# apb_arbiter

**apb_arbiter: port wiring**

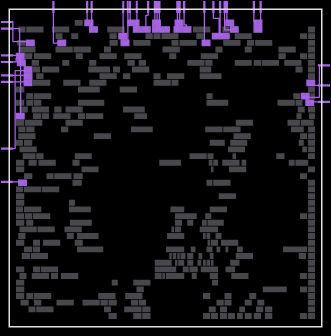

--- src/rtl/apb_arb_pkg.sv ---
// Shared encodings for the two-requester APB arbiter: FSM states and requester indices.
package apb_arb_pkg;

   typedef enum logic [1:0] {
      ST_IDLE   = 2'd0,
      ST_SETUP  = 2'd1,
      ST_ACCESS = 2'd2
   } state_t;

   localparam int NUM_REQ = 2;
   localparam int M_CPU   = 0;
   localparam int M_AUX   = 1;

endpackage

--- src/rtl/apb_arbiter_rr_pick2.sv ---
// Two-way round-robin selector: on a tie the port that did not win last time is chosen.
module rr_pick2
   import apb_arb_pkg::*;
(
   input  logic [NUM_REQ-1:0] req,
   input  logic               last,
   output logic [NUM_REQ-1:0] gnt
);

   always_comb begin
      gnt = req;
      if (req[M_CPU] && req[M_AUX]) begin
         gnt[M_CPU] = last;
         gnt[M_AUX] = ~last;
      end
   end

endmodule

--- src/rtl/apb_arbiter.sv ---
// Two-requester APB arbiter: captures the winning request and replays it as SETUP/ACCESS.
// Optional ACCESS-phase watchdog is enabled by defining ARB_TIMEOUT_EN.
module apb_arbiter
   import apb_arb_pkg::*;
#(
   parameter int ADDR_WIDTH     = 32,
   parameter int DATA_WIDTH     = 32,
   parameter int TIMEOUT_CYCLES = 255
)
(
   input  logic                    clk,
   input  logic                    rts_n,
   input  logic                    m0_psel,
   input  logic                    m0_penable,
   input  logic                    m0_pwrite,
   input  logic [ADDR_WIDTH-1:0]   m0_paddr,
   input  logic [DATA_WIDTH-1:0]   m0_pdata,
   input  logic [DATA_WIDTH/8-1:0] m0_pstb,
   output logic [DATA_WIDTH-1:0]   m0_prdata,
   output logic                    m0_pready,
   output logic                    m0_perr,
   input  logic                    m1_psel,
   input  logic                    m1_penable,
   input  logic                    m1_pwrite,
   input  logic [ADDR_WIDTH-1:0]   m1_paddr,
   input  logic [DATA_WIDTH-1:0]   m1_pdata,
   input  logic [DATA_WIDTH/8-1:0] m1_pstb,
   output logic [DATA_WIDTH-1:0]   m1_prdata,
   output logic                    m1_pready,
   output logic                    m1_perr,
   output logic                    s_psel,
   output logic                    s_penable,
   output logic                    s_pwrite,
   output logic [ADDR_WIDTH-1:0]   s_paddr,
   output logic [DATA_WIDTH-1:0]   s_pdata,
   output logic [DATA_WIDTH/8-1:0] s_pstb,
   input  logic [DATA_WIDTH-1:0]   s_prdata,
   input  logic                    s_pready,
   input  logic                    s_perr,
   output logic [NUM_REQ-1:0]      gnt
);

   localparam int STB_WIDTH = DATA_WIDTH / 8;

   state_t                  state_reg;
   logic [NUM_REQ-1:0]      gnt_reg;
   logic                    last_reg;
   logic                    psel_reg;
   logic                    penable_reg;
   logic                    pwrite_reg;
   logic [ADDR_WIDTH-1:0]   paddr_reg;
   logic [DATA_WIDTH-1:0]   pdata_reg;
   logic [STB_WIDTH-1:0]    pstb_reg;

   logic [NUM_REQ-1:0]      pick;
   logic                    win_pwrite;
   logic [ADDR_WIDTH-1:0]   win_paddr;
   logic [DATA_WIDTH-1:0]   win_pdata;
   logic [STB_WIDTH-1:0]    win_pstb;
   logic                    timeout;
   logic                    done;
   logic                    complete;
   logic                    unused_in;

   logic                    rsp_ready [NUM_REQ];
   logic                    rsp_err   [NUM_REQ];
   logic [DATA_WIDTH-1:0]   rsp_data  [NUM_REQ];

   assign unused_in = m0_penable ^ m1_penable;

   rr_pick2 u_pick (
      .req  ({m1_psel, m0_psel}),
      .last (last_reg),
      .gnt  (pick)
   );

   assign win_pwrite = pick[M_AUX] ? m1_pwrite : m0_pwrite;
   assign win_paddr  = pick[M_AUX] ? m1_paddr  : m0_paddr;
   assign win_pdata  = pick[M_AUX] ? m1_pdata  : m0_pdata;
   assign win_pstb   = pick[M_AUX] ? m1_pstb   : m0_pstb;

`ifdef ARB_TIMEOUT_EN
   localparam int CNT_W = ($clog2(TIMEOUT_CYCLES + 1) > 8) ? $clog2(TIMEOUT_CYCLES + 1) : 8;

   logic [CNT_W-1:0] cnt_reg;

   assign timeout = (state_reg == ST_ACCESS) && (cnt_reg == CNT_W'(TIMEOUT_CYCLES));

   always_ff @(posedge clk) begin
      if (!rts_n) begin
         cnt_reg <= '0;
      end else if (state_reg == ST_SETUP) begin
         cnt_reg <= '0;
      end else if (state_reg == ST_ACCESS && !s_pready && !timeout) begin
         cnt_reg <= cnt_reg + 1'b1;
      end
   end
`else
   logic unused_cfg;

   assign timeout    = 1'b0;
   assign unused_cfg = ^TIMEOUT_CYCLES;
`endif

   // Once the watchdog fires it owns the response, so a late s_pready cannot leak data.
   assign done     = s_pready | timeout;
   assign complete = rts_n && (state_reg == ST_ACCESS) && done;

   generate
      for (genvar gi = 0; gi < NUM_REQ; gi++) begin : g_rsp
         assign rsp_ready[gi] = complete & gnt_reg[gi];
         assign rsp_err[gi]   = rsp_ready[gi] & (timeout | s_perr);
         assign rsp_data[gi]  = (rsp_ready[gi] && !timeout) ? s_prdata : '0;
      end
   endgenerate

   assign m0_pready = rsp_ready[M_CPU];
   assign m0_perr   = rsp_err[M_CPU];
   assign m0_prdata = rsp_data[M_CPU];
   assign m1_pready = rsp_ready[M_AUX];
   assign m1_perr   = rsp_err[M_AUX];
   assign m1_prdata = rsp_data[M_AUX];

   always_ff @(posedge clk) begin
      if (!rts_n) begin
         state_reg   <= ST_IDLE;
         gnt_reg     <= '0;
         last_reg    <= 1'b1;
         psel_reg    <= 1'b0;
         penable_reg <= 1'b0;
         pwrite_reg  <= 1'b0;
         paddr_reg   <= '0;
         pdata_reg   <= '0;
         pstb_reg    <= '0;
      end else begin
         case (state_reg)
            ST_IDLE: begin
               if (|pick) begin
                  gnt_reg    <= pick;
                  pwrite_reg <= win_pwrite;
                  paddr_reg  <= win_paddr;
                  pdata_reg  <= win_pdata;
                  pstb_reg   <= win_pwrite ? win_pstb : '1;
                  psel_reg   <= 1'b1;
                  state_reg  <= ST_SETUP;
               end
            end
            ST_SETUP: begin
               penable_reg <= 1'b1;
               state_reg   <= ST_ACCESS;
            end
            ST_ACCESS: begin
               if (done) begin
                  last_reg    <= gnt_reg[M_AUX];
                  gnt_reg     <= '0;
                  psel_reg    <= 1'b0;
                  penable_reg <= 1'b0;
                  state_reg   <= ST_IDLE;
               end
            end
            default: begin
               state_reg <= ST_IDLE;
            end
         endcase
      end
   end

   assign s_psel    = psel_reg;
   assign s_penable = penable_reg;
   assign s_pwrite  = pwrite_reg;
   assign s_paddr   = paddr_reg;
   assign s_pdata   = pdata_reg;
   assign s_pstb    = pstb_reg;
   assign gnt       = gnt_reg;

endmodule

--- config.mk ---
export PLATFORM = sky130hd
export DESIGN_NAME = apb_arbiter
export DESIGN_NICKNAME = d
export VERILOG_FILES = /design/src/rtl/apb_arb_pkg.sv /design/src/rtl/apb_arbiter_rr_pick2.sv /design/src/rtl/apb_arbiter.sv
export SDC_FILE = /design/constraint.sdc
export NUM_CORES = 1
export LEC_CHECK = 0
export CAP_MARGIN = 15
export CORE_AREA = 2 2 125 127
export CTS_CLUSTER_DIAMETER = 60
export DETAILED_ROUTE_END_ITERATION = 10
export DIE_AREA = 0 0 127 129
export DONT_BUFFER_PORTS = 1
export GPL_ROUTABILITY_DRIVEN = 0
export HOLD_SLACK_MARGIN = 0.03
export PLACE_DENSITY = 0.43
export SETUP_SLACK_MARGIN = 0.02
export SLEW_MARGIN = 20
export SYNTH_ARGS = -nofsm -noshare
export SYNTH_HDL_FRONTEND = slang
export SYNTH_SLANG_ARGS = --single-unit
--- constraint.sdc ---
create_clock -name clk -period 1.4 [get_ports clk]
set_input_delay 0.28 -clock clk [delete_from_list [all_inputs] [get_ports clk]]
set_output_delay 0.28 -clock clk [all_outputs]
set_load 0.01 [all_outputs]
# mem_lane_unit_flat

**src/rtl/mem_lane_if.sv**
```systemverilog
// Bundle of pipeline request, data-memory port and response signals for mem_lane_unit.
// The unit uses the slave view; the pipeline/memory environment drives the master view.
interface mem_lane_if;
    logic        req_valid;
    logic [2:0]  req_op;
    logic [31:0] req_addr;
    logic [31:0] req_wdata;
    logic        req_ready;

    logic        dm_req;
    logic        dm_we;
    logic [31:0] dm_addr;
    logic [31:0] dm_wdata;
    logic [3:0]  dm_byteen;
    logic        dm_ack;
    logic [31:0] dm_rdata;

    logic        rsp_valid;
    logic [31:0] rsp_data;
    logic        exc_adel;
    logic        exc_ades;
    logic        exc_bus;

    modport master (
        output req_valid, req_op, req_addr, req_wdata, dm_ack, dm_rdata,
        input  req_ready, dm_req, dm_we, dm_addr, dm_wdata, dm_byteen,
               rsp_valid, rsp_data, exc_adel, exc_ades, exc_bus
    );

    modport slave (
        input  req_valid, req_op, req_addr, req_wdata, dm_ack, dm_rdata,
        output req_ready, dm_req, dm_we, dm_addr, dm_wdata, dm_byteen,
               rsp_valid, rsp_data, exc_adel, exc_ades, exc_bus
    );
endinterface

```
**src/rtl/mem_lane_unit.sv**
```systemverilog
// Memory-stage load/store lane unit: word-aligned DM transactions with byte enables and load extension.
// Optional misalignment detection is enabled by defining MEM_LANE_ALIGN_CHECK_EN.
module mem_lane_unit #(
    parameter int MAX_WAIT = 15
) (
    input logic       clk,
    input logic       reset,
    mem_lane_if.slave bus
);
    localparam logic [2:0] OP_LW = 3'd0, OP_LH = 3'd1, OP_LHU = 3'd2, OP_LB = 3'd3,
                           OP_LBU = 3'd4, OP_SW = 3'd5, OP_SH = 3'd6;
    localparam logic [7:0] MAX_WAIT_C = 8'(MAX_WAIT);

    typedef enum logic {IDLE, BUSY} state_t;

    state_t      state_reg;
    logic        ready_reg;
    logic [2:0]  op_reg;
    logic [1:0]  lane_reg;
    logic [7:0]  wait_cnt_reg;
    logic        dm_req_reg, dm_we_reg;
    logic [31:0] dm_addr_reg, dm_wdata_reg;
    logic [3:0]  dm_byteen_reg;
    logic        rsp_valid_reg, adel_reg, ades_reg, bus_err_reg;
    logic [31:0] rsp_data_reg;

    // Request decode for the op presented in the current cycle
    logic [1:0]  req_lane;
    logic        is_store, is_word, is_half, misaligned;
    logic [3:0]  req_byteen;
    logic [31:0] req_lane_wdata;

    assign req_lane = bus.req_addr[1:0];
    assign is_store = (bus.req_op >= OP_SW);
    assign is_word  = (bus.req_op == OP_LW) || (bus.req_op == OP_SW);
    assign is_half  = (bus.req_op == OP_LH) || (bus.req_op == OP_LHU) || (bus.req_op == OP_SH);

`ifdef MEM_LANE_ALIGN_CHECK_EN
    assign misaligned = (is_word && (req_lane != 2'b00)) || (is_half && req_lane[0]);
`else
    assign misaligned = 1'b0;
`endif

    always_comb begin
        req_byteen     = 4'b0000;
        req_lane_wdata = 32'd0;
        if (is_store) begin
            if (is_word) begin
                req_byteen     = 4'b1111;
                req_lane_wdata = bus.req_wdata;
            end else if (is_half) begin
                req_byteen     = req_lane[1] ? 4'b1100 : 4'b0011;
                req_lane_wdata = {2{bus.req_wdata[15:0]}};
            end else begin
                req_byteen     = 4'b0001 << req_lane;
                req_lane_wdata = {4{bus.req_wdata[7:0]}};
            end
        end
    end

    // Read lane slicing of the returned word
    logic [7:0]  rd_byte [4];
    logic [15:0] rd_half [2];
    genvar gi;
    generate
        for (gi = 0; gi < 4; gi++) begin : g_byte
            assign rd_byte[gi] = bus.dm_rdata[8*gi +: 8];
        end
        for (gi = 0; gi < 2; gi++) begin : g_half
            assign rd_half[gi] = bus.dm_rdata[16*gi +: 16];
        end
    endgenerate

    logic [7:0]  sel_byte;
    logic [15:0] sel_half;
    logic [31:0] load_ext;

    assign sel_byte = rd_byte[lane_reg];
    assign sel_half = rd_half[lane_reg[1]];

    always_comb begin
        load_ext = 32'd0;
        case (op_reg)
            OP_LW:   load_ext = bus.dm_rdata;
            OP_LH:   load_ext = {{16{sel_half[15]}}, sel_half};
            OP_LHU:  load_ext = {16'd0, sel_half};
            OP_LB:   load_ext = {{24{sel_byte[7]}}, sel_byte};
            OP_LBU:  load_ext = {24'd0, sel_byte};
            default: load_ext = 32'd0;
        endcase
    end

    always_ff @(posedge clk or posedge reset) begin
        if (reset) begin
            state_reg     <= IDLE;
            ready_reg     <= 1'b1;
            op_reg        <= 3'd0;
            lane_reg      <= 2'd0;
            wait_cnt_reg  <= 8'd0;
            dm_req_reg    <= 1'b0;
            dm_we_reg     <= 1'b0;
            dm_addr_reg   <= 32'd0;
            dm_wdata_reg  <= 32'd0;
            dm_byteen_reg <= 4'd0;
            rsp_valid_reg <= 1'b0;
            rsp_data_reg  <= 32'd0;
            adel_reg      <= 1'b0;
            ades_reg      <= 1'b0;
            bus_err_reg   <= 1'b0;
        end else begin
            rsp_valid_reg <= 1'b0;
            rsp_data_reg  <= 32'd0;
            adel_reg      <= 1'b0;
            ades_reg      <= 1'b0;
            bus_err_reg   <= 1'b0;
            case (state_reg)
                IDLE: begin
                    if (bus.req_valid) begin
                        if (misaligned) begin
                            rsp_valid_reg <= 1'b1;
                            adel_reg      <= ~is_store;
                            ades_reg      <= is_store;
                        end else begin
                            state_reg     <= BUSY;
                            ready_reg     <= 1'b0;
                            op_reg        <= bus.req_op;
                            lane_reg      <= req_lane;
                            wait_cnt_reg  <= 8'd0;
                            dm_req_reg    <= 1'b1;
                            dm_we_reg     <= is_store;
                            dm_addr_reg   <= {bus.req_addr[31:2], 2'b00};
                            dm_wdata_reg  <= req_lane_wdata;
                            dm_byteen_reg <= req_byteen;
                        end
                    end
                end
                BUSY: begin
                    // An ack on the final wait cycle still completes normally
                    if (bus.dm_ack || (wait_cnt_reg == MAX_WAIT_C)) begin
                        state_reg     <= IDLE;
                        ready_reg     <= 1'b1;
                        dm_req_reg    <= 1'b0;
                        dm_we_reg     <= 1'b0;
                        dm_addr_reg   <= 32'd0;
                        dm_wdata_reg  <= 32'd0;
                        dm_byteen_reg <= 4'd0;
                        rsp_valid_reg <= 1'b1;
                        bus_err_reg   <= ~bus.dm_ack;
                        rsp_data_reg  <= (bus.dm_ack && !dm_we_reg) ? load_ext : 32'd0;
                    end else begin
                        wait_cnt_reg <= wait_cnt_reg + 8'd1;
                    end
                end
                default: state_reg <= IDLE;
            endcase
        end
    end

    assign bus.req_ready = ready_reg;
    assign bus.dm_req    = dm_req_reg;
    assign bus.dm_we     = dm_we_reg;
    assign bus.dm_addr   = dm_addr_reg;
    assign bus.dm_wdata  = dm_wdata_reg;
    assign bus.dm_byteen = dm_byteen_reg;
    assign bus.rsp_valid = rsp_valid_reg;
    assign bus.rsp_data  = rsp_data_reg;
    assign bus.exc_adel  = adel_reg;
    assign bus.exc_ades  = ades_reg;
    assign bus.exc_bus   = bus_err_reg;
endmodule
```
**src/flat_wrapper.sv**
```systemverilog
// flat-port wrapper written by rule: the top's interface ports become plain ports
module mem_lane_unit_flat 
#(
    parameter int MAX_WAIT = 15
)
  (clk, reset, bus_req_valid, bus_req_op, bus_req_addr, bus_req_wdata, bus_dm_ack, bus_dm_rdata, bus_req_ready, bus_dm_req, bus_dm_we, bus_dm_addr, bus_dm_wdata, bus_dm_byteen, bus_rsp_valid, bus_rsp_data, bus_exc_adel, bus_exc_ades, bus_exc_bus);
  mem_lane_if bus_i ();
  input logic clk;
  input logic reset;
  input wire logic [$bits(bus_i.req_valid)-1:0] bus_req_valid;
  input wire logic [$bits(bus_i.req_op)-1:0] bus_req_op;
  input wire logic [$bits(bus_i.req_addr)-1:0] bus_req_addr;
  input wire logic [$bits(bus_i.req_wdata)-1:0] bus_req_wdata;
  input wire logic [$bits(bus_i.dm_ack)-1:0] bus_dm_ack;
  input wire logic [$bits(bus_i.dm_rdata)-1:0] bus_dm_rdata;
  output wire logic [$bits(bus_i.req_ready)-1:0] bus_req_ready;
  output wire logic [$bits(bus_i.dm_req)-1:0] bus_dm_req;
  output wire logic [$bits(bus_i.dm_we)-1:0] bus_dm_we;
  output wire logic [$bits(bus_i.dm_addr)-1:0] bus_dm_addr;
  output wire logic [$bits(bus_i.dm_wdata)-1:0] bus_dm_wdata;
  output wire logic [$bits(bus_i.dm_byteen)-1:0] bus_dm_byteen;
  output wire logic [$bits(bus_i.rsp_valid)-1:0] bus_rsp_valid;
  output wire logic [$bits(bus_i.rsp_data)-1:0] bus_rsp_data;
  output wire logic [$bits(bus_i.exc_adel)-1:0] bus_exc_adel;
  output wire logic [$bits(bus_i.exc_ades)-1:0] bus_exc_ades;
  output wire logic [$bits(bus_i.exc_bus)-1:0] bus_exc_bus;
  assign bus_i.req_valid = bus_req_valid;
  assign bus_i.req_op = bus_req_op;
  assign bus_i.req_addr = bus_req_addr;
  assign bus_i.req_wdata = bus_req_wdata;
  assign bus_i.dm_ack = bus_dm_ack;
  assign bus_i.dm_rdata = bus_dm_rdata;
  assign bus_req_ready = bus_i.req_ready;
  assign bus_dm_req = bus_i.dm_req;
  assign bus_dm_we = bus_i.dm_we;
  assign bus_dm_addr = bus_i.dm_addr;
  assign bus_dm_wdata = bus_i.dm_wdata;
  assign bus_dm_byteen = bus_i.dm_byteen;
  assign bus_rsp_valid = bus_i.rsp_valid;
  assign bus_rsp_data = bus_i.rsp_data;
  assign bus_exc_adel = bus_i.exc_adel;
  assign bus_exc_ades = bus_i.exc_ades;
  assign bus_exc_bus = bus_i.exc_bus;
  mem_lane_unit #(.MAX_WAIT(MAX_WAIT)) u_core (.clk(clk), .reset(reset), .bus(bus_i));
endmodule
```
**config.mk**
```make
export PLATFORM = sky130hd
export DESIGN_NAME = mem_lane_unit_flat
export DESIGN_NICKNAME = d
export VERILOG_FILES = /design/src/rtl/mem_lane_if.sv /design/src/rtl/mem_lane_unit.sv /design/src/flat_wrapper.sv
export SDC_FILE = /design/constraint.sdc
export NUM_CORES = 1
export LEC_CHECK = 0
export CORE_MARGIN = 2
export CORE_UTILIZATION = 35
export CTS_CLUSTER_SIZE = 30
export DETAILED_ROUTE_END_ITERATION = 8
export PLACE_DENSITY_LB_ADDON = 0.08
export SLEW_MARGIN = 25
export SYNTH_ARGS = -nofsm -noshare
export SYNTH_HDL_FRONTEND = slang
export SYNTH_SLANG_ARGS = --single-unit
```
**constraint.sdc**
```tcl
create_clock -name clk -period 4 [get_ports clk]
set_clock_uncertainty 0.15 [all_clocks]
set_input_delay 0.8 -clock clk [delete_from_list [all_inputs] [get_ports clk]]
set_output_delay 0.8 -clock clk [all_outputs]
set_load 0.01 [all_outputs]
```
# mandel_scheduler

<file path="src/rtl/mandel_scheduler.sv">
// mandel_scheduler: scans a W_PIX x H_PIX grid, loads c into the iterator, counts
// iterations to divergence or MAX_ITER, and streams one result per pixel.
module mandel_scheduler #(
  parameter int WIDTH    = 32,
  parameter int W_PIX    = 4,
  parameter int H_PIX    = 4,
  parameter int MAX_ITER = 255,
  parameter int ITER_W   = 8,
  parameter int XW       = 8,
  parameter int YW       = 8
) (
  input  logic              clk,
  input  logic              rst,
  input  logic              start,
  input  logic [WIDTH-1:0]  x0,
  input  logic [WIDTH-1:0]  y0,
  input  logic [WIDTH-1:0]  dx,
  input  logic [WIDTH-1:0]  dy,
  output logic [WIDTH-1:0]  c_re,
  output logic [WIDTH-1:0]  c_im,
  output logic              ld,
  input  logic              diverged,
  output logic [XW-1:0]     pix_x,
  output logic [YW-1:0]     pix_y,
  output logic [ITER_W-1:0] pix_iter,
  output logic              pix_valid,
  input  logic              pix_ready,
  output logic              busy,
  output logic              done
);
  typedef enum logic [1:0] {IDLE, LOAD, ITER, EMIT} state_t;
  state_t            state_q;
  logic [WIDTH-1:0]  x0_q, dx_q, dy_q, c_re_q, c_im_q;
  logic [ITER_W-1:0] cnt_q, pix_iter_q;
  logic [XW-1:0]     pix_x_q;
  logic [YW-1:0]     pix_y_q;
  logic              ld_q, valid_q, busy_q, done_q;
  logic              last_x, last_y;
  assign last_x = pix_x_q == XW'(W_PIX - 1);
  assign last_y = pix_y_q == YW'(H_PIX - 1);
  always_ff @(posedge clk or posedge rst) begin
    if (rst) begin
      state_q    <= IDLE;
      x0_q       <= '0;
      dx_q       <= '0;
      dy_q       <= '0;
      c_re_q     <= '0;
      c_im_q     <= '0;
      cnt_q      <= '0;
      pix_iter_q <= '0;
      pix_x_q    <= '0;
      pix_y_q    <= '0;
      ld_q       <= 1'b0;
      valid_q    <= 1'b0;
      busy_q     <= 1'b0;
      done_q     <= 1'b0;
    end else begin
      ld_q   <= 1'b0;
      done_q <= 1'b0;
      case (state_q)
        IDLE: if (start) begin
          x0_q    <= x0;
          dx_q    <= dx;
          dy_q    <= dy;
          c_re_q  <= x0;
          c_im_q  <= y0;
          pix_x_q <= '0;
          pix_y_q <= '0;
          ld_q    <= 1'b1;
          busy_q  <= 1'b1;
          state_q <= LOAD;
        end
        LOAD: begin
          cnt_q   <= '0;
          state_q <= ITER;
        end
        // On the cap the counter already equals MAX_ITER, so both exits report cnt_q.
        ITER: if (diverged || cnt_q == ITER_W'(MAX_ITER)) begin
          pix_iter_q <= cnt_q;
          valid_q    <= 1'b1;
          state_q    <= EMIT;
        end else begin
          cnt_q <= cnt_q + 1'b1;
        end
        EMIT: if (pix_ready) begin
          valid_q <= 1'b0;
          if (last_x && last_y) begin
            done_q  <= 1'b1;
            busy_q  <= 1'b0;
            state_q <= IDLE;
          end else begin
            ld_q    <= 1'b1;
            state_q <= LOAD;
            pix_x_q <= last_x ? '0 : pix_x_q + 1'b1;
            pix_y_q <= last_x ? pix_y_q + 1'b1 : pix_y_q;
            c_re_q  <= last_x ? x0_q : c_re_q + dx_q;
            c_im_q  <= last_x ? c_im_q + dy_q : c_im_q;
          end
        end
        default: state_q <= IDLE;
      endcase
    end
  end
  assign c_re      = c_re_q;
  assign c_im      = c_im_q;
  assign ld        = ld_q;
  assign pix_x     = pix_x_q;
  assign pix_y     = pix_y_q;
  assign pix_iter  = pix_iter_q;
  assign pix_valid = valid_q;
  assign busy      = busy_q;
  assign done      = done_q;
endmodule

</file>
<file path="config.mk">
export PLATFORM = sky130hd
export DESIGN_NAME = mandel_scheduler
export DESIGN_NICKNAME = d
export VERILOG_FILES = /design/src/rtl/mandel_scheduler.sv
export SDC_FILE = /design/constraint.sdc
export NUM_CORES = 1
export LEC_CHECK = 0
export CAP_MARGIN = 20
export CORE_UTILIZATION = 52
export DETAILED_ROUTE_END_ITERATION = 7
export GPL_TIMING_DRIVEN = 0
export PLACE_DENSITY_LB_ADDON = 0.15
export SETUP_SLACK_MARGIN = 0.4
export SLEW_MARGIN = 15
export SYNTH_ARGS = -nofsm -noshare
export SYNTH_HDL_FRONTEND = slang
export SYNTH_SLANG_ARGS = --single-unit
</file>
<file path="constraint.sdc">
create_clock -name clk -period 7.11 [get_ports clk]
set_input_delay 0.711 -clock clk [delete_from_list [all_inputs] [get_ports clk]]
set_output_delay 0.711 -clock clk [all_outputs]
set_load 0.02 [all_outputs]
</file>
# wb_picc_host

## config.mk

```make
export PLATFORM = sky130hd
export DESIGN_NAME = wb_picc_host
export DESIGN_NICKNAME = d
export VERILOG_FILES = /design/src/rtl/wb_picc_host.sv
export SDC_FILE = /design/constraint.sdc
export NUM_CORES = 1
export LEC_CHECK = 0
export CAP_MARGIN = 20
export CORE_MARGIN = 4
export CORE_UTILIZATION = 49
export DETAILED_ROUTE_END_ITERATION = 10
export GPL_ROUTABILITY_DRIVEN = 1
export PLACE_DENSITY = 0.88
export SKIP_LAST_GASP = 1
export SYNTH_ARGS = -nofsm -noshare
export SYNTH_HDL_FRONTEND = slang
export SYNTH_SLANG_ARGS = --single-unit
```

## constraint.sdc

```tcl
create_clock -name clk -period 2.61 [get_ports clk]
set_clock_uncertainty 0.1 [all_clocks]
set_input_delay 0.783 -clock clk [delete_from_list [all_inputs] [get_ports clk]]
set_output_delay 0.783 -clock clk [all_outputs]
set_load 0.02 [all_outputs]
```

## src/rtl/wb_picc_host.sv

```systemverilog
// wb_picc_host: Wishbone B2 initiator that programs the 8-line PIC and sequences its interrupts to the CPU.
// Optional feature macro IRQ_NEST_EN: priority stack for nested interrupt service (depth 0..7).
module wb_picc_host #(
   parameter logic [7:0] INIT_MASK   = 8'hFF,
   parameter logic [2:0] INIT_PRI    = 3'd0,
   parameter int         ACK_TIMEOUT = 16
) (
   input  logic       clk,
   input  logic       rst,
   output logic       wb_cyc_o,
   output logic       wb_stb_o,
   output logic       wb_we_o,
   output logic       wb_sel_o,
   output logic [7:0] wb_addr_o,
   output logic [7:0] wb_dat_o,
   input  logic [7:0] wb_dat_i,
   input  logic       wb_ack_i,
   input  logic       wb_irq,
   output logic       vec_valid,
   output logic [2:0] vec,
   input  logic       vec_ready,
   input  logic       eoi,
   input  logic       mask_req,
   input  logic [7:0] mask_val,
   output logic       mask_gnt,
   output logic [3:0] depth,
   output logic       init_done,
   output logic       err
);

   typedef enum logic [3:0] {
      S_INIT_MASK, S_INIT_PRI, S_IDLE, S_RD_IRQ, S_WR_PRI,
      S_DELIVER, S_EOI_WR, S_MASK_WR, S_GAP
   } state_t;

   state_t     r_state, w_stateN, r_after, w_afterN;
   logic       r_bus, w_busN, r_we, w_weN;
   logic [7:0] r_addr, w_addrN, r_dat, w_datN, r_tmo, w_tmoN;
   logic [2:0] r_vec, w_vecN, r_curPri, w_curPriN;
   logic [3:0] r_depth, w_depthN;
   logic       r_maskGnt, w_maskGntN, r_initDone, w_initDoneN;
   logic       r_err, w_errN, r_eoiPend, w_eoiPendN;
   logic       w_ack, w_tmoHit, w_eoiReq, w_irqOk;
   logic       w_start, w_startWe;
   logic [7:0] w_startAddr, w_startDat;
   logic [2:0] w_popVal, w_priVal;
   logic       w_unusedDatHi;

   assign w_unusedDatHi = ^wb_dat_i[7:3];
   assign w_ack         = r_bus && wb_ack_i;
   assign w_tmoHit      = r_bus && !wb_ack_i && (r_tmo == 8'(ACK_TIMEOUT - 1));
   assign w_eoiReq      = eoi || r_eoiPend;

`ifdef IRQ_NEST_EN
   logic       w_push;
   logic [2:0] r_stack [0:7];

   // The stack pointer is the nesting depth itself; cur_pri only ever rises on push, so it never overflows.
   always_ff @(posedge clk) begin
      if (rst) begin
         for (int i = 0; i < 8; i++) r_stack[i] <= 3'd0;
      end else if (w_push) begin
         r_stack[r_depth[2:0]] <= r_curPri;
      end
   end

   assign w_popVal = r_stack[r_depth[2:0] - 3'd1];
   assign w_priVal = r_vec;
   assign w_irqOk  = 1'b1;
`else
   assign w_popVal = INIT_PRI;
   assign w_priVal = 3'd7;
   assign w_irqOk  = (r_depth == 4'd0);
`endif

   always_ff @(posedge clk) begin
      if (rst) begin
         r_state    <= S_INIT_MASK;
         r_after    <= S_IDLE;
         r_bus      <= 1'b0;
         r_we       <= 1'b0;
         r_addr     <= 8'd0;
         r_dat      <= 8'd0;
         r_tmo      <= 8'd0;
         r_vec      <= 3'd0;
         r_curPri   <= INIT_PRI;
         r_depth    <= 4'd0;
         r_maskGnt  <= 1'b0;
         r_initDone <= 1'b0;
         r_err      <= 1'b0;
         r_eoiPend  <= 1'b0;
      end else begin
         r_state    <= w_stateN;
         r_after    <= w_afterN;
         r_bus      <= w_busN;
         r_we       <= w_weN;
         r_addr     <= w_addrN;
         r_dat      <= w_datN;
         r_tmo      <= w_tmoN;
         r_vec      <= w_vecN;
         r_curPri   <= w_curPriN;
         r_depth    <= w_depthN;
         r_maskGnt  <= w_maskGntN;
         r_initDone <= w_initDoneN;
         r_err      <= w_errN;
         r_eoiPend  <= w_eoiPendN;
      end
   end

   always_comb begin
      w_stateN    = r_state;
      w_afterN    = r_after;
      w_busN      = r_bus;
      w_weN       = r_we;
      w_addrN     = r_addr;
      w_datN      = r_dat;
      w_tmoN      = r_tmo;
      w_vecN      = r_vec;
      w_curPriN   = r_curPri;
      w_depthN    = r_depth;
      w_maskGntN  = 1'b0;
      w_initDoneN = r_initDone;
      w_errN      = r_err;
      w_eoiPendN  = r_eoiPend;
      w_start     = 1'b0;
      w_startWe   = 1'b0;
      w_startAddr = 8'd0;
      w_startDat  = 8'd0;
`ifdef IRQ_NEST_EN
      w_push      = 1'b0;
`endif

      if (eoi && r_state != S_IDLE) w_eoiPendN = 1'b1;

      // Any transfer ends on ack or timeout; the GAP cycle keeps the trailing registered ack away from the next strobe.
      if (r_bus) begin
         if (w_ack || w_tmoHit) begin
            w_busN   = 1'b0;
            w_weN    = 1'b0;
            w_stateN = S_GAP;
            w_afterN = S_IDLE;
            if (w_tmoHit) w_errN = 1'b1;
         end else begin
            w_tmoN = r_tmo + 8'd1;
         end
      end

      case (r_state)
         S_INIT_MASK: begin
            if (!r_bus) begin
               w_start     = 1'b1;
               w_startWe   = 1'b1;
               w_startAddr = 8'd0;
               w_startDat  = INIT_MASK;
            end else if (w_ack || w_tmoHit) begin
               w_afterN = S_INIT_PRI;
            end
         end
         S_INIT_PRI: begin
            if (w_ack || w_tmoHit) begin
               w_curPriN   = INIT_PRI;
               w_initDoneN = 1'b1;
            end
         end
         S_IDLE: begin
            w_eoiPendN = 1'b0;
            if (w_eoiReq && r_depth != 4'd0) begin
               w_stateN    = S_EOI_WR;
               w_start     = 1'b1;
               w_startWe   = 1'b1;
               w_startAddr = 8'd1;
               w_startDat  = {5'd0, w_popVal};
            end else if (mask_req) begin
               w_stateN    = S_MASK_WR;
               w_start     = 1'b1;
               w_startWe   = 1'b1;
               w_startAddr = 8'd0;
               w_startDat  = mask_val;
            end else if (wb_irq && w_irqOk) begin
               w_stateN    = S_RD_IRQ;
               w_start     = 1'b1;
               w_startAddr = 8'd2;
            end
         end
         S_RD_IRQ: begin
            if (w_ack && wb_irq && (wb_dat_i[2:0] > r_curPri)) begin
               w_vecN   = wb_dat_i[2:0];
               w_afterN = S_WR_PRI;
            end
         end
         S_WR_PRI: begin
            if (w_ack) begin
`ifdef IRQ_NEST_EN
               w_push = 1'b1;
`endif
               w_curPriN = w_priVal;
               w_depthN  = r_depth + 4'd1;
               w_afterN  = S_DELIVER;
            end
         end
         S_DELIVER: begin
            if (vec_ready) w_stateN = S_IDLE;
         end
         S_EOI_WR: begin
            if (w_ack) begin
               w_curPriN = w_popVal;
               w_depthN  = r_depth - 4'd1;
            end
         end
         S_MASK_WR: begin
            if (w_ack) w_maskGntN = 1'b1;
         end
         S_GAP: begin
            w_stateN = r_after;
            if (r_after == S_INIT_PRI) begin
               w_start     = 1'b1;
               w_startWe   = 1'b1;
               w_startAddr = 8'd1;
               w_startDat  = {5'd0, INIT_PRI};
            end else if (r_after == S_WR_PRI) begin
               w_start     = 1'b1;
               w_startWe   = 1'b1;
               w_startAddr = 8'd1;
               w_startDat  = {5'd0, w_priVal};
            end
         end
         default: w_stateN = S_IDLE;
      endcase

      if (w_start) begin
         w_busN  = 1'b1;
         w_weN   = w_startWe;
         w_addrN = w_startAddr;
         w_datN  = w_startDat;
         w_tmoN  = 8'd0;
      end
   end

   assign wb_cyc_o  = r_bus;
   assign wb_stb_o  = r_bus;
   assign wb_sel_o  = r_bus;
   assign wb_we_o   = r_we;
   assign wb_addr_o = r_addr;
   assign wb_dat_o  = r_dat;
   assign vec_valid = (r_state == S_DELIVER);
   assign vec       = r_vec;
   assign mask_gnt  = r_maskGnt;
   assign depth     = r_depth;
   assign init_done = r_initDone;
   assign err       = r_err;

endmodule
```


==> screenshots <==
Cell placement.
panel A
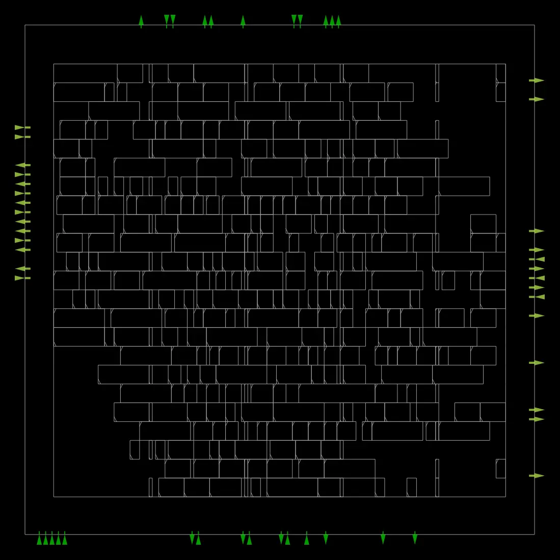
panel B
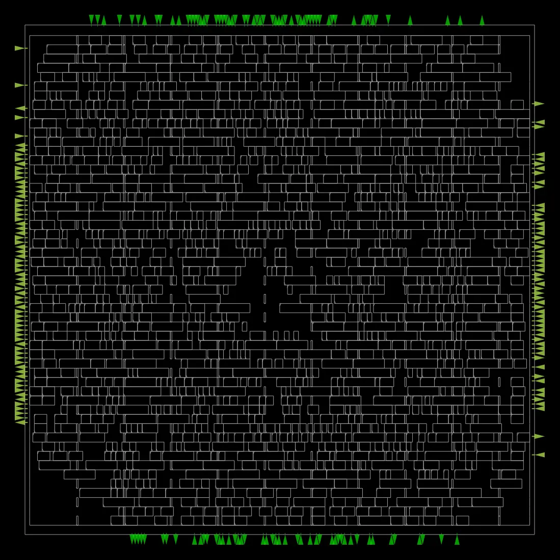
panel C
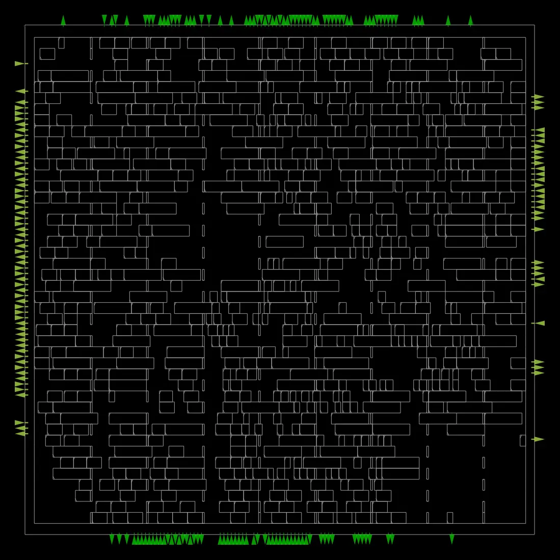
panel D
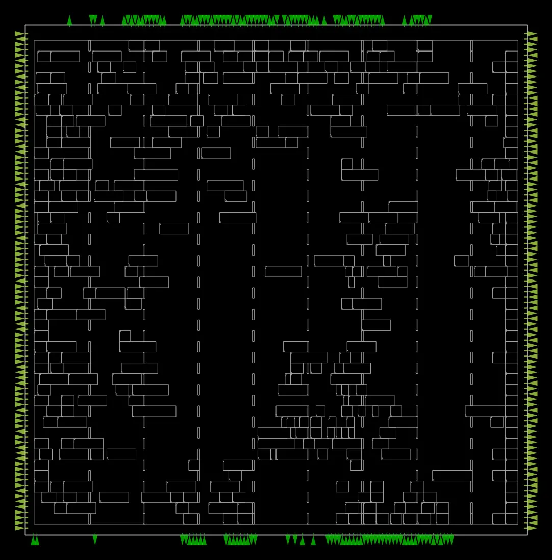
panel C -> mem_lane_unit_flat
panel D -> apb_arbiter
panel A -> wb_picc_host
panel B -> mandel_scheduler
The one with the fewest sequential cells is panel A.
The one with the most cells is panel B.

**mem_lane_unit_flat: logic cells by family**

Scale bar: 50 µm.
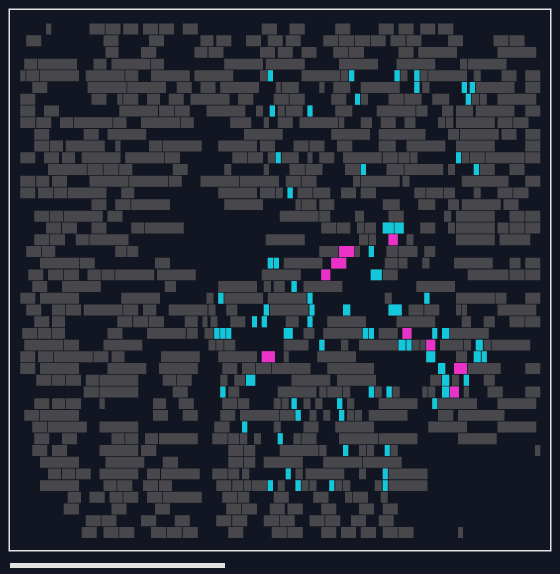
color	family	cells	most used
cyan	NAND gates	71	nand2_1
magenta	AND and OR gates	9	and3_1

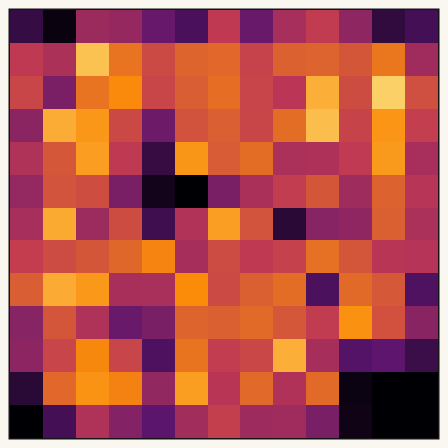
**Above:** mem_lane_unit_flat (cell density map).
The die is cut into 13 by 13 equal tiles; black is low, pale yellow is high, 0 to 100% covered.
fullest tile	90%
mean over tiles	49%
nearly empty tiles	3.6%
final core utilization: 54.9%
FP Core Util: 35.7%

==> deck_impl_summary.md, mem_lane_unit_flat <==
Flow Results at a Glance

Critical path
  • CP cell instances: clkdlybuf4s50_1, xnor2_1, nand2b_1, mux2i_1, o2bb2ai_1
  • Crit path capture type: flip-flop
  • Top cell family by delay on the critical path: buffers and inverters
  • Reg-to-reg endpoint: u_core.bus.rsp_data[23]
  • Crit Reg-Reg Startpoint: u_core.lane_reg[1]

Floorplan
  • Core ar.: 14500 µm²

Run status
  • Outcome: completed

Final layout
  • Fin cells: 853
  • Fillcell total: 1253

Yosys
  • YS warnings: 0
  • Synthesized cell area: 5160 µm²
  • Seq share, synth: 56.7%
  • # Cells Yosys: 462

Clock tree
  • Clk latency late pin: 0.42 ns

Power
  • Power Total: 3820 µW
  • Clk network pwr share: 40.8%

Global route
  • Pin count of the biggest net entering global routing: 81

Routing
  • WL/cell: 17.7 µm
mem_lane_unit_flat: cell families after synthesis:
| logic type | synth area share, % |
|---|---|
| other | 0.0726 |
| adder cells (fa/ha/maj) | 0.436 |
| multiplexers | 5.99 |
| flip-flops | 56.7 |
| AND-OR/OR-AND | 22.7 |
| buffers and inverters | 4.02 |
| AND/OR/NAND/NOR | 9.72 |
| XOR/XNOR | 0.339 |
mem_lane_unit_flat: layer usage:
layer / vias up / share of wire, % / GRT usage [%]
met1: 2143 / 45 / 25.9
met5: - / 0 / 0
met4: 0 / 0.93 / 5.49
met3: 8 / 7.1 / 8.00
li1: 2061 / - / -
met2: 148 / 47 / 30.1
mem_lane_unit_flat: layout make-up:
type                    count  area [µm²]  share of cell area, %
inverters                   2        11.3                  0.142
multi-input cells         305        2050                   25.7
repair buffers            214        2130                   26.8
clock buffers              21         450                   5.66
well taps                 184         230                   2.89
clock inverters            10         155                   1.95
flip-flops and latches    117        2930                   36.8
mem_lane_unit_flat: worst reg2reg max path, cell delays in order (launching register included):
cell      delay, ns
dfrtp_1        0.88
mux2i_1        0.21
mux2i_1        0.17
nand3b_1       0.53
a21oi_1        0.41
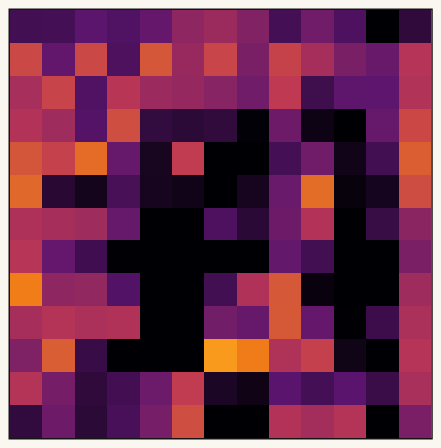
**Above:** apb_arbiter (cell density map).
The die is cut into 13 by 13 equal tiles; black is low, pale yellow is high, 0 to 100% covered.
fullest tile	78%
mean over tiles	28%
densest ninth of the die	top left
emptiest ninth of the die	middle
tiles over 75% full	0.60%
nearly empty tiles	18%

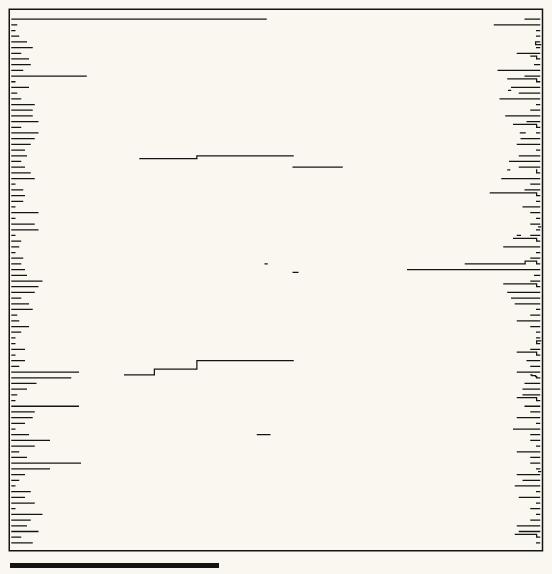
**Above:** apb_arbiter (signal wires on met3).
Scale bar: 50 µm.
share of all routed wire	7.4%
wire length on this layer	918 µm
met3 Track Usage GR: 3.62%
Detailed Route WL: 12.4 mm

## Picture notes: 'port wiring' of apb_arbiter
color	port	bits	direction	edge	end cells	buffers	wire
purple	m1_paddr	32	input	21 top, 8 left, 3 right	32	0	351 µm

==> deck_impl_summary.md, apb_arbiter <==
Flow Results at a Glance

Floorplan
  • Chip area: 16400 µm²
  • Die Ht: 129 µm

Run status
  • Outcome: complete, but fails checks
  • Violated checks: setup timing

Yosys
  • Most frequent cell after synthesis: dfxtp_1
  • Cell Type Count: 30
  • Commonest cells post-synth: dfxtp_1 (76), and2_1 (68), mux2i_1 (65)

Critical path
  • Worst setup path endpoint: m0_prdata[7]
  • R2r setup slk: 0.01 ns

Worst hold path
  • Hold Crit Class: input port to flip-flop
  • Hold-critical path endpoint: s_pstb[0]
  • Min-Delay Path Depth: 1

Final layout
  • Multi-input gate area: 2200 µm²
  • Fillcell total: 1495

Final timing
  • Period minus WS final: 1.73 ns
  • Final setup viols: 68
  • PnR worst setup slack: -0.325 ns

Global route
  • Pin count of the biggest net entering global routing: 66
## apb_arbiter: report_power, final
part | internal [µW] | switching [µW] | leakage [µW] | total, µW
registers | 2390 | 285 | 0.000628 | 2680
clock network | 1620 | 957 | 0.000156 | 2580
logic | 413 | 398 | 0.00103 | 810
## apb_arbiter: cell usage in the layout, fill, tap and decap left out, drive strengths merged, types with 2 or more instances in the layout
cell type / count
nor2: 5
nand3: 3
o2bb2ai: 64
and3: 2
nor2b: 2
nand2: 4
a21oi: 2
inv: 5
o221a: 4
clkinvlp: 2
clkbuf: 13
nand2b: 4
and2: 68
o21ai: 4
bufinv: 2
buf: 27
dfxtp: 76
nor3: 2
mux2i: 65
mux2: 4
## apb_arbiter: routing by layer
layer | track usage [%] | vias up | wire length (µm)
li1 | - | 1295 | -
met1 | 13.6 | 1340 | 4700
met2 | 24.4 | 197 | 6560
met3 | 3.62 | 16 | 917
met4 | 4.27 | 0 | 174
met5 | 0 | - | 0
## apb_arbiter: cells by family (layout without fill, tap and decap cells)
kind of cell,Yosys count,in the layout,share of synthesized area (%)
buf+inv,34,50,5.40
simple gates,94,94,15.5
compound gates,78,78,18.5
flops,76,76,41.6
mux,69,69,19.0
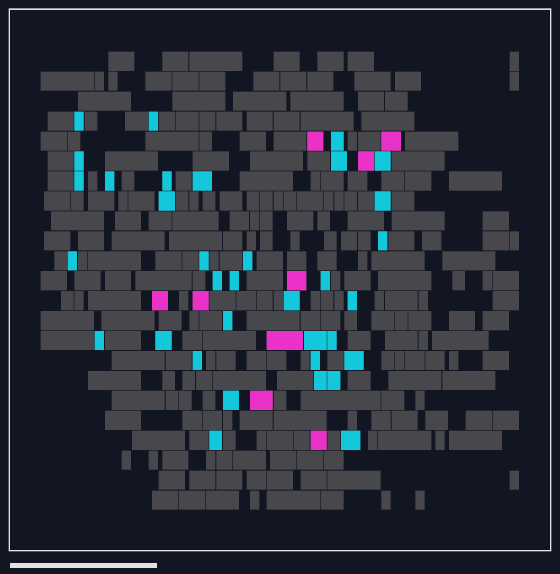
**Above:** wb_picc_host (logic cells by family).
Scale bar: 20 µm.
color	family	cells	most used
cyan	NAND gates	34	nand2_1
magenta	AND and OR gates	9	and3_1

==> deck_impl_summary.md, wb_picc_host <==
Flow Results at a Glance

Yosys
  • Mux share: 2.85%
  • Async SR Flop Fraction: 0%
  • # Cells Yosys: 241
  • Synthesis area per yosys: 2110 µm²
  • Adder share: 4.51%

Global route
  • Met2 Use GR: 31.9%
  • Global routing's busiest layer: met2

Power
  • Sequential share of power: 38.2%
  • Max VDD drop: 0.620 mV

Worst hold path
  • Hold-critical path endpoint: init_done

Floorplan
  • Die Ht: 73.6 µm
  • Chip area: 5420 µm²
  • FP Core Util: 51.7%

Final timing
  • Fin Setup TNS: 0 ns

Critical path
  • Crit path from: r_state[1]
  • Reg-to-reg endpoint: wb_dat_o[1]

Place
  • Final Wtd Congestion: 0.888
  • Placed cell areas: 2590 µm²

Routing
  • WL/cell: 14.6 µm

Run status
  • Outcome: completed

Final layout
  • Most frequent logic cell in the layout: clkdlybuf4s50_1
## wb_picc_host: layout make-up
type | count | area, µm²
fillers | 332 | 1370
multi-input cells | 179 | 1170
flip-flops and latches | 40 | 801
repair buffers | 55 | 518
clock buffers | 7 | 96.3
well taps | 50 | 62.6
inverters | 10 | 37.5
clock inverters | 1 | 30.0
## wb_picc_host: worst reg2reg max path, stage by stage, from the launching register on
cell	delay, ns
dfxtp_1	0.38
buf_4	0.19
or4b_4	0.58
o41ai_1	0.62
a21oi_1	0.13
## wb_picc_host: cells in the mapped netlist (all sizes together) (5+ instances only)
cell	count
nand2	19
dfxtp	40
nor3	14
mux2i	6
inv	10
xnor2	7
nor2b	5
nor2	33
buf	13
ha	6
a21oi	22
o21ai	7
## wb_picc_host: flip-flops by register name (all words and copies together), names as in the netlist
signal,count
r_curPri,1
wb_cyc_o,1
err,1
depth,4
wb_addr_o,2
wb_we_o,1
init_done,1
vec,3
r_after,4
r_state,4
mask_gnt,1
r_eoiPend,1
r_tmo,8
wb_dat_o,8
## wb_picc_host: power groups by stage
stage	clock network, µW	logic, µW	registers [µW]
finish	546	732	789
global placement	0	710	793
CTS	556	732	786
floorplan	0	447	861
detailed placement	0	725	799
global route	576	790	801
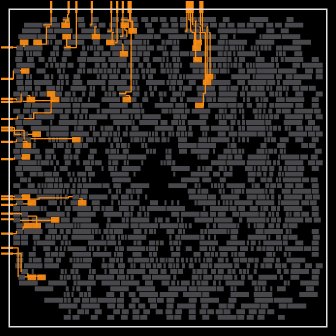
**Above:** mandel_scheduler (port wiring).
color	port	bits	direction	edge	end cells	buffers	wire
orange	dy	32	input	17 left, 15 top	32	32	637 µm
PortBufs: 224
Ports: 225

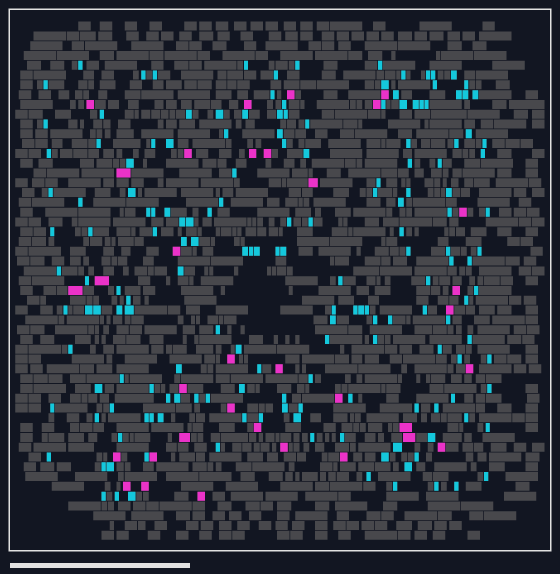
**Above:** mandel_scheduler (logic cells by family).
Scale bar: 50 µm.
color	family	cells	most used	where
cyan	NAND gates	169	nand2_1	all over the die
magenta	AND and OR gates	34	and3_1	all over the die

==> deck_impl_summary.md, mandel_scheduler <==
Flow Results at a Glance

Routing
  • DRC: 0
  • WL/cell: 18.9 µm

Place
  • Placed instance count: 1632
  • Final Wtd Congestion: 0.909
  • Placed cell areas: 14000 µm²

Yosys
  • Seq share, synth: 43.5%
  • Adder share: 8.04%
  • Synth Area per Inst: 10.1 µm²

Final layout
  • FF/Latch Area: 4950 µm²
  • Clock buf count: 21
  • Flops: 198

Run status
  • Outcome: completed

Final timing
  • Hold slack final: 0.505 ns
  • Worst Clk Skew: 0.0125 ns
  • PnR worst setup slack: 3.34 ns

Floorplan
  • Chip area: 22500 µm²
  • Die Ht: 150 µm
  • Row cnt: 53

Global route
  • Number of global-route vias before repair: 9533
  • Initial antenna violation count: 0

Clock tree
  • Clk root buf: clkbuf_16
  • CTS tree: done
  • Cts hold-fix bufs: 0

Critical path
  • Crit path capture type: flip-flop
  • Critical path class: flip-flop to flip-flop
  • CP cell instances: ha_1, fa_1, a21o_1, a21oi_1, o21ai_0, a31oi_1, o21ai_0, a311oi_2, o21ai_1, a31o_2, a31oi_4, mux2i_1, a211oi_1
  • Arrival time worst endpoint: 4.11 ns
  • Crit Reg-Reg Startpoint: c_re[0]
==> mandel_scheduler: critical path, delay by kind of cell (launching register included) <==
family	cells	cell delay, ns
flops	1	0.39
fa+ha+maj	2	0.65
compound gates	10	2.55
mux	1	0.11
==> mandel_scheduler: sequential cells by signal, summed over array words and instances (netlist names), 2 cells and up <==
register / count
c_im: 32
pix_iter: 8
dy_q: 32
dx_q: 32
c_re: 32
pix_y: 8
state_q: 2
x0_q: 32
pix_x: 8
cnt_q: 8
==> mandel_scheduler: routing by layer <==
metal  part of all wire, %  GRT usage (%)  up-vias
met5                     0              0        -
met4                   2.4           10.2        0
met3                   7.7           7.16       44
met2                    47           46.4      341
met1                    43           37.5     4723
li1                      -              -     4593
==> mandel_scheduler: report_power, final <==
part / switching, µW / internal (µW)
sequential: 379 / 1650
combinational: 2780 / 2230
clock: 441 / 512
total: 3600 / 4390
==> mandel_scheduler: final timing paths <==
kind / to / slack, ns / cells after the start
min: pix_iter[0] / 0.51 / 1
max: c_re[30] / 3.34 / 13
min in group asynchronous: cnt_q[3] / 0.63 / 2
max in group asynchronous: dy_q[3] / 5.38 / 4
max reg2reg: c_re[30] / 3.34 / 13
min reg2reg: pix_iter[0] / 0.51 / 1

# mylogic_sweeper

**mylogic_sweeper: logic cells by family**

Scale bar: 20 µm.
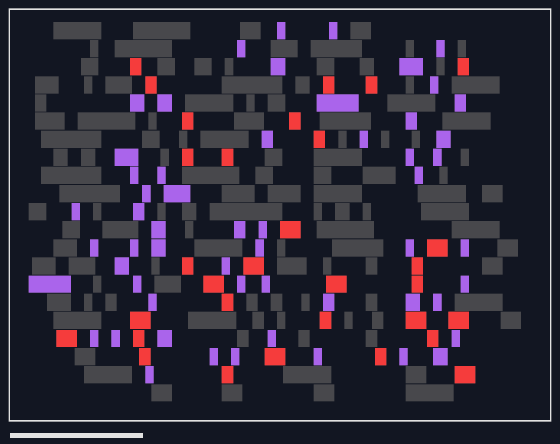

==> src/rtl/mylogic_sweeper_pkg.sv <==
// rtl/mylogic_sweeper_pkg.sv - shared state encodings and sizes for the mylogic sweeper
package mylogic_sweeper_pkg;

  typedef enum logic [1:0] {
    ST_IDLE   = 2'd0,
    ST_DRIVE  = 2'd1,
    ST_SAMPLE = 2'd2,
    ST_DONE   = 2'd3
  } state_e;

  localparam int NUM_VECTORS = 8;
  localparam int IDX_W       = 3;

endpackage

==> src/rtl/sweep_dwell_timer.sv <==
// rtl/sweep_dwell_timer.sv - 8-bit dwell counter, expired when count reaches DWELL-1
module sweep_dwell_timer #(
  parameter int DWELL = 4
) (
  input  logic clk,
  input  logic rst_n,
  input  logic clear,
  input  logic run,
  output logic expired
);

  logic [7:0] cnt_q, cnt_d;

  always_comb begin
    cnt_d = cnt_q;
    if (clear) begin
      cnt_d = '0;
    end else if (run) begin
      cnt_d = cnt_q + 8'd1;
    end
  end

  always_ff @(posedge clk) begin
    if (!rst_n) begin
      cnt_q <= '0;
    end else begin
      cnt_q <= cnt_d;
    end
  end

  assign expired = (cnt_q == 8'(DWELL - 1));

endmodule

==> src/rtl/mylogic_sweeper.sv <==
// rtl/mylogic_sweeper.sv - sweeps mylogic through all {a,b,c} vectors and captures its truth table
// Optional result comparator is compiled in with MYLOGIC_SWEEP_COMPARE_EN.
module mylogic_sweeper #(
  parameter int DWELL = 4
) (
  input  logic       clk,
  input  logic       rst_n,
  input  logic       start,
  input  logic       abort,
  output logic       a,
  output logic       b,
  output logic       c,
  input  logic       q_in,
  output logic       busy,
  output logic       done,
  output logic [7:0] truth
`ifdef MYLOGIC_SWEEP_COMPARE_EN
  ,
  input  logic [7:0] expected,
  output logic [7:0] mismatch,
  output logic       pass
`endif
);

  import mylogic_sweeper_pkg::*;

  state_e           state_q, state_d;
  logic [IDX_W-1:0] idx_q, idx_d;
  logic [IDX_W-1:0] vec_q, vec_d;
  logic [7:0]       truth_q, truth_d;
  logic             expired;
  logic             accept;

  sweep_dwell_timer #(.DWELL(DWELL)) u_timer (
    .clk     (clk),
    .rst_n   (rst_n),
    .clear   (state_q != ST_DRIVE),
    .run     (state_q == ST_DRIVE),
    .expired (expired)
  );

  assign accept = (state_q == ST_IDLE) && start && !abort;

  always_comb begin
    state_d = state_q;
    idx_d   = idx_q;
    truth_d = truth_q;
    case (state_q)
      ST_IDLE: begin
        if (accept) begin
          truth_d = '0;
          idx_d   = '0;
          state_d = ST_DRIVE;
        end
      end
      ST_DRIVE: begin
        if (abort) begin
          state_d = ST_IDLE;
        end else if (expired) begin
          state_d = ST_SAMPLE;
        end
      end
      ST_SAMPLE: begin
        // The bit is captured even when abort lands in this cycle.
        truth_d[idx_q] = q_in;
        if (abort) begin
          state_d = ST_IDLE;
        end else if (idx_q == IDX_W'(NUM_VECTORS - 1)) begin
          state_d = ST_DONE;
        end else begin
          idx_d   = idx_q + 1'b1;
          state_d = ST_DRIVE;
        end
      end
      ST_DONE: begin
        state_d = ST_IDLE;
      end
      default: begin
        state_d = ST_IDLE;
      end
    endcase
    vec_d = ((state_d == ST_DRIVE) || (state_d == ST_SAMPLE)) ? idx_d : '0;
  end

  always_ff @(posedge clk) begin
    if (!rst_n) begin
      state_q <= ST_IDLE;
      idx_q   <= '0;
      vec_q   <= '0;
      truth_q <= '0;
    end else begin
      state_q <= state_d;
      idx_q   <= idx_d;
      vec_q   <= vec_d;
      truth_q <= truth_d;
    end
  end

  assign a     = vec_q[2];
  assign b     = vec_q[1];
  assign c     = vec_q[0];
  assign busy  = (state_q == ST_DRIVE) || (state_q == ST_SAMPLE);
  assign done  = (state_q == ST_DONE);
  assign truth = truth_q;

`ifdef MYLOGIC_SWEEP_COMPARE_EN
  logic [7:0] exp_q;
  logic [7:0] mismatch_q;
  logic       pass_q;

  // Result registers load on entry to DONE so they are valid alongside done.
  always_ff @(posedge clk) begin
    if (!rst_n) begin
      exp_q      <= '0;
      mismatch_q <= '0;
      pass_q     <= 1'b0;
    end else begin
      if (accept) begin
        exp_q <= expected;
      end
      if ((state_q == ST_SAMPLE) && (state_d == ST_DONE)) begin
        mismatch_q <= truth_d ^ exp_q;
        pass_q     <= (truth_d == exp_q);
      end
    end
  end

  assign mismatch = mismatch_q;
  assign pass     = pass_q;
`endif

endmodule

==> config.mk <==
export PLATFORM = sky130hd
export DESIGN_NAME = mylogic_sweeper
export DESIGN_NICKNAME = d
export VERILOG_FILES = /design/src/rtl/mylogic_sweeper_pkg.sv /design/src/rtl/sweep_dwell_timer.sv /design/src/rtl/mylogic_sweeper.sv
export SDC_FILE = /design/constraint.sdc
export NUM_CORES = 1
export LEC_CHECK = 0
export ABC_AREA = 1
export CELL_PAD_IN_SITES_DETAIL_PLACEMENT = 2
export CELL_PAD_IN_SITES_GLOBAL_PLACEMENT = 2
export CORE_ASPECT_RATIO = 0.75
export CORE_MARGIN = 1.5
export CORE_UTILIZATION = 27
export CTS_CLUSTER_DIAMETER = 40
export CTS_CLUSTER_SIZE = 25
export DETAILED_ROUTE_END_ITERATION = 7
export GPL_TIMING_DRIVEN = 0
export PLACE_DENSITY_LB_ADDON = 0.1
export SYNTH_ARGS = -nofsm -noshare
export SYNTH_HDL_FRONTEND = slang
export SYNTH_HIERARCHICAL = 1
export SYNTH_SLANG_ARGS = --single-unit
==> constraint.sdc <==
create_clock -name clk -period 1.4 [get_ports clk]
set_input_delay 0.14 -clock clk [delete_from_list [all_inputs] [get_ports clk]]
set_output_delay 0.14 -clock clk [all_outputs]
set_load 0.05 [all_outputs]
# conv_pass_sequencer

===== src/rtl/conv_pass_sequencer.sv =====
// conv_pass_sequencer: runtime-configured pixel/loop/filter pass sequencer with stall and done pulse.
module conv_pass_sequencer #(
  parameter int ADDRESS_DATAWIDTH = 13,
  parameter int SIZE_DATAWIDTH = 7,
  parameter int LOOP_DATAWIDTH = 3,
  parameter int FILTER_DATAWIDTH = 5
) (
  input  logic clk,
  input  logic reset,
  input  logic start,
  input  logic [SIZE_DATAWIDTH-1:0] cfg_out_size,
  input  logic [LOOP_DATAWIDTH-1:0] cfg_loop_max,
  input  logic [FILTER_DATAWIDTH-1:0] cfg_filter_max,
  input  logic stall,
  output logic busy,
  output logic [ADDRESS_DATAWIDTH-1:0] out_address,
  output logic [LOOP_DATAWIDTH-1:0] current_loop,
  output logic [FILTER_DATAWIDTH-1:0] current_filter,
  output logic first_loop,
  output logic last_loop,
  output logic change,
  output logic done
);
  typedef enum logic [1:0] {IDLE, RUN, FINISH} state_t;
  state_t state;
  logic [ADDRESS_DATAWIDTH-1:0] pass_end, cfg_end, size_ext, next_address;
  logic [LOOP_DATAWIDTH-1:0] loop_max, next_loop;
  logic [FILTER_DATAWIDTH-1:0] filter_max;
  always_comb begin
    size_ext = ADDRESS_DATAWIDTH'(cfg_out_size);
    cfg_end = size_ext * size_ext - ADDRESS_DATAWIDTH'(1);
    next_address = out_address + ADDRESS_DATAWIDTH'(1);
    next_loop = current_loop + LOOP_DATAWIDTH'(1);
  end
  always_ff @(posedge clk or posedge reset) begin
    if (reset) begin
      state <= IDLE;
      pass_end <= '0;
      loop_max <= '0;
      filter_max <= '0;
      busy <= 1'b0;
      out_address <= '0;
      current_loop <= '0;
      current_filter <= '0;
      first_loop <= 1'b0;
      last_loop <= 1'b0;
      change <= 1'b0;
      done <= 1'b0;
    end else begin
      case (state)
        IDLE: begin
          done <= 1'b0;
          if (start && cfg_out_size != '0) begin
            state <= RUN;
            pass_end <= cfg_end;
            loop_max <= cfg_loop_max;
            filter_max <= cfg_filter_max;
            busy <= 1'b1;
            out_address <= '0;
            current_loop <= '0;
            current_filter <= '0;
            first_loop <= 1'b1;
            last_loop <= cfg_loop_max == '0;
            change <= cfg_end == '0;
          end
        end
        RUN: begin
          if (!stall) begin
            if (out_address != pass_end) begin
              out_address <= next_address;
              change <= next_address == pass_end;
            end else if (current_loop != loop_max) begin
              out_address <= '0;
              change <= pass_end == '0;
              current_loop <= next_loop;
              first_loop <= 1'b0;
              last_loop <= next_loop == loop_max;
            end else if (current_filter != filter_max) begin
              out_address <= '0;
              change <= pass_end == '0;
              current_loop <= '0;
              current_filter <= current_filter + FILTER_DATAWIDTH'(1);
              first_loop <= 1'b1;
              last_loop <= loop_max == '0;
            end else begin
              // final pixel of the final pass: clear everything and raise done for FINISH
              state <= FINISH;
              busy <= 1'b0;
              done <= 1'b1;
              out_address <= '0;
              current_loop <= '0;
              current_filter <= '0;
              first_loop <= 1'b0;
              last_loop <= 1'b0;
              change <= 1'b0;
            end
          end
        end
        default: begin
          state <= IDLE;
          done <= 1'b0;
        end
      endcase
    end
  end
endmodule


===== config.mk =====
export PLATFORM = sky130hd
export DESIGN_NAME = conv_pass_sequencer
export DESIGN_NICKNAME = d
export VERILOG_FILES = /design/src/rtl/conv_pass_sequencer.sv
export SDC_FILE = /design/constraint.sdc
export NUM_CORES = 1
export LEC_CHECK = 0
export ABC_CLOCK_PERIOD_IN_PS = 2100
export CAP_MARGIN = 20
export CORE_ASPECT_RATIO = 1.2
export CORE_MARGIN = 2
export CORE_UTILIZATION = 45
export DETAILED_ROUTE_END_ITERATION = 12
export DONT_BUFFER_PORTS = 1
export HOLD_SLACK_MARGIN = 0.03
export SYNTH_ARGS = -nofsm -noshare
export SYNTH_HDL_FRONTEND = slang
export SYNTH_SLANG_ARGS = --single-unit

===== constraint.sdc =====
create_clock -name clk -period 2.1 [get_ports clk]
set_input_delay 0.525 -clock clk [delete_from_list [all_inputs] [get_ports clk]]
set_output_delay 0.525 -clock clk [all_outputs]
set_load 0.01 [all_outputs]

# alu_issue_wb

===== config.mk =====
export PLATFORM = sky130hd
export DESIGN_NAME = alu_issue_wb
export DESIGN_NICKNAME = d
export VERILOG_FILES = /design/src/rtl/alu_pkg.sv /design/src/rtl/alu_tag_pipe.sv /design/src/rtl/alu_issue_wb.sv
export SDC_FILE = /design/constraint.sdc
export NUM_CORES = 1
export LEC_CHECK = 0
export CORE_AREA = 3 3 122 124
export DETAILED_ROUTE_END_ITERATION = 16
export DIE_AREA = 0 0 125 127
export PLACE_DENSITY = 0.74
export SLEW_MARGIN = 15
export SYNTH_ARGS = -nofsm -noshare
export SYNTH_HDL_FRONTEND = slang
export SYNTH_SLANG_ARGS = --single-unit

===== constraint.sdc =====
create_clock -name clk -period 2.3 [get_ports clk]
set_input_delay 0.46 -clock clk [delete_from_list [all_inputs] [get_ports clk]]
set_output_delay 0.46 -clock clk [all_outputs]
set_load 0.02 [all_outputs]

===== src/rtl/alu_pkg.sv =====
// Shared opcode encodings, operation classes and writeback tag type for the
// alu_issue_wb issue/writeback controller.
package alu_pkg;

  localparam logic [4:0] OP_ADD  = 5'b00011;
  localparam logic [4:0] OP_SUB  = 5'b00100;
  localparam logic [4:0] OP_SHR  = 5'b00101;
  localparam logic [4:0] OP_SHL  = 5'b00110;
  localparam logic [4:0] OP_ROL  = 5'b01000;
  localparam logic [4:0] OP_AND  = 5'b01001;
  localparam logic [4:0] OP_OR   = 5'b01010;
  localparam logic [4:0] OP_MUL  = 5'b01110;
  localparam logic [4:0] OP_DIV  = 5'b01111;
  localparam logic [4:0] OP_NEG  = 5'b10000;
  localparam logic [4:0] OP_NOT  = 5'b10001;
  localparam logic [4:0] OP_SHRA = 5'b10101;

  // Width of the destination index carried in a tag (log2 of 16 registers).
  localparam int unsigned TAG_RD_W = 4;

  typedef enum logic [1:0] {
    CLS_NONE = 2'd0,
    CLS_RF   = 2'd1,
    CLS_HL   = 2'd2
  } op_class_e;

  typedef struct packed {
    logic                v;
    op_class_e           cls;
    logic [TAG_RD_W-1:0] rd;
  } tag_t;

  function automatic op_class_e op_class(input logic [4:0] opcode);
    op_class_e c;
    case (opcode)
      OP_ADD, OP_SUB, OP_SHR, OP_SHL, OP_ROL,
      OP_AND, OP_OR, OP_NEG, OP_NOT, OP_SHRA: c = CLS_RF;
      OP_MUL, OP_DIV:                         c = CLS_HL;
      default:                                c = CLS_NONE;
    endcase
    return c;
  endfunction

endpackage


===== src/rtl/alu_tag_pipe.sv =====
// Delay line of writeback tags, DEPTH stages deep, matched to the ALU latency.
module alu_tag_pipe
  import alu_pkg::*;
#(
  parameter int unsigned DEPTH = 3
) (
  input  logic clk_i,
  input  logic clear_i,
  input  tag_t tag_i,
  output tag_t tag_o
);

  tag_t stage_q [DEPTH];

  always_ff @(posedge clk_i) begin
    if (clear_i) begin
      for (int unsigned i = 0; i < DEPTH; i++) stage_q[i] <= '0;
    end else begin
      stage_q[0] <= tag_i;
      for (int unsigned i = 1; i < DEPTH; i++) stage_q[i] <= stage_q[i-1];
    end
  end

  assign tag_o = stage_q[DEPTH-1];

endmodule


===== src/rtl/alu_issue_wb.sv =====
// Issue/writeback controller around the 3-stage ALU: scoreboarded issue,
// tag delay line, RF or HI/LO writeback. Optional perf counters: ALU_ISSUE_PERF_EN.
module alu_issue_wb
  import alu_pkg::*;
#(
  parameter  int unsigned ALU_LATENCY = 3,
  parameter  int unsigned NUM_REGS    = 16,
  localparam int unsigned RW          = $clog2(NUM_REGS)
) (
  input  logic                clk,
  input  logic                clear,
  input  logic                issue_valid,
  output logic                issue_ready,
  input  logic [4:0]          issue_opcode,
  input  logic [RW-1:0]       issue_rd,
  input  logic [RW-1:0]       issue_rs_a,
  input  logic [RW-1:0]       issue_rs_b,
  output logic [4:0]          alu_opcode,
  input  logic [63:0]         alu_result,
  output logic                rf_we,
  output logic [RW-1:0]       rf_waddr,
  output logic [31:0]         rf_wdata,
  output logic [31:0]         hi_out,
  output logic [31:0]         lo_out,
  output logic [NUM_REGS-1:0] busy,
  output logic                hilo_busy
`ifdef ALU_ISSUE_PERF_EN
  ,
  output logic [31:0]         perf_issued,
  output logic [31:0]         perf_stall
`endif
);

  logic [NUM_REGS-1:0] busy_q, busy_d;
  logic                hilo_q, hilo_d;
  logic                rf_we_q, rf_we_d;
  logic [RW-1:0]       rf_waddr_q, rf_waddr_d;
  logic [31:0]         rf_wdata_q, rf_wdata_d;
  logic [31:0]         hi_q, hi_d, lo_q, lo_d;
  op_class_e           cls;
  logic                fire;
  tag_t                tag_in, tag_ret;

  assign cls         = op_class(issue_opcode);
  assign issue_ready = !clear && !busy_q[issue_rs_a] && !busy_q[issue_rs_b] &&
                       !busy_q[issue_rd] && !((cls == CLS_HL) && hilo_q);
  assign fire        = issue_valid && issue_ready;
  assign alu_opcode  = fire ? issue_opcode : '0;

  always_comb begin
    tag_in = '0;
    if (fire) begin
      tag_in.v   = 1'b1;
      tag_in.cls = cls;
      tag_in.rd  = TAG_RD_W'(issue_rd);
    end
  end

  alu_tag_pipe #(.DEPTH(ALU_LATENCY)) u_tag_pipe (
    .clk_i   (clk),
    .clear_i (clear),
    .tag_i   (tag_in),
    .tag_o   (tag_ret)
  );

  // Retire clears before issue sets, so a same-cycle set on a bit wins.
  always_comb begin
    busy_d     = busy_q;
    hilo_d     = hilo_q;
    rf_we_d    = 1'b0;
    rf_waddr_d = rf_waddr_q;
    rf_wdata_d = rf_wdata_q;
    hi_d       = hi_q;
    lo_d       = lo_q;
    if (tag_ret.v) begin
      case (tag_ret.cls)
        CLS_RF: begin
          rf_we_d                  = 1'b1;
          rf_waddr_d               = RW'(tag_ret.rd);
          rf_wdata_d               = alu_result[31:0];
          busy_d[RW'(tag_ret.rd)]  = 1'b0;
        end
        CLS_HL: begin
          hi_d   = alu_result[63:32];
          lo_d   = alu_result[31:0];
          hilo_d = 1'b0;
        end
        default: ;
      endcase
    end
    if (fire) begin
      case (cls)
        CLS_RF:  busy_d[issue_rd] = 1'b1;
        CLS_HL:  hilo_d = 1'b1;
        default: ;
      endcase
    end
  end

  always_ff @(posedge clk) begin
    if (clear) begin
      busy_q     <= '0;
      hilo_q     <= 1'b0;
      rf_we_q    <= 1'b0;
      rf_waddr_q <= '0;
      rf_wdata_q <= '0;
      hi_q       <= '0;
      lo_q       <= '0;
    end else begin
      busy_q     <= busy_d;
      hilo_q     <= hilo_d;
      rf_we_q    <= rf_we_d;
      rf_waddr_q <= rf_waddr_d;
      rf_wdata_q <= rf_wdata_d;
      hi_q       <= hi_d;
      lo_q       <= lo_d;
    end
  end

  assign busy      = busy_q;
  assign hilo_busy = hilo_q;
  assign rf_we     = rf_we_q;
  assign rf_waddr  = rf_waddr_q;
  assign rf_wdata  = rf_wdata_q;
  assign hi_out    = hi_q;
  assign lo_out    = lo_q;

`ifdef ALU_ISSUE_PERF_EN
  logic [31:0] perf_issued_q, perf_stall_q;

  always_ff @(posedge clk) begin
    if (clear) begin
      perf_issued_q <= '0;
      perf_stall_q  <= '0;
    end else begin
      if (fire)                        perf_issued_q <= perf_issued_q + 32'd1;
      if (issue_valid && !issue_ready) perf_stall_q  <= perf_stall_q + 32'd1;
    end
  end

  assign perf_issued = perf_issued_q;
  assign perf_stall  = perf_stall_q;
`endif

endmodule


# timer0_peripheral_flat

**config.mk**
```make
export PLATFORM = sky130hd
export DESIGN_NAME = timer0_peripheral_flat
export DESIGN_NICKNAME = d
export VERILOG_FILES = /design/src/rtl/timer0_peripheral_if.sv /design/src/rtl/timer0_peripheral.sv /design/src/flat_wrapper.sv
export SDC_FILE = /design/constraint.sdc
export NUM_CORES = 1
export LEC_CHECK = 0
export CAP_MARGIN = 20
export CORE_ASPECT_RATIO = 1.2
export CORE_UTILIZATION = 30
export CTS_CLUSTER_SIZE = 12
export DETAILED_ROUTE_END_ITERATION = 10
export HOLD_SLACK_MARGIN = 0.05
export MAX_ROUTING_LAYER = met4
export PLACE_DENSITY_LB_ADDON = 0.3
export REMOVE_ABC_BUFFERS = 1
export SLEW_MARGIN = 0
export SYNTH_ARGS = -nofsm -noshare
export SYNTH_HDL_FRONTEND = slang
export SYNTH_SLANG_ARGS = --single-unit
export TNS_END_PERCENT = 100
```
**constraint.sdc**
```tcl
create_clock -name clk -period 3.4 [get_ports clk]
set_input_delay 0.68 -clock clk [delete_from_list [all_inputs] [get_ports clk]]
set_output_delay 0.68 -clock clk [all_outputs]
set_load 0.05 [all_outputs]
```
**src/rtl/timer0_peripheral_if.sv**
```systemverilog
// Peripheral bus between the core and a register-file responder.
// The core drives address/write strobe; the responder returns read data and a hit flag.
interface timer0_peripheral_if;
    logic [8:0] periph_addr;
    logic [7:0] periph_wr_data;
    logic       periph_wr_en;
    logic [7:0] periph_rd_data;
    logic       periph_sel;

    modport master (
        output periph_addr,
        output periph_wr_data,
        output periph_wr_en,
        input  periph_rd_data,
        input  periph_sel
    );

    modport slave (
        input  periph_addr,
        input  periph_wr_data,
        input  periph_wr_en,
        output periph_rd_data,
        output periph_sel
    );
endinterface

```
**src/rtl/timer0_peripheral.sv**
```systemverilog
// Timer0 (TMR0 + OPTION_REG) responder: counts instruction cycles or synchronised
// T0CKI edges through an optional prescaler and pulses t0if_set on overflow.
module timer0_peripheral #(
    parameter logic [8:0] TMR0_ADDR_A   = 9'h001,
    parameter logic [8:0] TMR0_ADDR_B   = 9'h101,
    parameter logic [8:0] OPTION_ADDR_A = 9'h081,
    parameter logic [8:0] OPTION_ADDR_B = 9'h181
) (
    input  logic                 clk,
    input  logic                 rst,
    timer0_peripheral_if.slave   bus,
    input  logic                 instr_cycle_tick,
    input  logic                 t0cki,
    output logic                 t0if_set
);

    logic [7:0] tmr0_q;
    logic [7:0] option_q;
    logic [7:0] presc_q;
    logic [1:0] inhibit_q;
    logic [1:0] warm_q;
    logic       sync1_q;
    logic       sync2_q;
    logic       sync3_q;

    logic       hit_tmr;
    logic       hit_opt;
    logic       tmr_wr;
    logic       opt_wr;
    logic       t0cs;
    logic       t0se;
    logic       psa;
    logic [2:0] ps;
    logic [7:0] presc_mask;
    logic       pin_event;
    logic       src_event;
    logic       accept;
    logic       tmr_inc;

    assign hit_tmr = (bus.periph_addr == TMR0_ADDR_A) || (bus.periph_addr == TMR0_ADDR_B);
    assign hit_opt = (bus.periph_addr == OPTION_ADDR_A) || (bus.periph_addr == OPTION_ADDR_B);
    assign tmr_wr  = bus.periph_wr_en & hit_tmr;
    assign opt_wr  = bus.periph_wr_en & hit_opt;

    assign t0cs = option_q[5];
    assign t0se = option_q[4];
    assign psa  = option_q[3];
    assign ps   = option_q[2:0];

    // Ratio 2^(PS+1): mask is PS+1 low ones.
    assign presc_mask = 8'((9'd2 << ps) - 9'd1);

    // Edge detect is gated until the sync chain has been refilled after reset.
    assign pin_event = (warm_q == 2'd3) &
                       (t0se ? (~sync2_q & sync3_q) : (sync2_q & ~sync3_q));
    assign src_event = t0cs ? pin_event : instr_cycle_tick;
    assign accept    = src_event & ~tmr_wr & (inhibit_q == 2'd0);
    assign tmr_inc   = accept & (psa | ((presc_q & presc_mask) == presc_mask));

    always_ff @(posedge clk or negedge rst) begin
        if (!rst) begin
            tmr0_q    <= 8'h00;
            option_q  <= 8'hFF;
            presc_q   <= 8'h00;
            inhibit_q <= 2'd0;
            warm_q    <= 2'd0;
            sync1_q   <= 1'b0;
            sync2_q   <= 1'b0;
            sync3_q   <= 1'b0;
            t0if_set  <= 1'b0;
        end else begin
            sync1_q <= t0cki;
            sync2_q <= sync1_q;
            sync3_q <= sync2_q;
            if (warm_q != 2'd3)
                warm_q <= warm_q + 2'd1;

            t0if_set <= tmr_inc & (tmr0_q == 8'hFF);

            if (tmr_wr)
                tmr0_q <= bus.periph_wr_data;
            else if (tmr_inc)
                tmr0_q <= tmr0_q + 8'h01;

            if (tmr_wr || opt_wr)
                presc_q <= 8'h00;
            else if (accept && !psa)
                presc_q <= presc_q + 8'h01;

            // Inhibit drains on instruction cycles regardless of the selected source.
            if (tmr_wr)
                inhibit_q <= 2'd2;
            else if (instr_cycle_tick && (inhibit_q != 2'd0))
                inhibit_q <= inhibit_q - 2'd1;

            if (opt_wr)
                option_q <= bus.periph_wr_data;
        end
    end

    always_comb begin
        bus.periph_rd_data = 8'h00;
        bus.periph_sel     = 1'b0;
        if (hit_tmr) begin
            bus.periph_rd_data = tmr0_q;
            bus.periph_sel     = 1'b1;
        end else if (hit_opt) begin
            bus.periph_rd_data = option_q;
            bus.periph_sel     = 1'b1;
        end
    end

endmodule

```
**src/flat_wrapper.sv**
```systemverilog
// flat-port wrapper written by rule: the top's interface ports become plain ports
module timer0_peripheral_flat 
#(
    parameter logic [8:0] TMR0_ADDR_A   = 9'h001,
    parameter logic [8:0] TMR0_ADDR_B   = 9'h101,
    parameter logic [8:0] OPTION_ADDR_A = 9'h081,
    parameter logic [8:0] OPTION_ADDR_B = 9'h181
)
  (clk, rst, instr_cycle_tick, t0cki, t0if_set, bus_periph_addr, bus_periph_wr_data, bus_periph_wr_en, bus_periph_rd_data, bus_periph_sel);
  timer0_peripheral_if bus_i ();
  input  logic clk;
  input  logic rst;
  input  logic instr_cycle_tick;
  input  logic t0cki;
  output logic t0if_set;
  input wire logic [$bits(bus_i.periph_addr)-1:0] bus_periph_addr;
  input wire logic [$bits(bus_i.periph_wr_data)-1:0] bus_periph_wr_data;
  input wire logic [$bits(bus_i.periph_wr_en)-1:0] bus_periph_wr_en;
  output wire logic [$bits(bus_i.periph_rd_data)-1:0] bus_periph_rd_data;
  output wire logic [$bits(bus_i.periph_sel)-1:0] bus_periph_sel;
  assign bus_i.periph_addr = bus_periph_addr;
  assign bus_i.periph_wr_data = bus_periph_wr_data;
  assign bus_i.periph_wr_en = bus_periph_wr_en;
  assign bus_periph_rd_data = bus_i.periph_rd_data;
  assign bus_periph_sel = bus_i.periph_sel;
  timer0_peripheral #(.TMR0_ADDR_A(TMR0_ADDR_A), .TMR0_ADDR_B(TMR0_ADDR_B), .OPTION_ADDR_A(OPTION_ADDR_A), .OPTION_ADDR_B(OPTION_ADDR_B)) u_core (.clk(clk), .rst(rst), .bus(bus_i), .instr_cycle_tick(instr_cycle_tick), .t0cki(t0cki), .t0if_set(t0if_set));
endmodule
```
**mylogic_sweeper: port wiring**

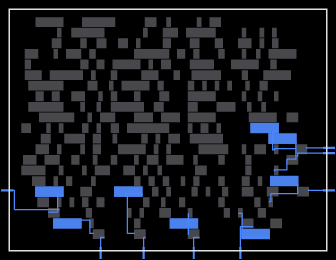
color	port	bits	direction	edge	end cells	buffers	wire
blue	truth	8	output	4 bottom, 3 right, 1 left	8	8	144 µm

## Picture notes: 'logic cells by family' of mylogic_sweeper
color	family	cells	most used
red	inverting AOI/OAI gates	31	o21ai_0
purple	NAND gates	56	nand2_1
most frequent logic cell in the layout: nand2_1
fin cells: 258

==> deck_impl_summary.md, mylogic_sweeper <==
Flow Results at a Glance

Run status
  • Outcome: complete, but fails checks
  • Violated checks: setup timing

Yosys
  • Yosys aoi share: 16.2%
  • Post-synth regs: 24
  • Basic Gates by Area: 29.3%

Power
  • Switching Share: 22.8%
  • Net Sw Power: 333 µW

Final timing
  • Max Slew Vio Count: 0
  • Fin Setup TNS: -0.721 ns
  • Final setup viols: 12
  • Final Hold Vio Count: 0
  • PnR worst setup slack: -0.107 ns

Global route
  • Global routing's busiest layer: met2
  • Global-route wire length before repair: 5.88 mm

Clock tree
  • Postcts setup bufs: 4
  • Clk root buf: clkbuf_8
  • Clk latency late pin: 0.27 ns
  • CTS Sinks: 24
  • CTS tree: done

Worst hold path
  • Hold Crit Class: flip-flop to flip-flop

Floorplan
  • Core ar.: 4440 µm²
  • Die Ht: 61.6 µm
  • FP Core Util: 27.8%

Routing
  • Vias per inst: 4.70
  • Routed met3 length: 83 µm
  • Drt pass-1 iters: 4

Final layout
  • Inverters: 22
  • # nets final: 214
  • Final Instance Area: 1790 µm²
  • Final core utilization: 40.3%

Run
  • Tool warnings: 32

Place
  • Placed instance count: 245
  • Placed cell areas: 1490 µm²
mylogic_sweeper: synth_stat cells, drive strengths merged:
cell type  count  share of area (%)
nand4          1               0.51
buf            2                1.5
ha             7                7.1
nor3b          1               0.61
nor3           8                3.2
inv           22                6.7
nor2          15                5.2
nor4           1               0.51
o21a           2                1.2
nand3         10                4.9
and3           1               0.51
a21oi         17                9.3
nand2         45                 14
clkbuf         1               0.30
o21ai         14                5.7
dfxtp         24                 39
mylogic_sweeper: sequential cells by signal, summed over array words and instances (netlist names):
| name | count |
|---|---|
| truth | 8 |
| u_timer/cnt_q | 8 |
| idx_q | 3 |
| vec_q | 3 |
| state_q | 2 |
mylogic_sweeper: worst max-delay path: cells and delay by family (launching register included):
family	cells	cell delay (ns)
AND/OR/NAND/NOR	10	0.78
flip-flops	1	0.37
adder cells (fa/ha/maj)	1	0.14
buffers and inverters	1	0.09
mylogic_sweeper: path summary, 6_finish.rpt:
kind / start / to / cells past startpoint
min reg2reg: truth[6] / truth[6] / 2
max: u_timer/cnt_q[0] / vec_q[2] / 12
max reg2reg: u_timer/cnt_q[0] / vec_q[2] / 12
min: truth[6] / truth[6] / 2
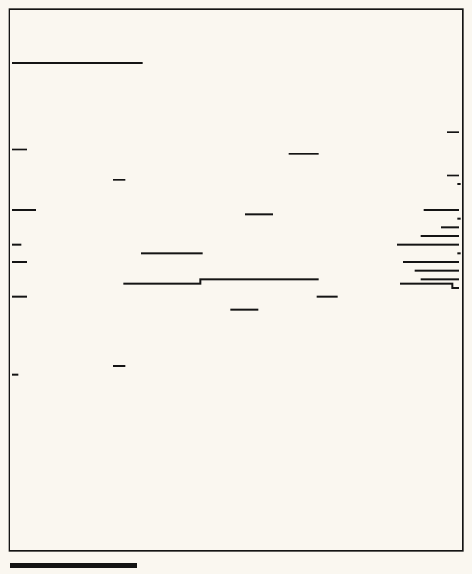
**Above:** timer0_peripheral_flat (signal wires on met3).
Scale bar: 20 µm.
longest straight run	20.2 µm
wire length on this layer	149 µm
nets with wire on the layer	23

==> deck_impl_summary.md, timer0_peripheral_flat <==
Flow Results at a Glance

Clock tree
  • Clk latency late pin: 0.29 ns
  • Postcts setup bufs: 0
  • Cts hold-fix bufs: 0

Critical path
  • Crit path from: bus_periph_addr[2]
  • Crit Reg-Reg Startpoint: u_core.option_q[4]
  • Stages on worst setup path: 5
  • Crit path capture type: output port
  • Reg-to-reg endpoint: u_core.tmr0_q[1]
  • Worst path buffer plus inverter count: 2
  • Crit Path Max Fanout: 10

Power
  • Clk network pwr share: 25.7%
  • Switching Share: 32.2%
  • Leakage: 0.000912 µW
  • Sequential share of power: 48.9%
  • Combinational Power Share: 25.4%
  • Power Total: 1110 µW

Final layout
  • # nets final: 223
  • Inverters: 6
  • Clock buf count: 7
  • Mi-comb count: 119
  • FF/Latch Area: 811 µm²
  • Buffer share of cell area: 18.3%

Yosys
  • Synthesized cell area: 1710 µm²
  • Cell Type Count: 39
  • Seq share, synth: 47.3%
  • Number of enable flip-flop cells: 0
  • Synthesis area per yosys: 1710 µm²
  • Most frequent cell after synthesis: dfrtp_1
  • Synth Flop Type: dfrtp_1

Routing
  • DRC: 2
  • Post-route ant nets: 0
  • Drt pass-1 iters: 9

Floorplan
  • Core ar.: 5410 µm²
  • Chip area: 6020 µm²
  • Die width: 71.0 µm
  • Ports: 32

Final timing
  • Worst Clk Skew: 0.00611 ns
  • Final setup viols: 0
  • Fin Setup TNS: 0 ns

Run status
  • Outcome: complete, but fails checks
  • Violated checks: DRC

Worst hold path
  • Hold-critical path endpoint: u_core.sync2_q

Global route
  • Pin count of the biggest net entering global routing: 33
  • Met3 Track Usage GR: 3.72%
  • Tot GR Track Use: 13.8%

Place
  • PortBufs: 30
  • Final Wtd Congestion: 0.757
  • DP HPWL: 2.50 mm
[timer0_peripheral_flat: sequential cells by signal (all words and copies together), names as in the netlist, 2 cells and up]
name	flops
u_core.warm_q	2
u_core.option_q	8
u_core.tmr0_q	8
u_core.presc_q	8
u_core.inhibit_q	2
[timer0_peripheral_flat: power groups by stage]
stage | combinational [µW] | sequential, µW | clock, µW
after CTS | 287 | 542 | 295
final | 281 | 541 | 285
after detailed placement | 281 | 548 | 0
after floorplan | 211 | 527 | 0
after global routing | 329 | 556 | 310
after global placement | 273 | 545 | 0
[timer0_peripheral_flat: worst register-to-register path, stage by stage (launching register included)]
cell       delay (ns)
dfstp_2          0.55
and3b_1          0.16
o2111ai_1        0.16
and2_4           0.19
a311oi_4         0.39
mux2_1           0.36
mux2_2           0.25
[timer0_peripheral_flat: metrics by stage]
step	instance area, µm²	hold WS, ns	std cells	worst slack, ns
global route	2260	0.359	260	0.301
CTS	2260	0.358	260	0.464
detailed placement	2180	0.342	252	0.468
global placement	2180	0.334	252	0.488
floorplan	1690	0.331	157	0.806
finish	2260	0.356	260	0.463
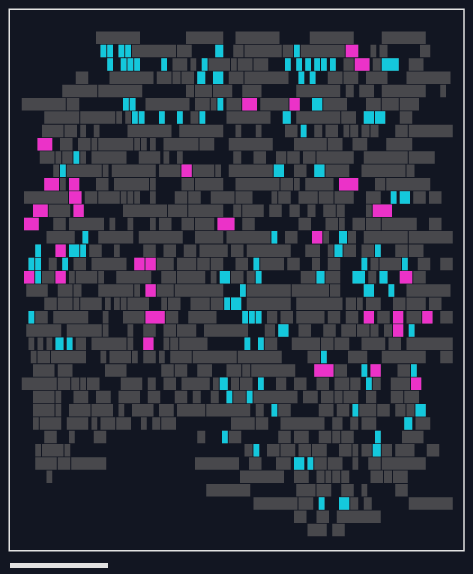
**Above:** conv_pass_sequencer (logic cells by family).
Scale bar: 20 µm.
color	family	cells
magenta	AND and OR gates	32
cyan	NAND gates	97
most frequent logic cell in the layout: buf_4
fin cells: 720

==> deck_impl_summary.md, conv_pass_sequencer <==
Flow Results at a Glance

Final timing
  • Final setup viols: 32
  • PnR worst setup slack: -1.96 ns
  • Period minus WS final: 4.06 ns

Critical path
  • Crit path from: cfg_out_size[2]
  • Critical Path Source Type: input port
  • Crit Reg-Reg Startpoint: out_address[6]
  • Worst setup path endpoint: change

Power
  • Power Total: 6840 µW
  • Cell Pwr Density: 1200 nW/µm²
  • Leakage: 0.00275 µW

Yosys
  • Largest family of logic cells by area: simple AND/OR/NAND/NOR gates
  • Basic Gates by Area: 21.8%
  • Yosys xor share: 10.1%
  • # Cells Yosys: 498
  • Synthesized cell area: 4250 µm²
  • Synth Area per Inst: 8.52 µm²

Place
  • Final Wtd Congestion: 0.874

Clock tree
  • Clk latency late pin: 0.32 ns
  • CTS Sinks: 48

Floorplan
  • FP Core Util: 46.5%
  • Row cnt: 38

Run status
  • Outcome: complete, but fails checks
  • Violated checks: setup timing

Worst hold path
  • Hold Crit Class: input port to async pin
[conv_pass_sequencer: routing by layer]
layer | routed length (µm) | vias to the layer above | GRT usage, %
met5 | 0 | - | 0
met2 | 5400 | 54 | 37.9
li1 | - | 1854 | -
met1 | 4350 | 1744 | 25.4
met4 | 204 | 0 | 6.18
met3 | 307 | 16 | 3.27
[conv_pass_sequencer: sequential cells by signal (all words and copies together) (netlist names)]
register / cells
current_loop: 3
filter_max: 5
busy: 1
first_loop: 1
out_address: 13
current_filter: 5
done: 1
state: 2
loop_max: 3
last_loop: 1
pass_end: 12
change: 1
[conv_pass_sequencer: worst min-delay path by stage]
stage	start	end
final	reset	out_address[2]
after global routing	reset	pass_end[2]
after CTS	reset	out_address[2]
after detailed placement	filter_max[2]	filter_max[2]
after global placement	filter_max[2]	filter_max[2]
after floorplan	filter_max[0]	filter_max[0]
[conv_pass_sequencer: power breakdown]
part / switching [µW] / internal (µW)
Clock: 343 / 270
Combinational: 2160 / 2470
Sequential: 362 / 1230
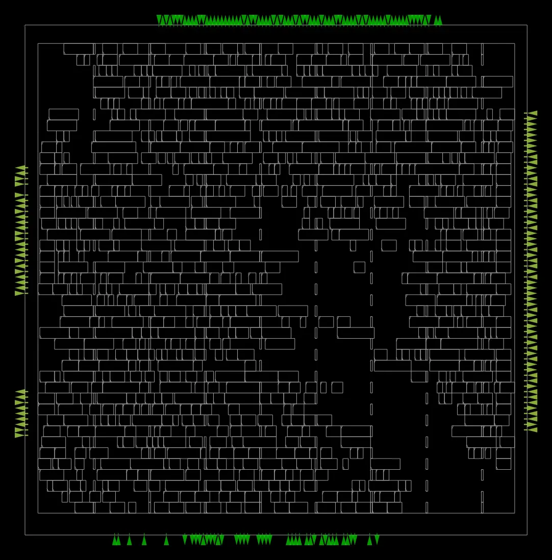
**Above:** alu_issue_wb (cell placement).
num tapcells: 180
Flops: 139
row cnt: 43

==> deck_impl_summary.md, alu_issue_wb <==
Flow Results at a Glance

Routing
  • Detailed Route WL: 17.1 mm
  • Max layer used: met5
  • DRC: 0
  • Met2 wire length: 8.44 mm
  • Vias per inst: 5.02
  • Routed met3 length: 1.21 mm

Final timing
  • PnR worst setup slack: -0.358 ns
  • Period minus WS final: 2.66 ns
  • Final setup viols: 6

Run
  • Tool warnings: 29

Yosys
  • Adder share: 0%
  • Yosys xor share: 0%

Final layout
  • Non-Clock Buffer Count: 267
  • Top Layout Cells: nand2_1 (206), clkdlybuf4s50_1 (187), dfxtp_1 (134)
  • # nets final: 971
  • Layout clock area frac: 7.37%

Global route
  • Number of global-route vias before repair: 5249
  • Initial antenna violation count: 1

Run status
  • Violated checks: setup timing
  • Outcome: complete, but fails checks

Worst hold path
  • Hold Crit Class: flip-flop to flip-flop

Clock tree
  • CTS Sinks: 139

Critical path
  • FF-to-FF path depth: 8
## alu_issue_wb: state kept, by name (all words and copies together), names as in the netlist
signal	cells
hi_out	32
hilo_busy	1
rf_we	1
lo_out	32
rf_wdata	32
rf_waddr	4
u_tag_pipe.stage_q	21
busy	16
## alu_issue_wb: report_power, final
part | internal [µW] | switching (µW) | leakage (µW)
sequential | 2420 | 6.14 | 0.00112
clock | 1880 | 1030 | 0.000310
combinational | 197 | 162 | 0.00168
total | 4490 | 1200 | 0.00312
## alu_issue_wb: worst max-delay path: cells and delay by family, from the launching register on
kind,cells,cell delay (ns)
buffers and inverters,2,0.33
DFF,1,0.36
muxes,2,0.74
and+or+nand+nor,3,0.36
## alu_issue_wb: through the flow
stage | util, % | cells | setup WS (ns) | TNS (ns)
final | 62.8 | 1080 | -0.358 | -1.98
after global routing | 62.8 | 1080 | -0.447 | -2.48
after CTS | 62.5 | 1079 | -0.376 | -1.98
after detailed placement | 57.6 | 1046 | -1.17 | -15.68
after global placement | 57.6 | 1046 | -1.12 | -14.76
after floorplan | - | 644 | -0.114 | -0.587


==> screenshots <==
Cell density map.
Plate I
The die is cut into 8 by 6 equal tiles; black is low, pale yellow is high, 0 to 100% covered.
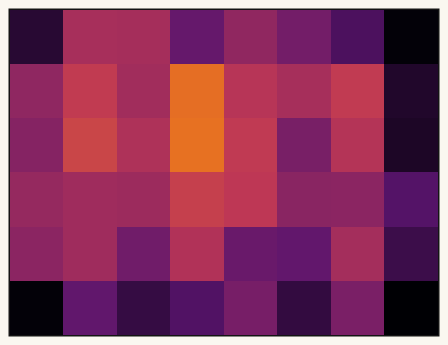
Plate II
The die is cut into 7 by 8 equal tiles; black is low, pale yellow is high, 0 to 100% covered.
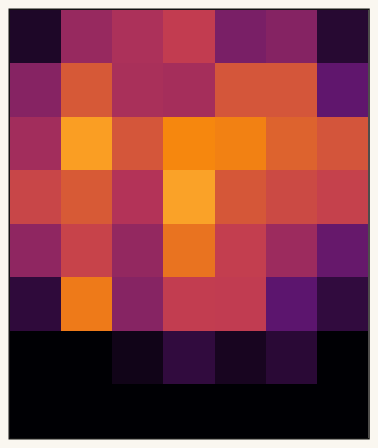
Plate III
The die is cut into 7 by 7 equal tiles; black is low, pale yellow is high, 0 to 100% covered.
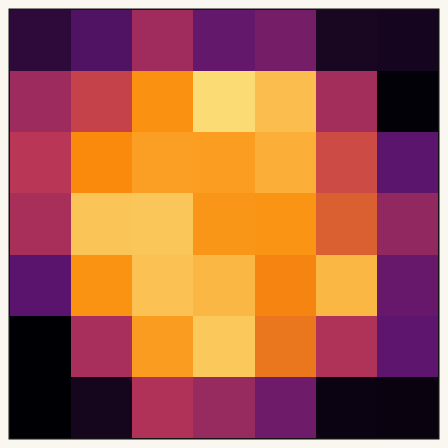
Plate IV
The die is cut into 12 by 13 equal tiles; black is low, pale yellow is high, 0 to 100% covered.
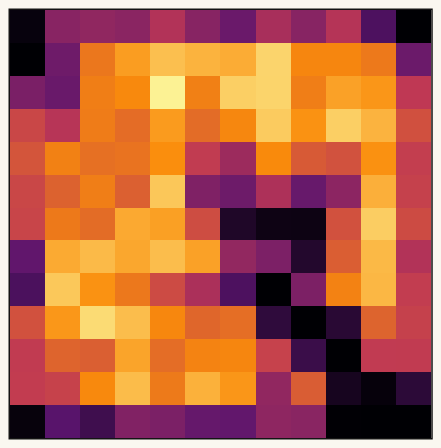
Plate V
The die is cut into 15 by 15 equal tiles; black is low, pale yellow is high, 0 to 100% covered.
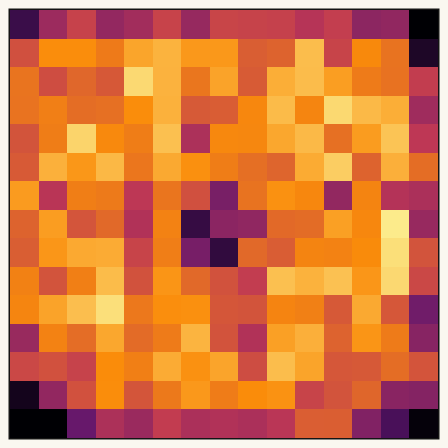
Plate VI
The die is cut into 9 by 11 equal tiles; black is low, pale yellow is high, 0 to 100% covered.
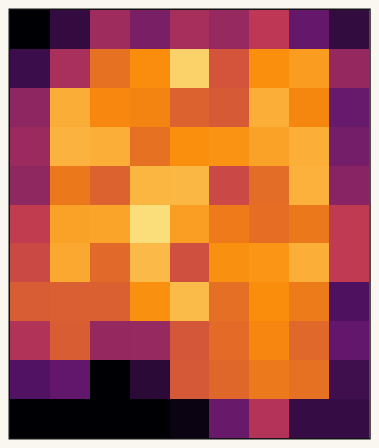
mandel_scheduler: Plate V
alu_issue_wb: Plate IV
mylogic_sweeper: Plate I
wb_picc_host: Plate III
conv_pass_sequencer: Plate VI
timer0_peripheral_flat: Plate II


==> gallery <==
Logic cells by family.
picture 1
Scale bar: 20 µm.
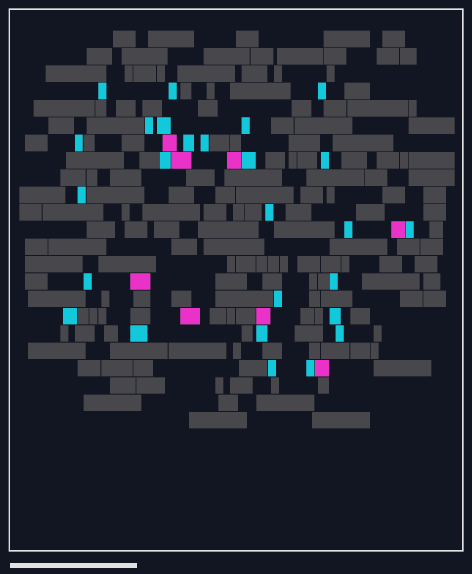
picture 2
Scale bar: 50 µm.
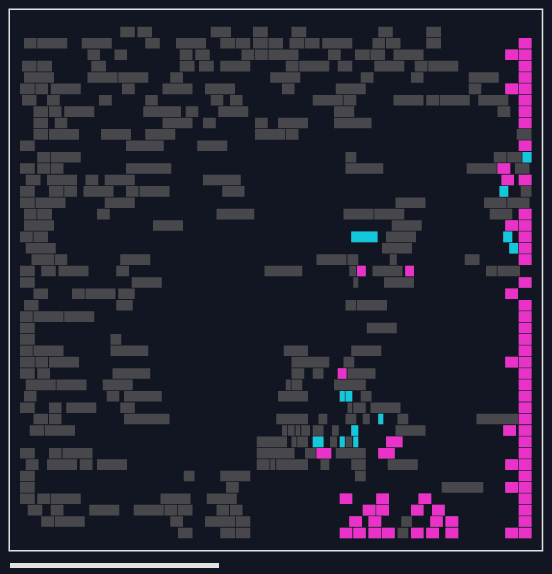
picture 3
Scale bar: 50 µm.
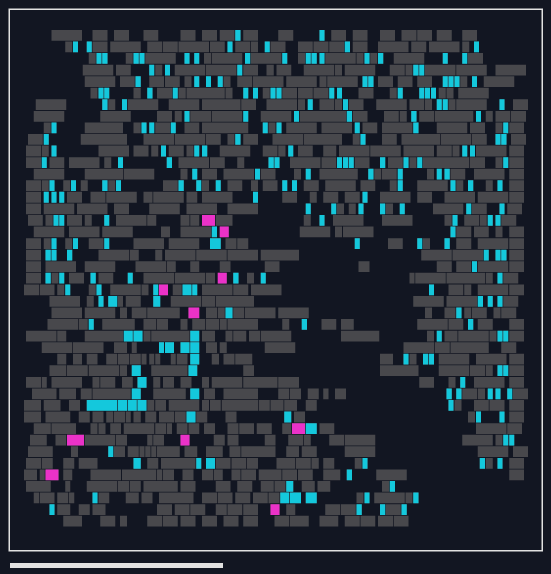
Picture 1 is timer0_peripheral_flat.
Picture 3 is alu_issue_wb.
Picture 2 is apb_arbiter.

Key to picture 3:
color	family	cells
cyan	NAND gates	236
magenta	AND and OR gates	10

No activity file was given, so power comes from the tool's default toggle rates.
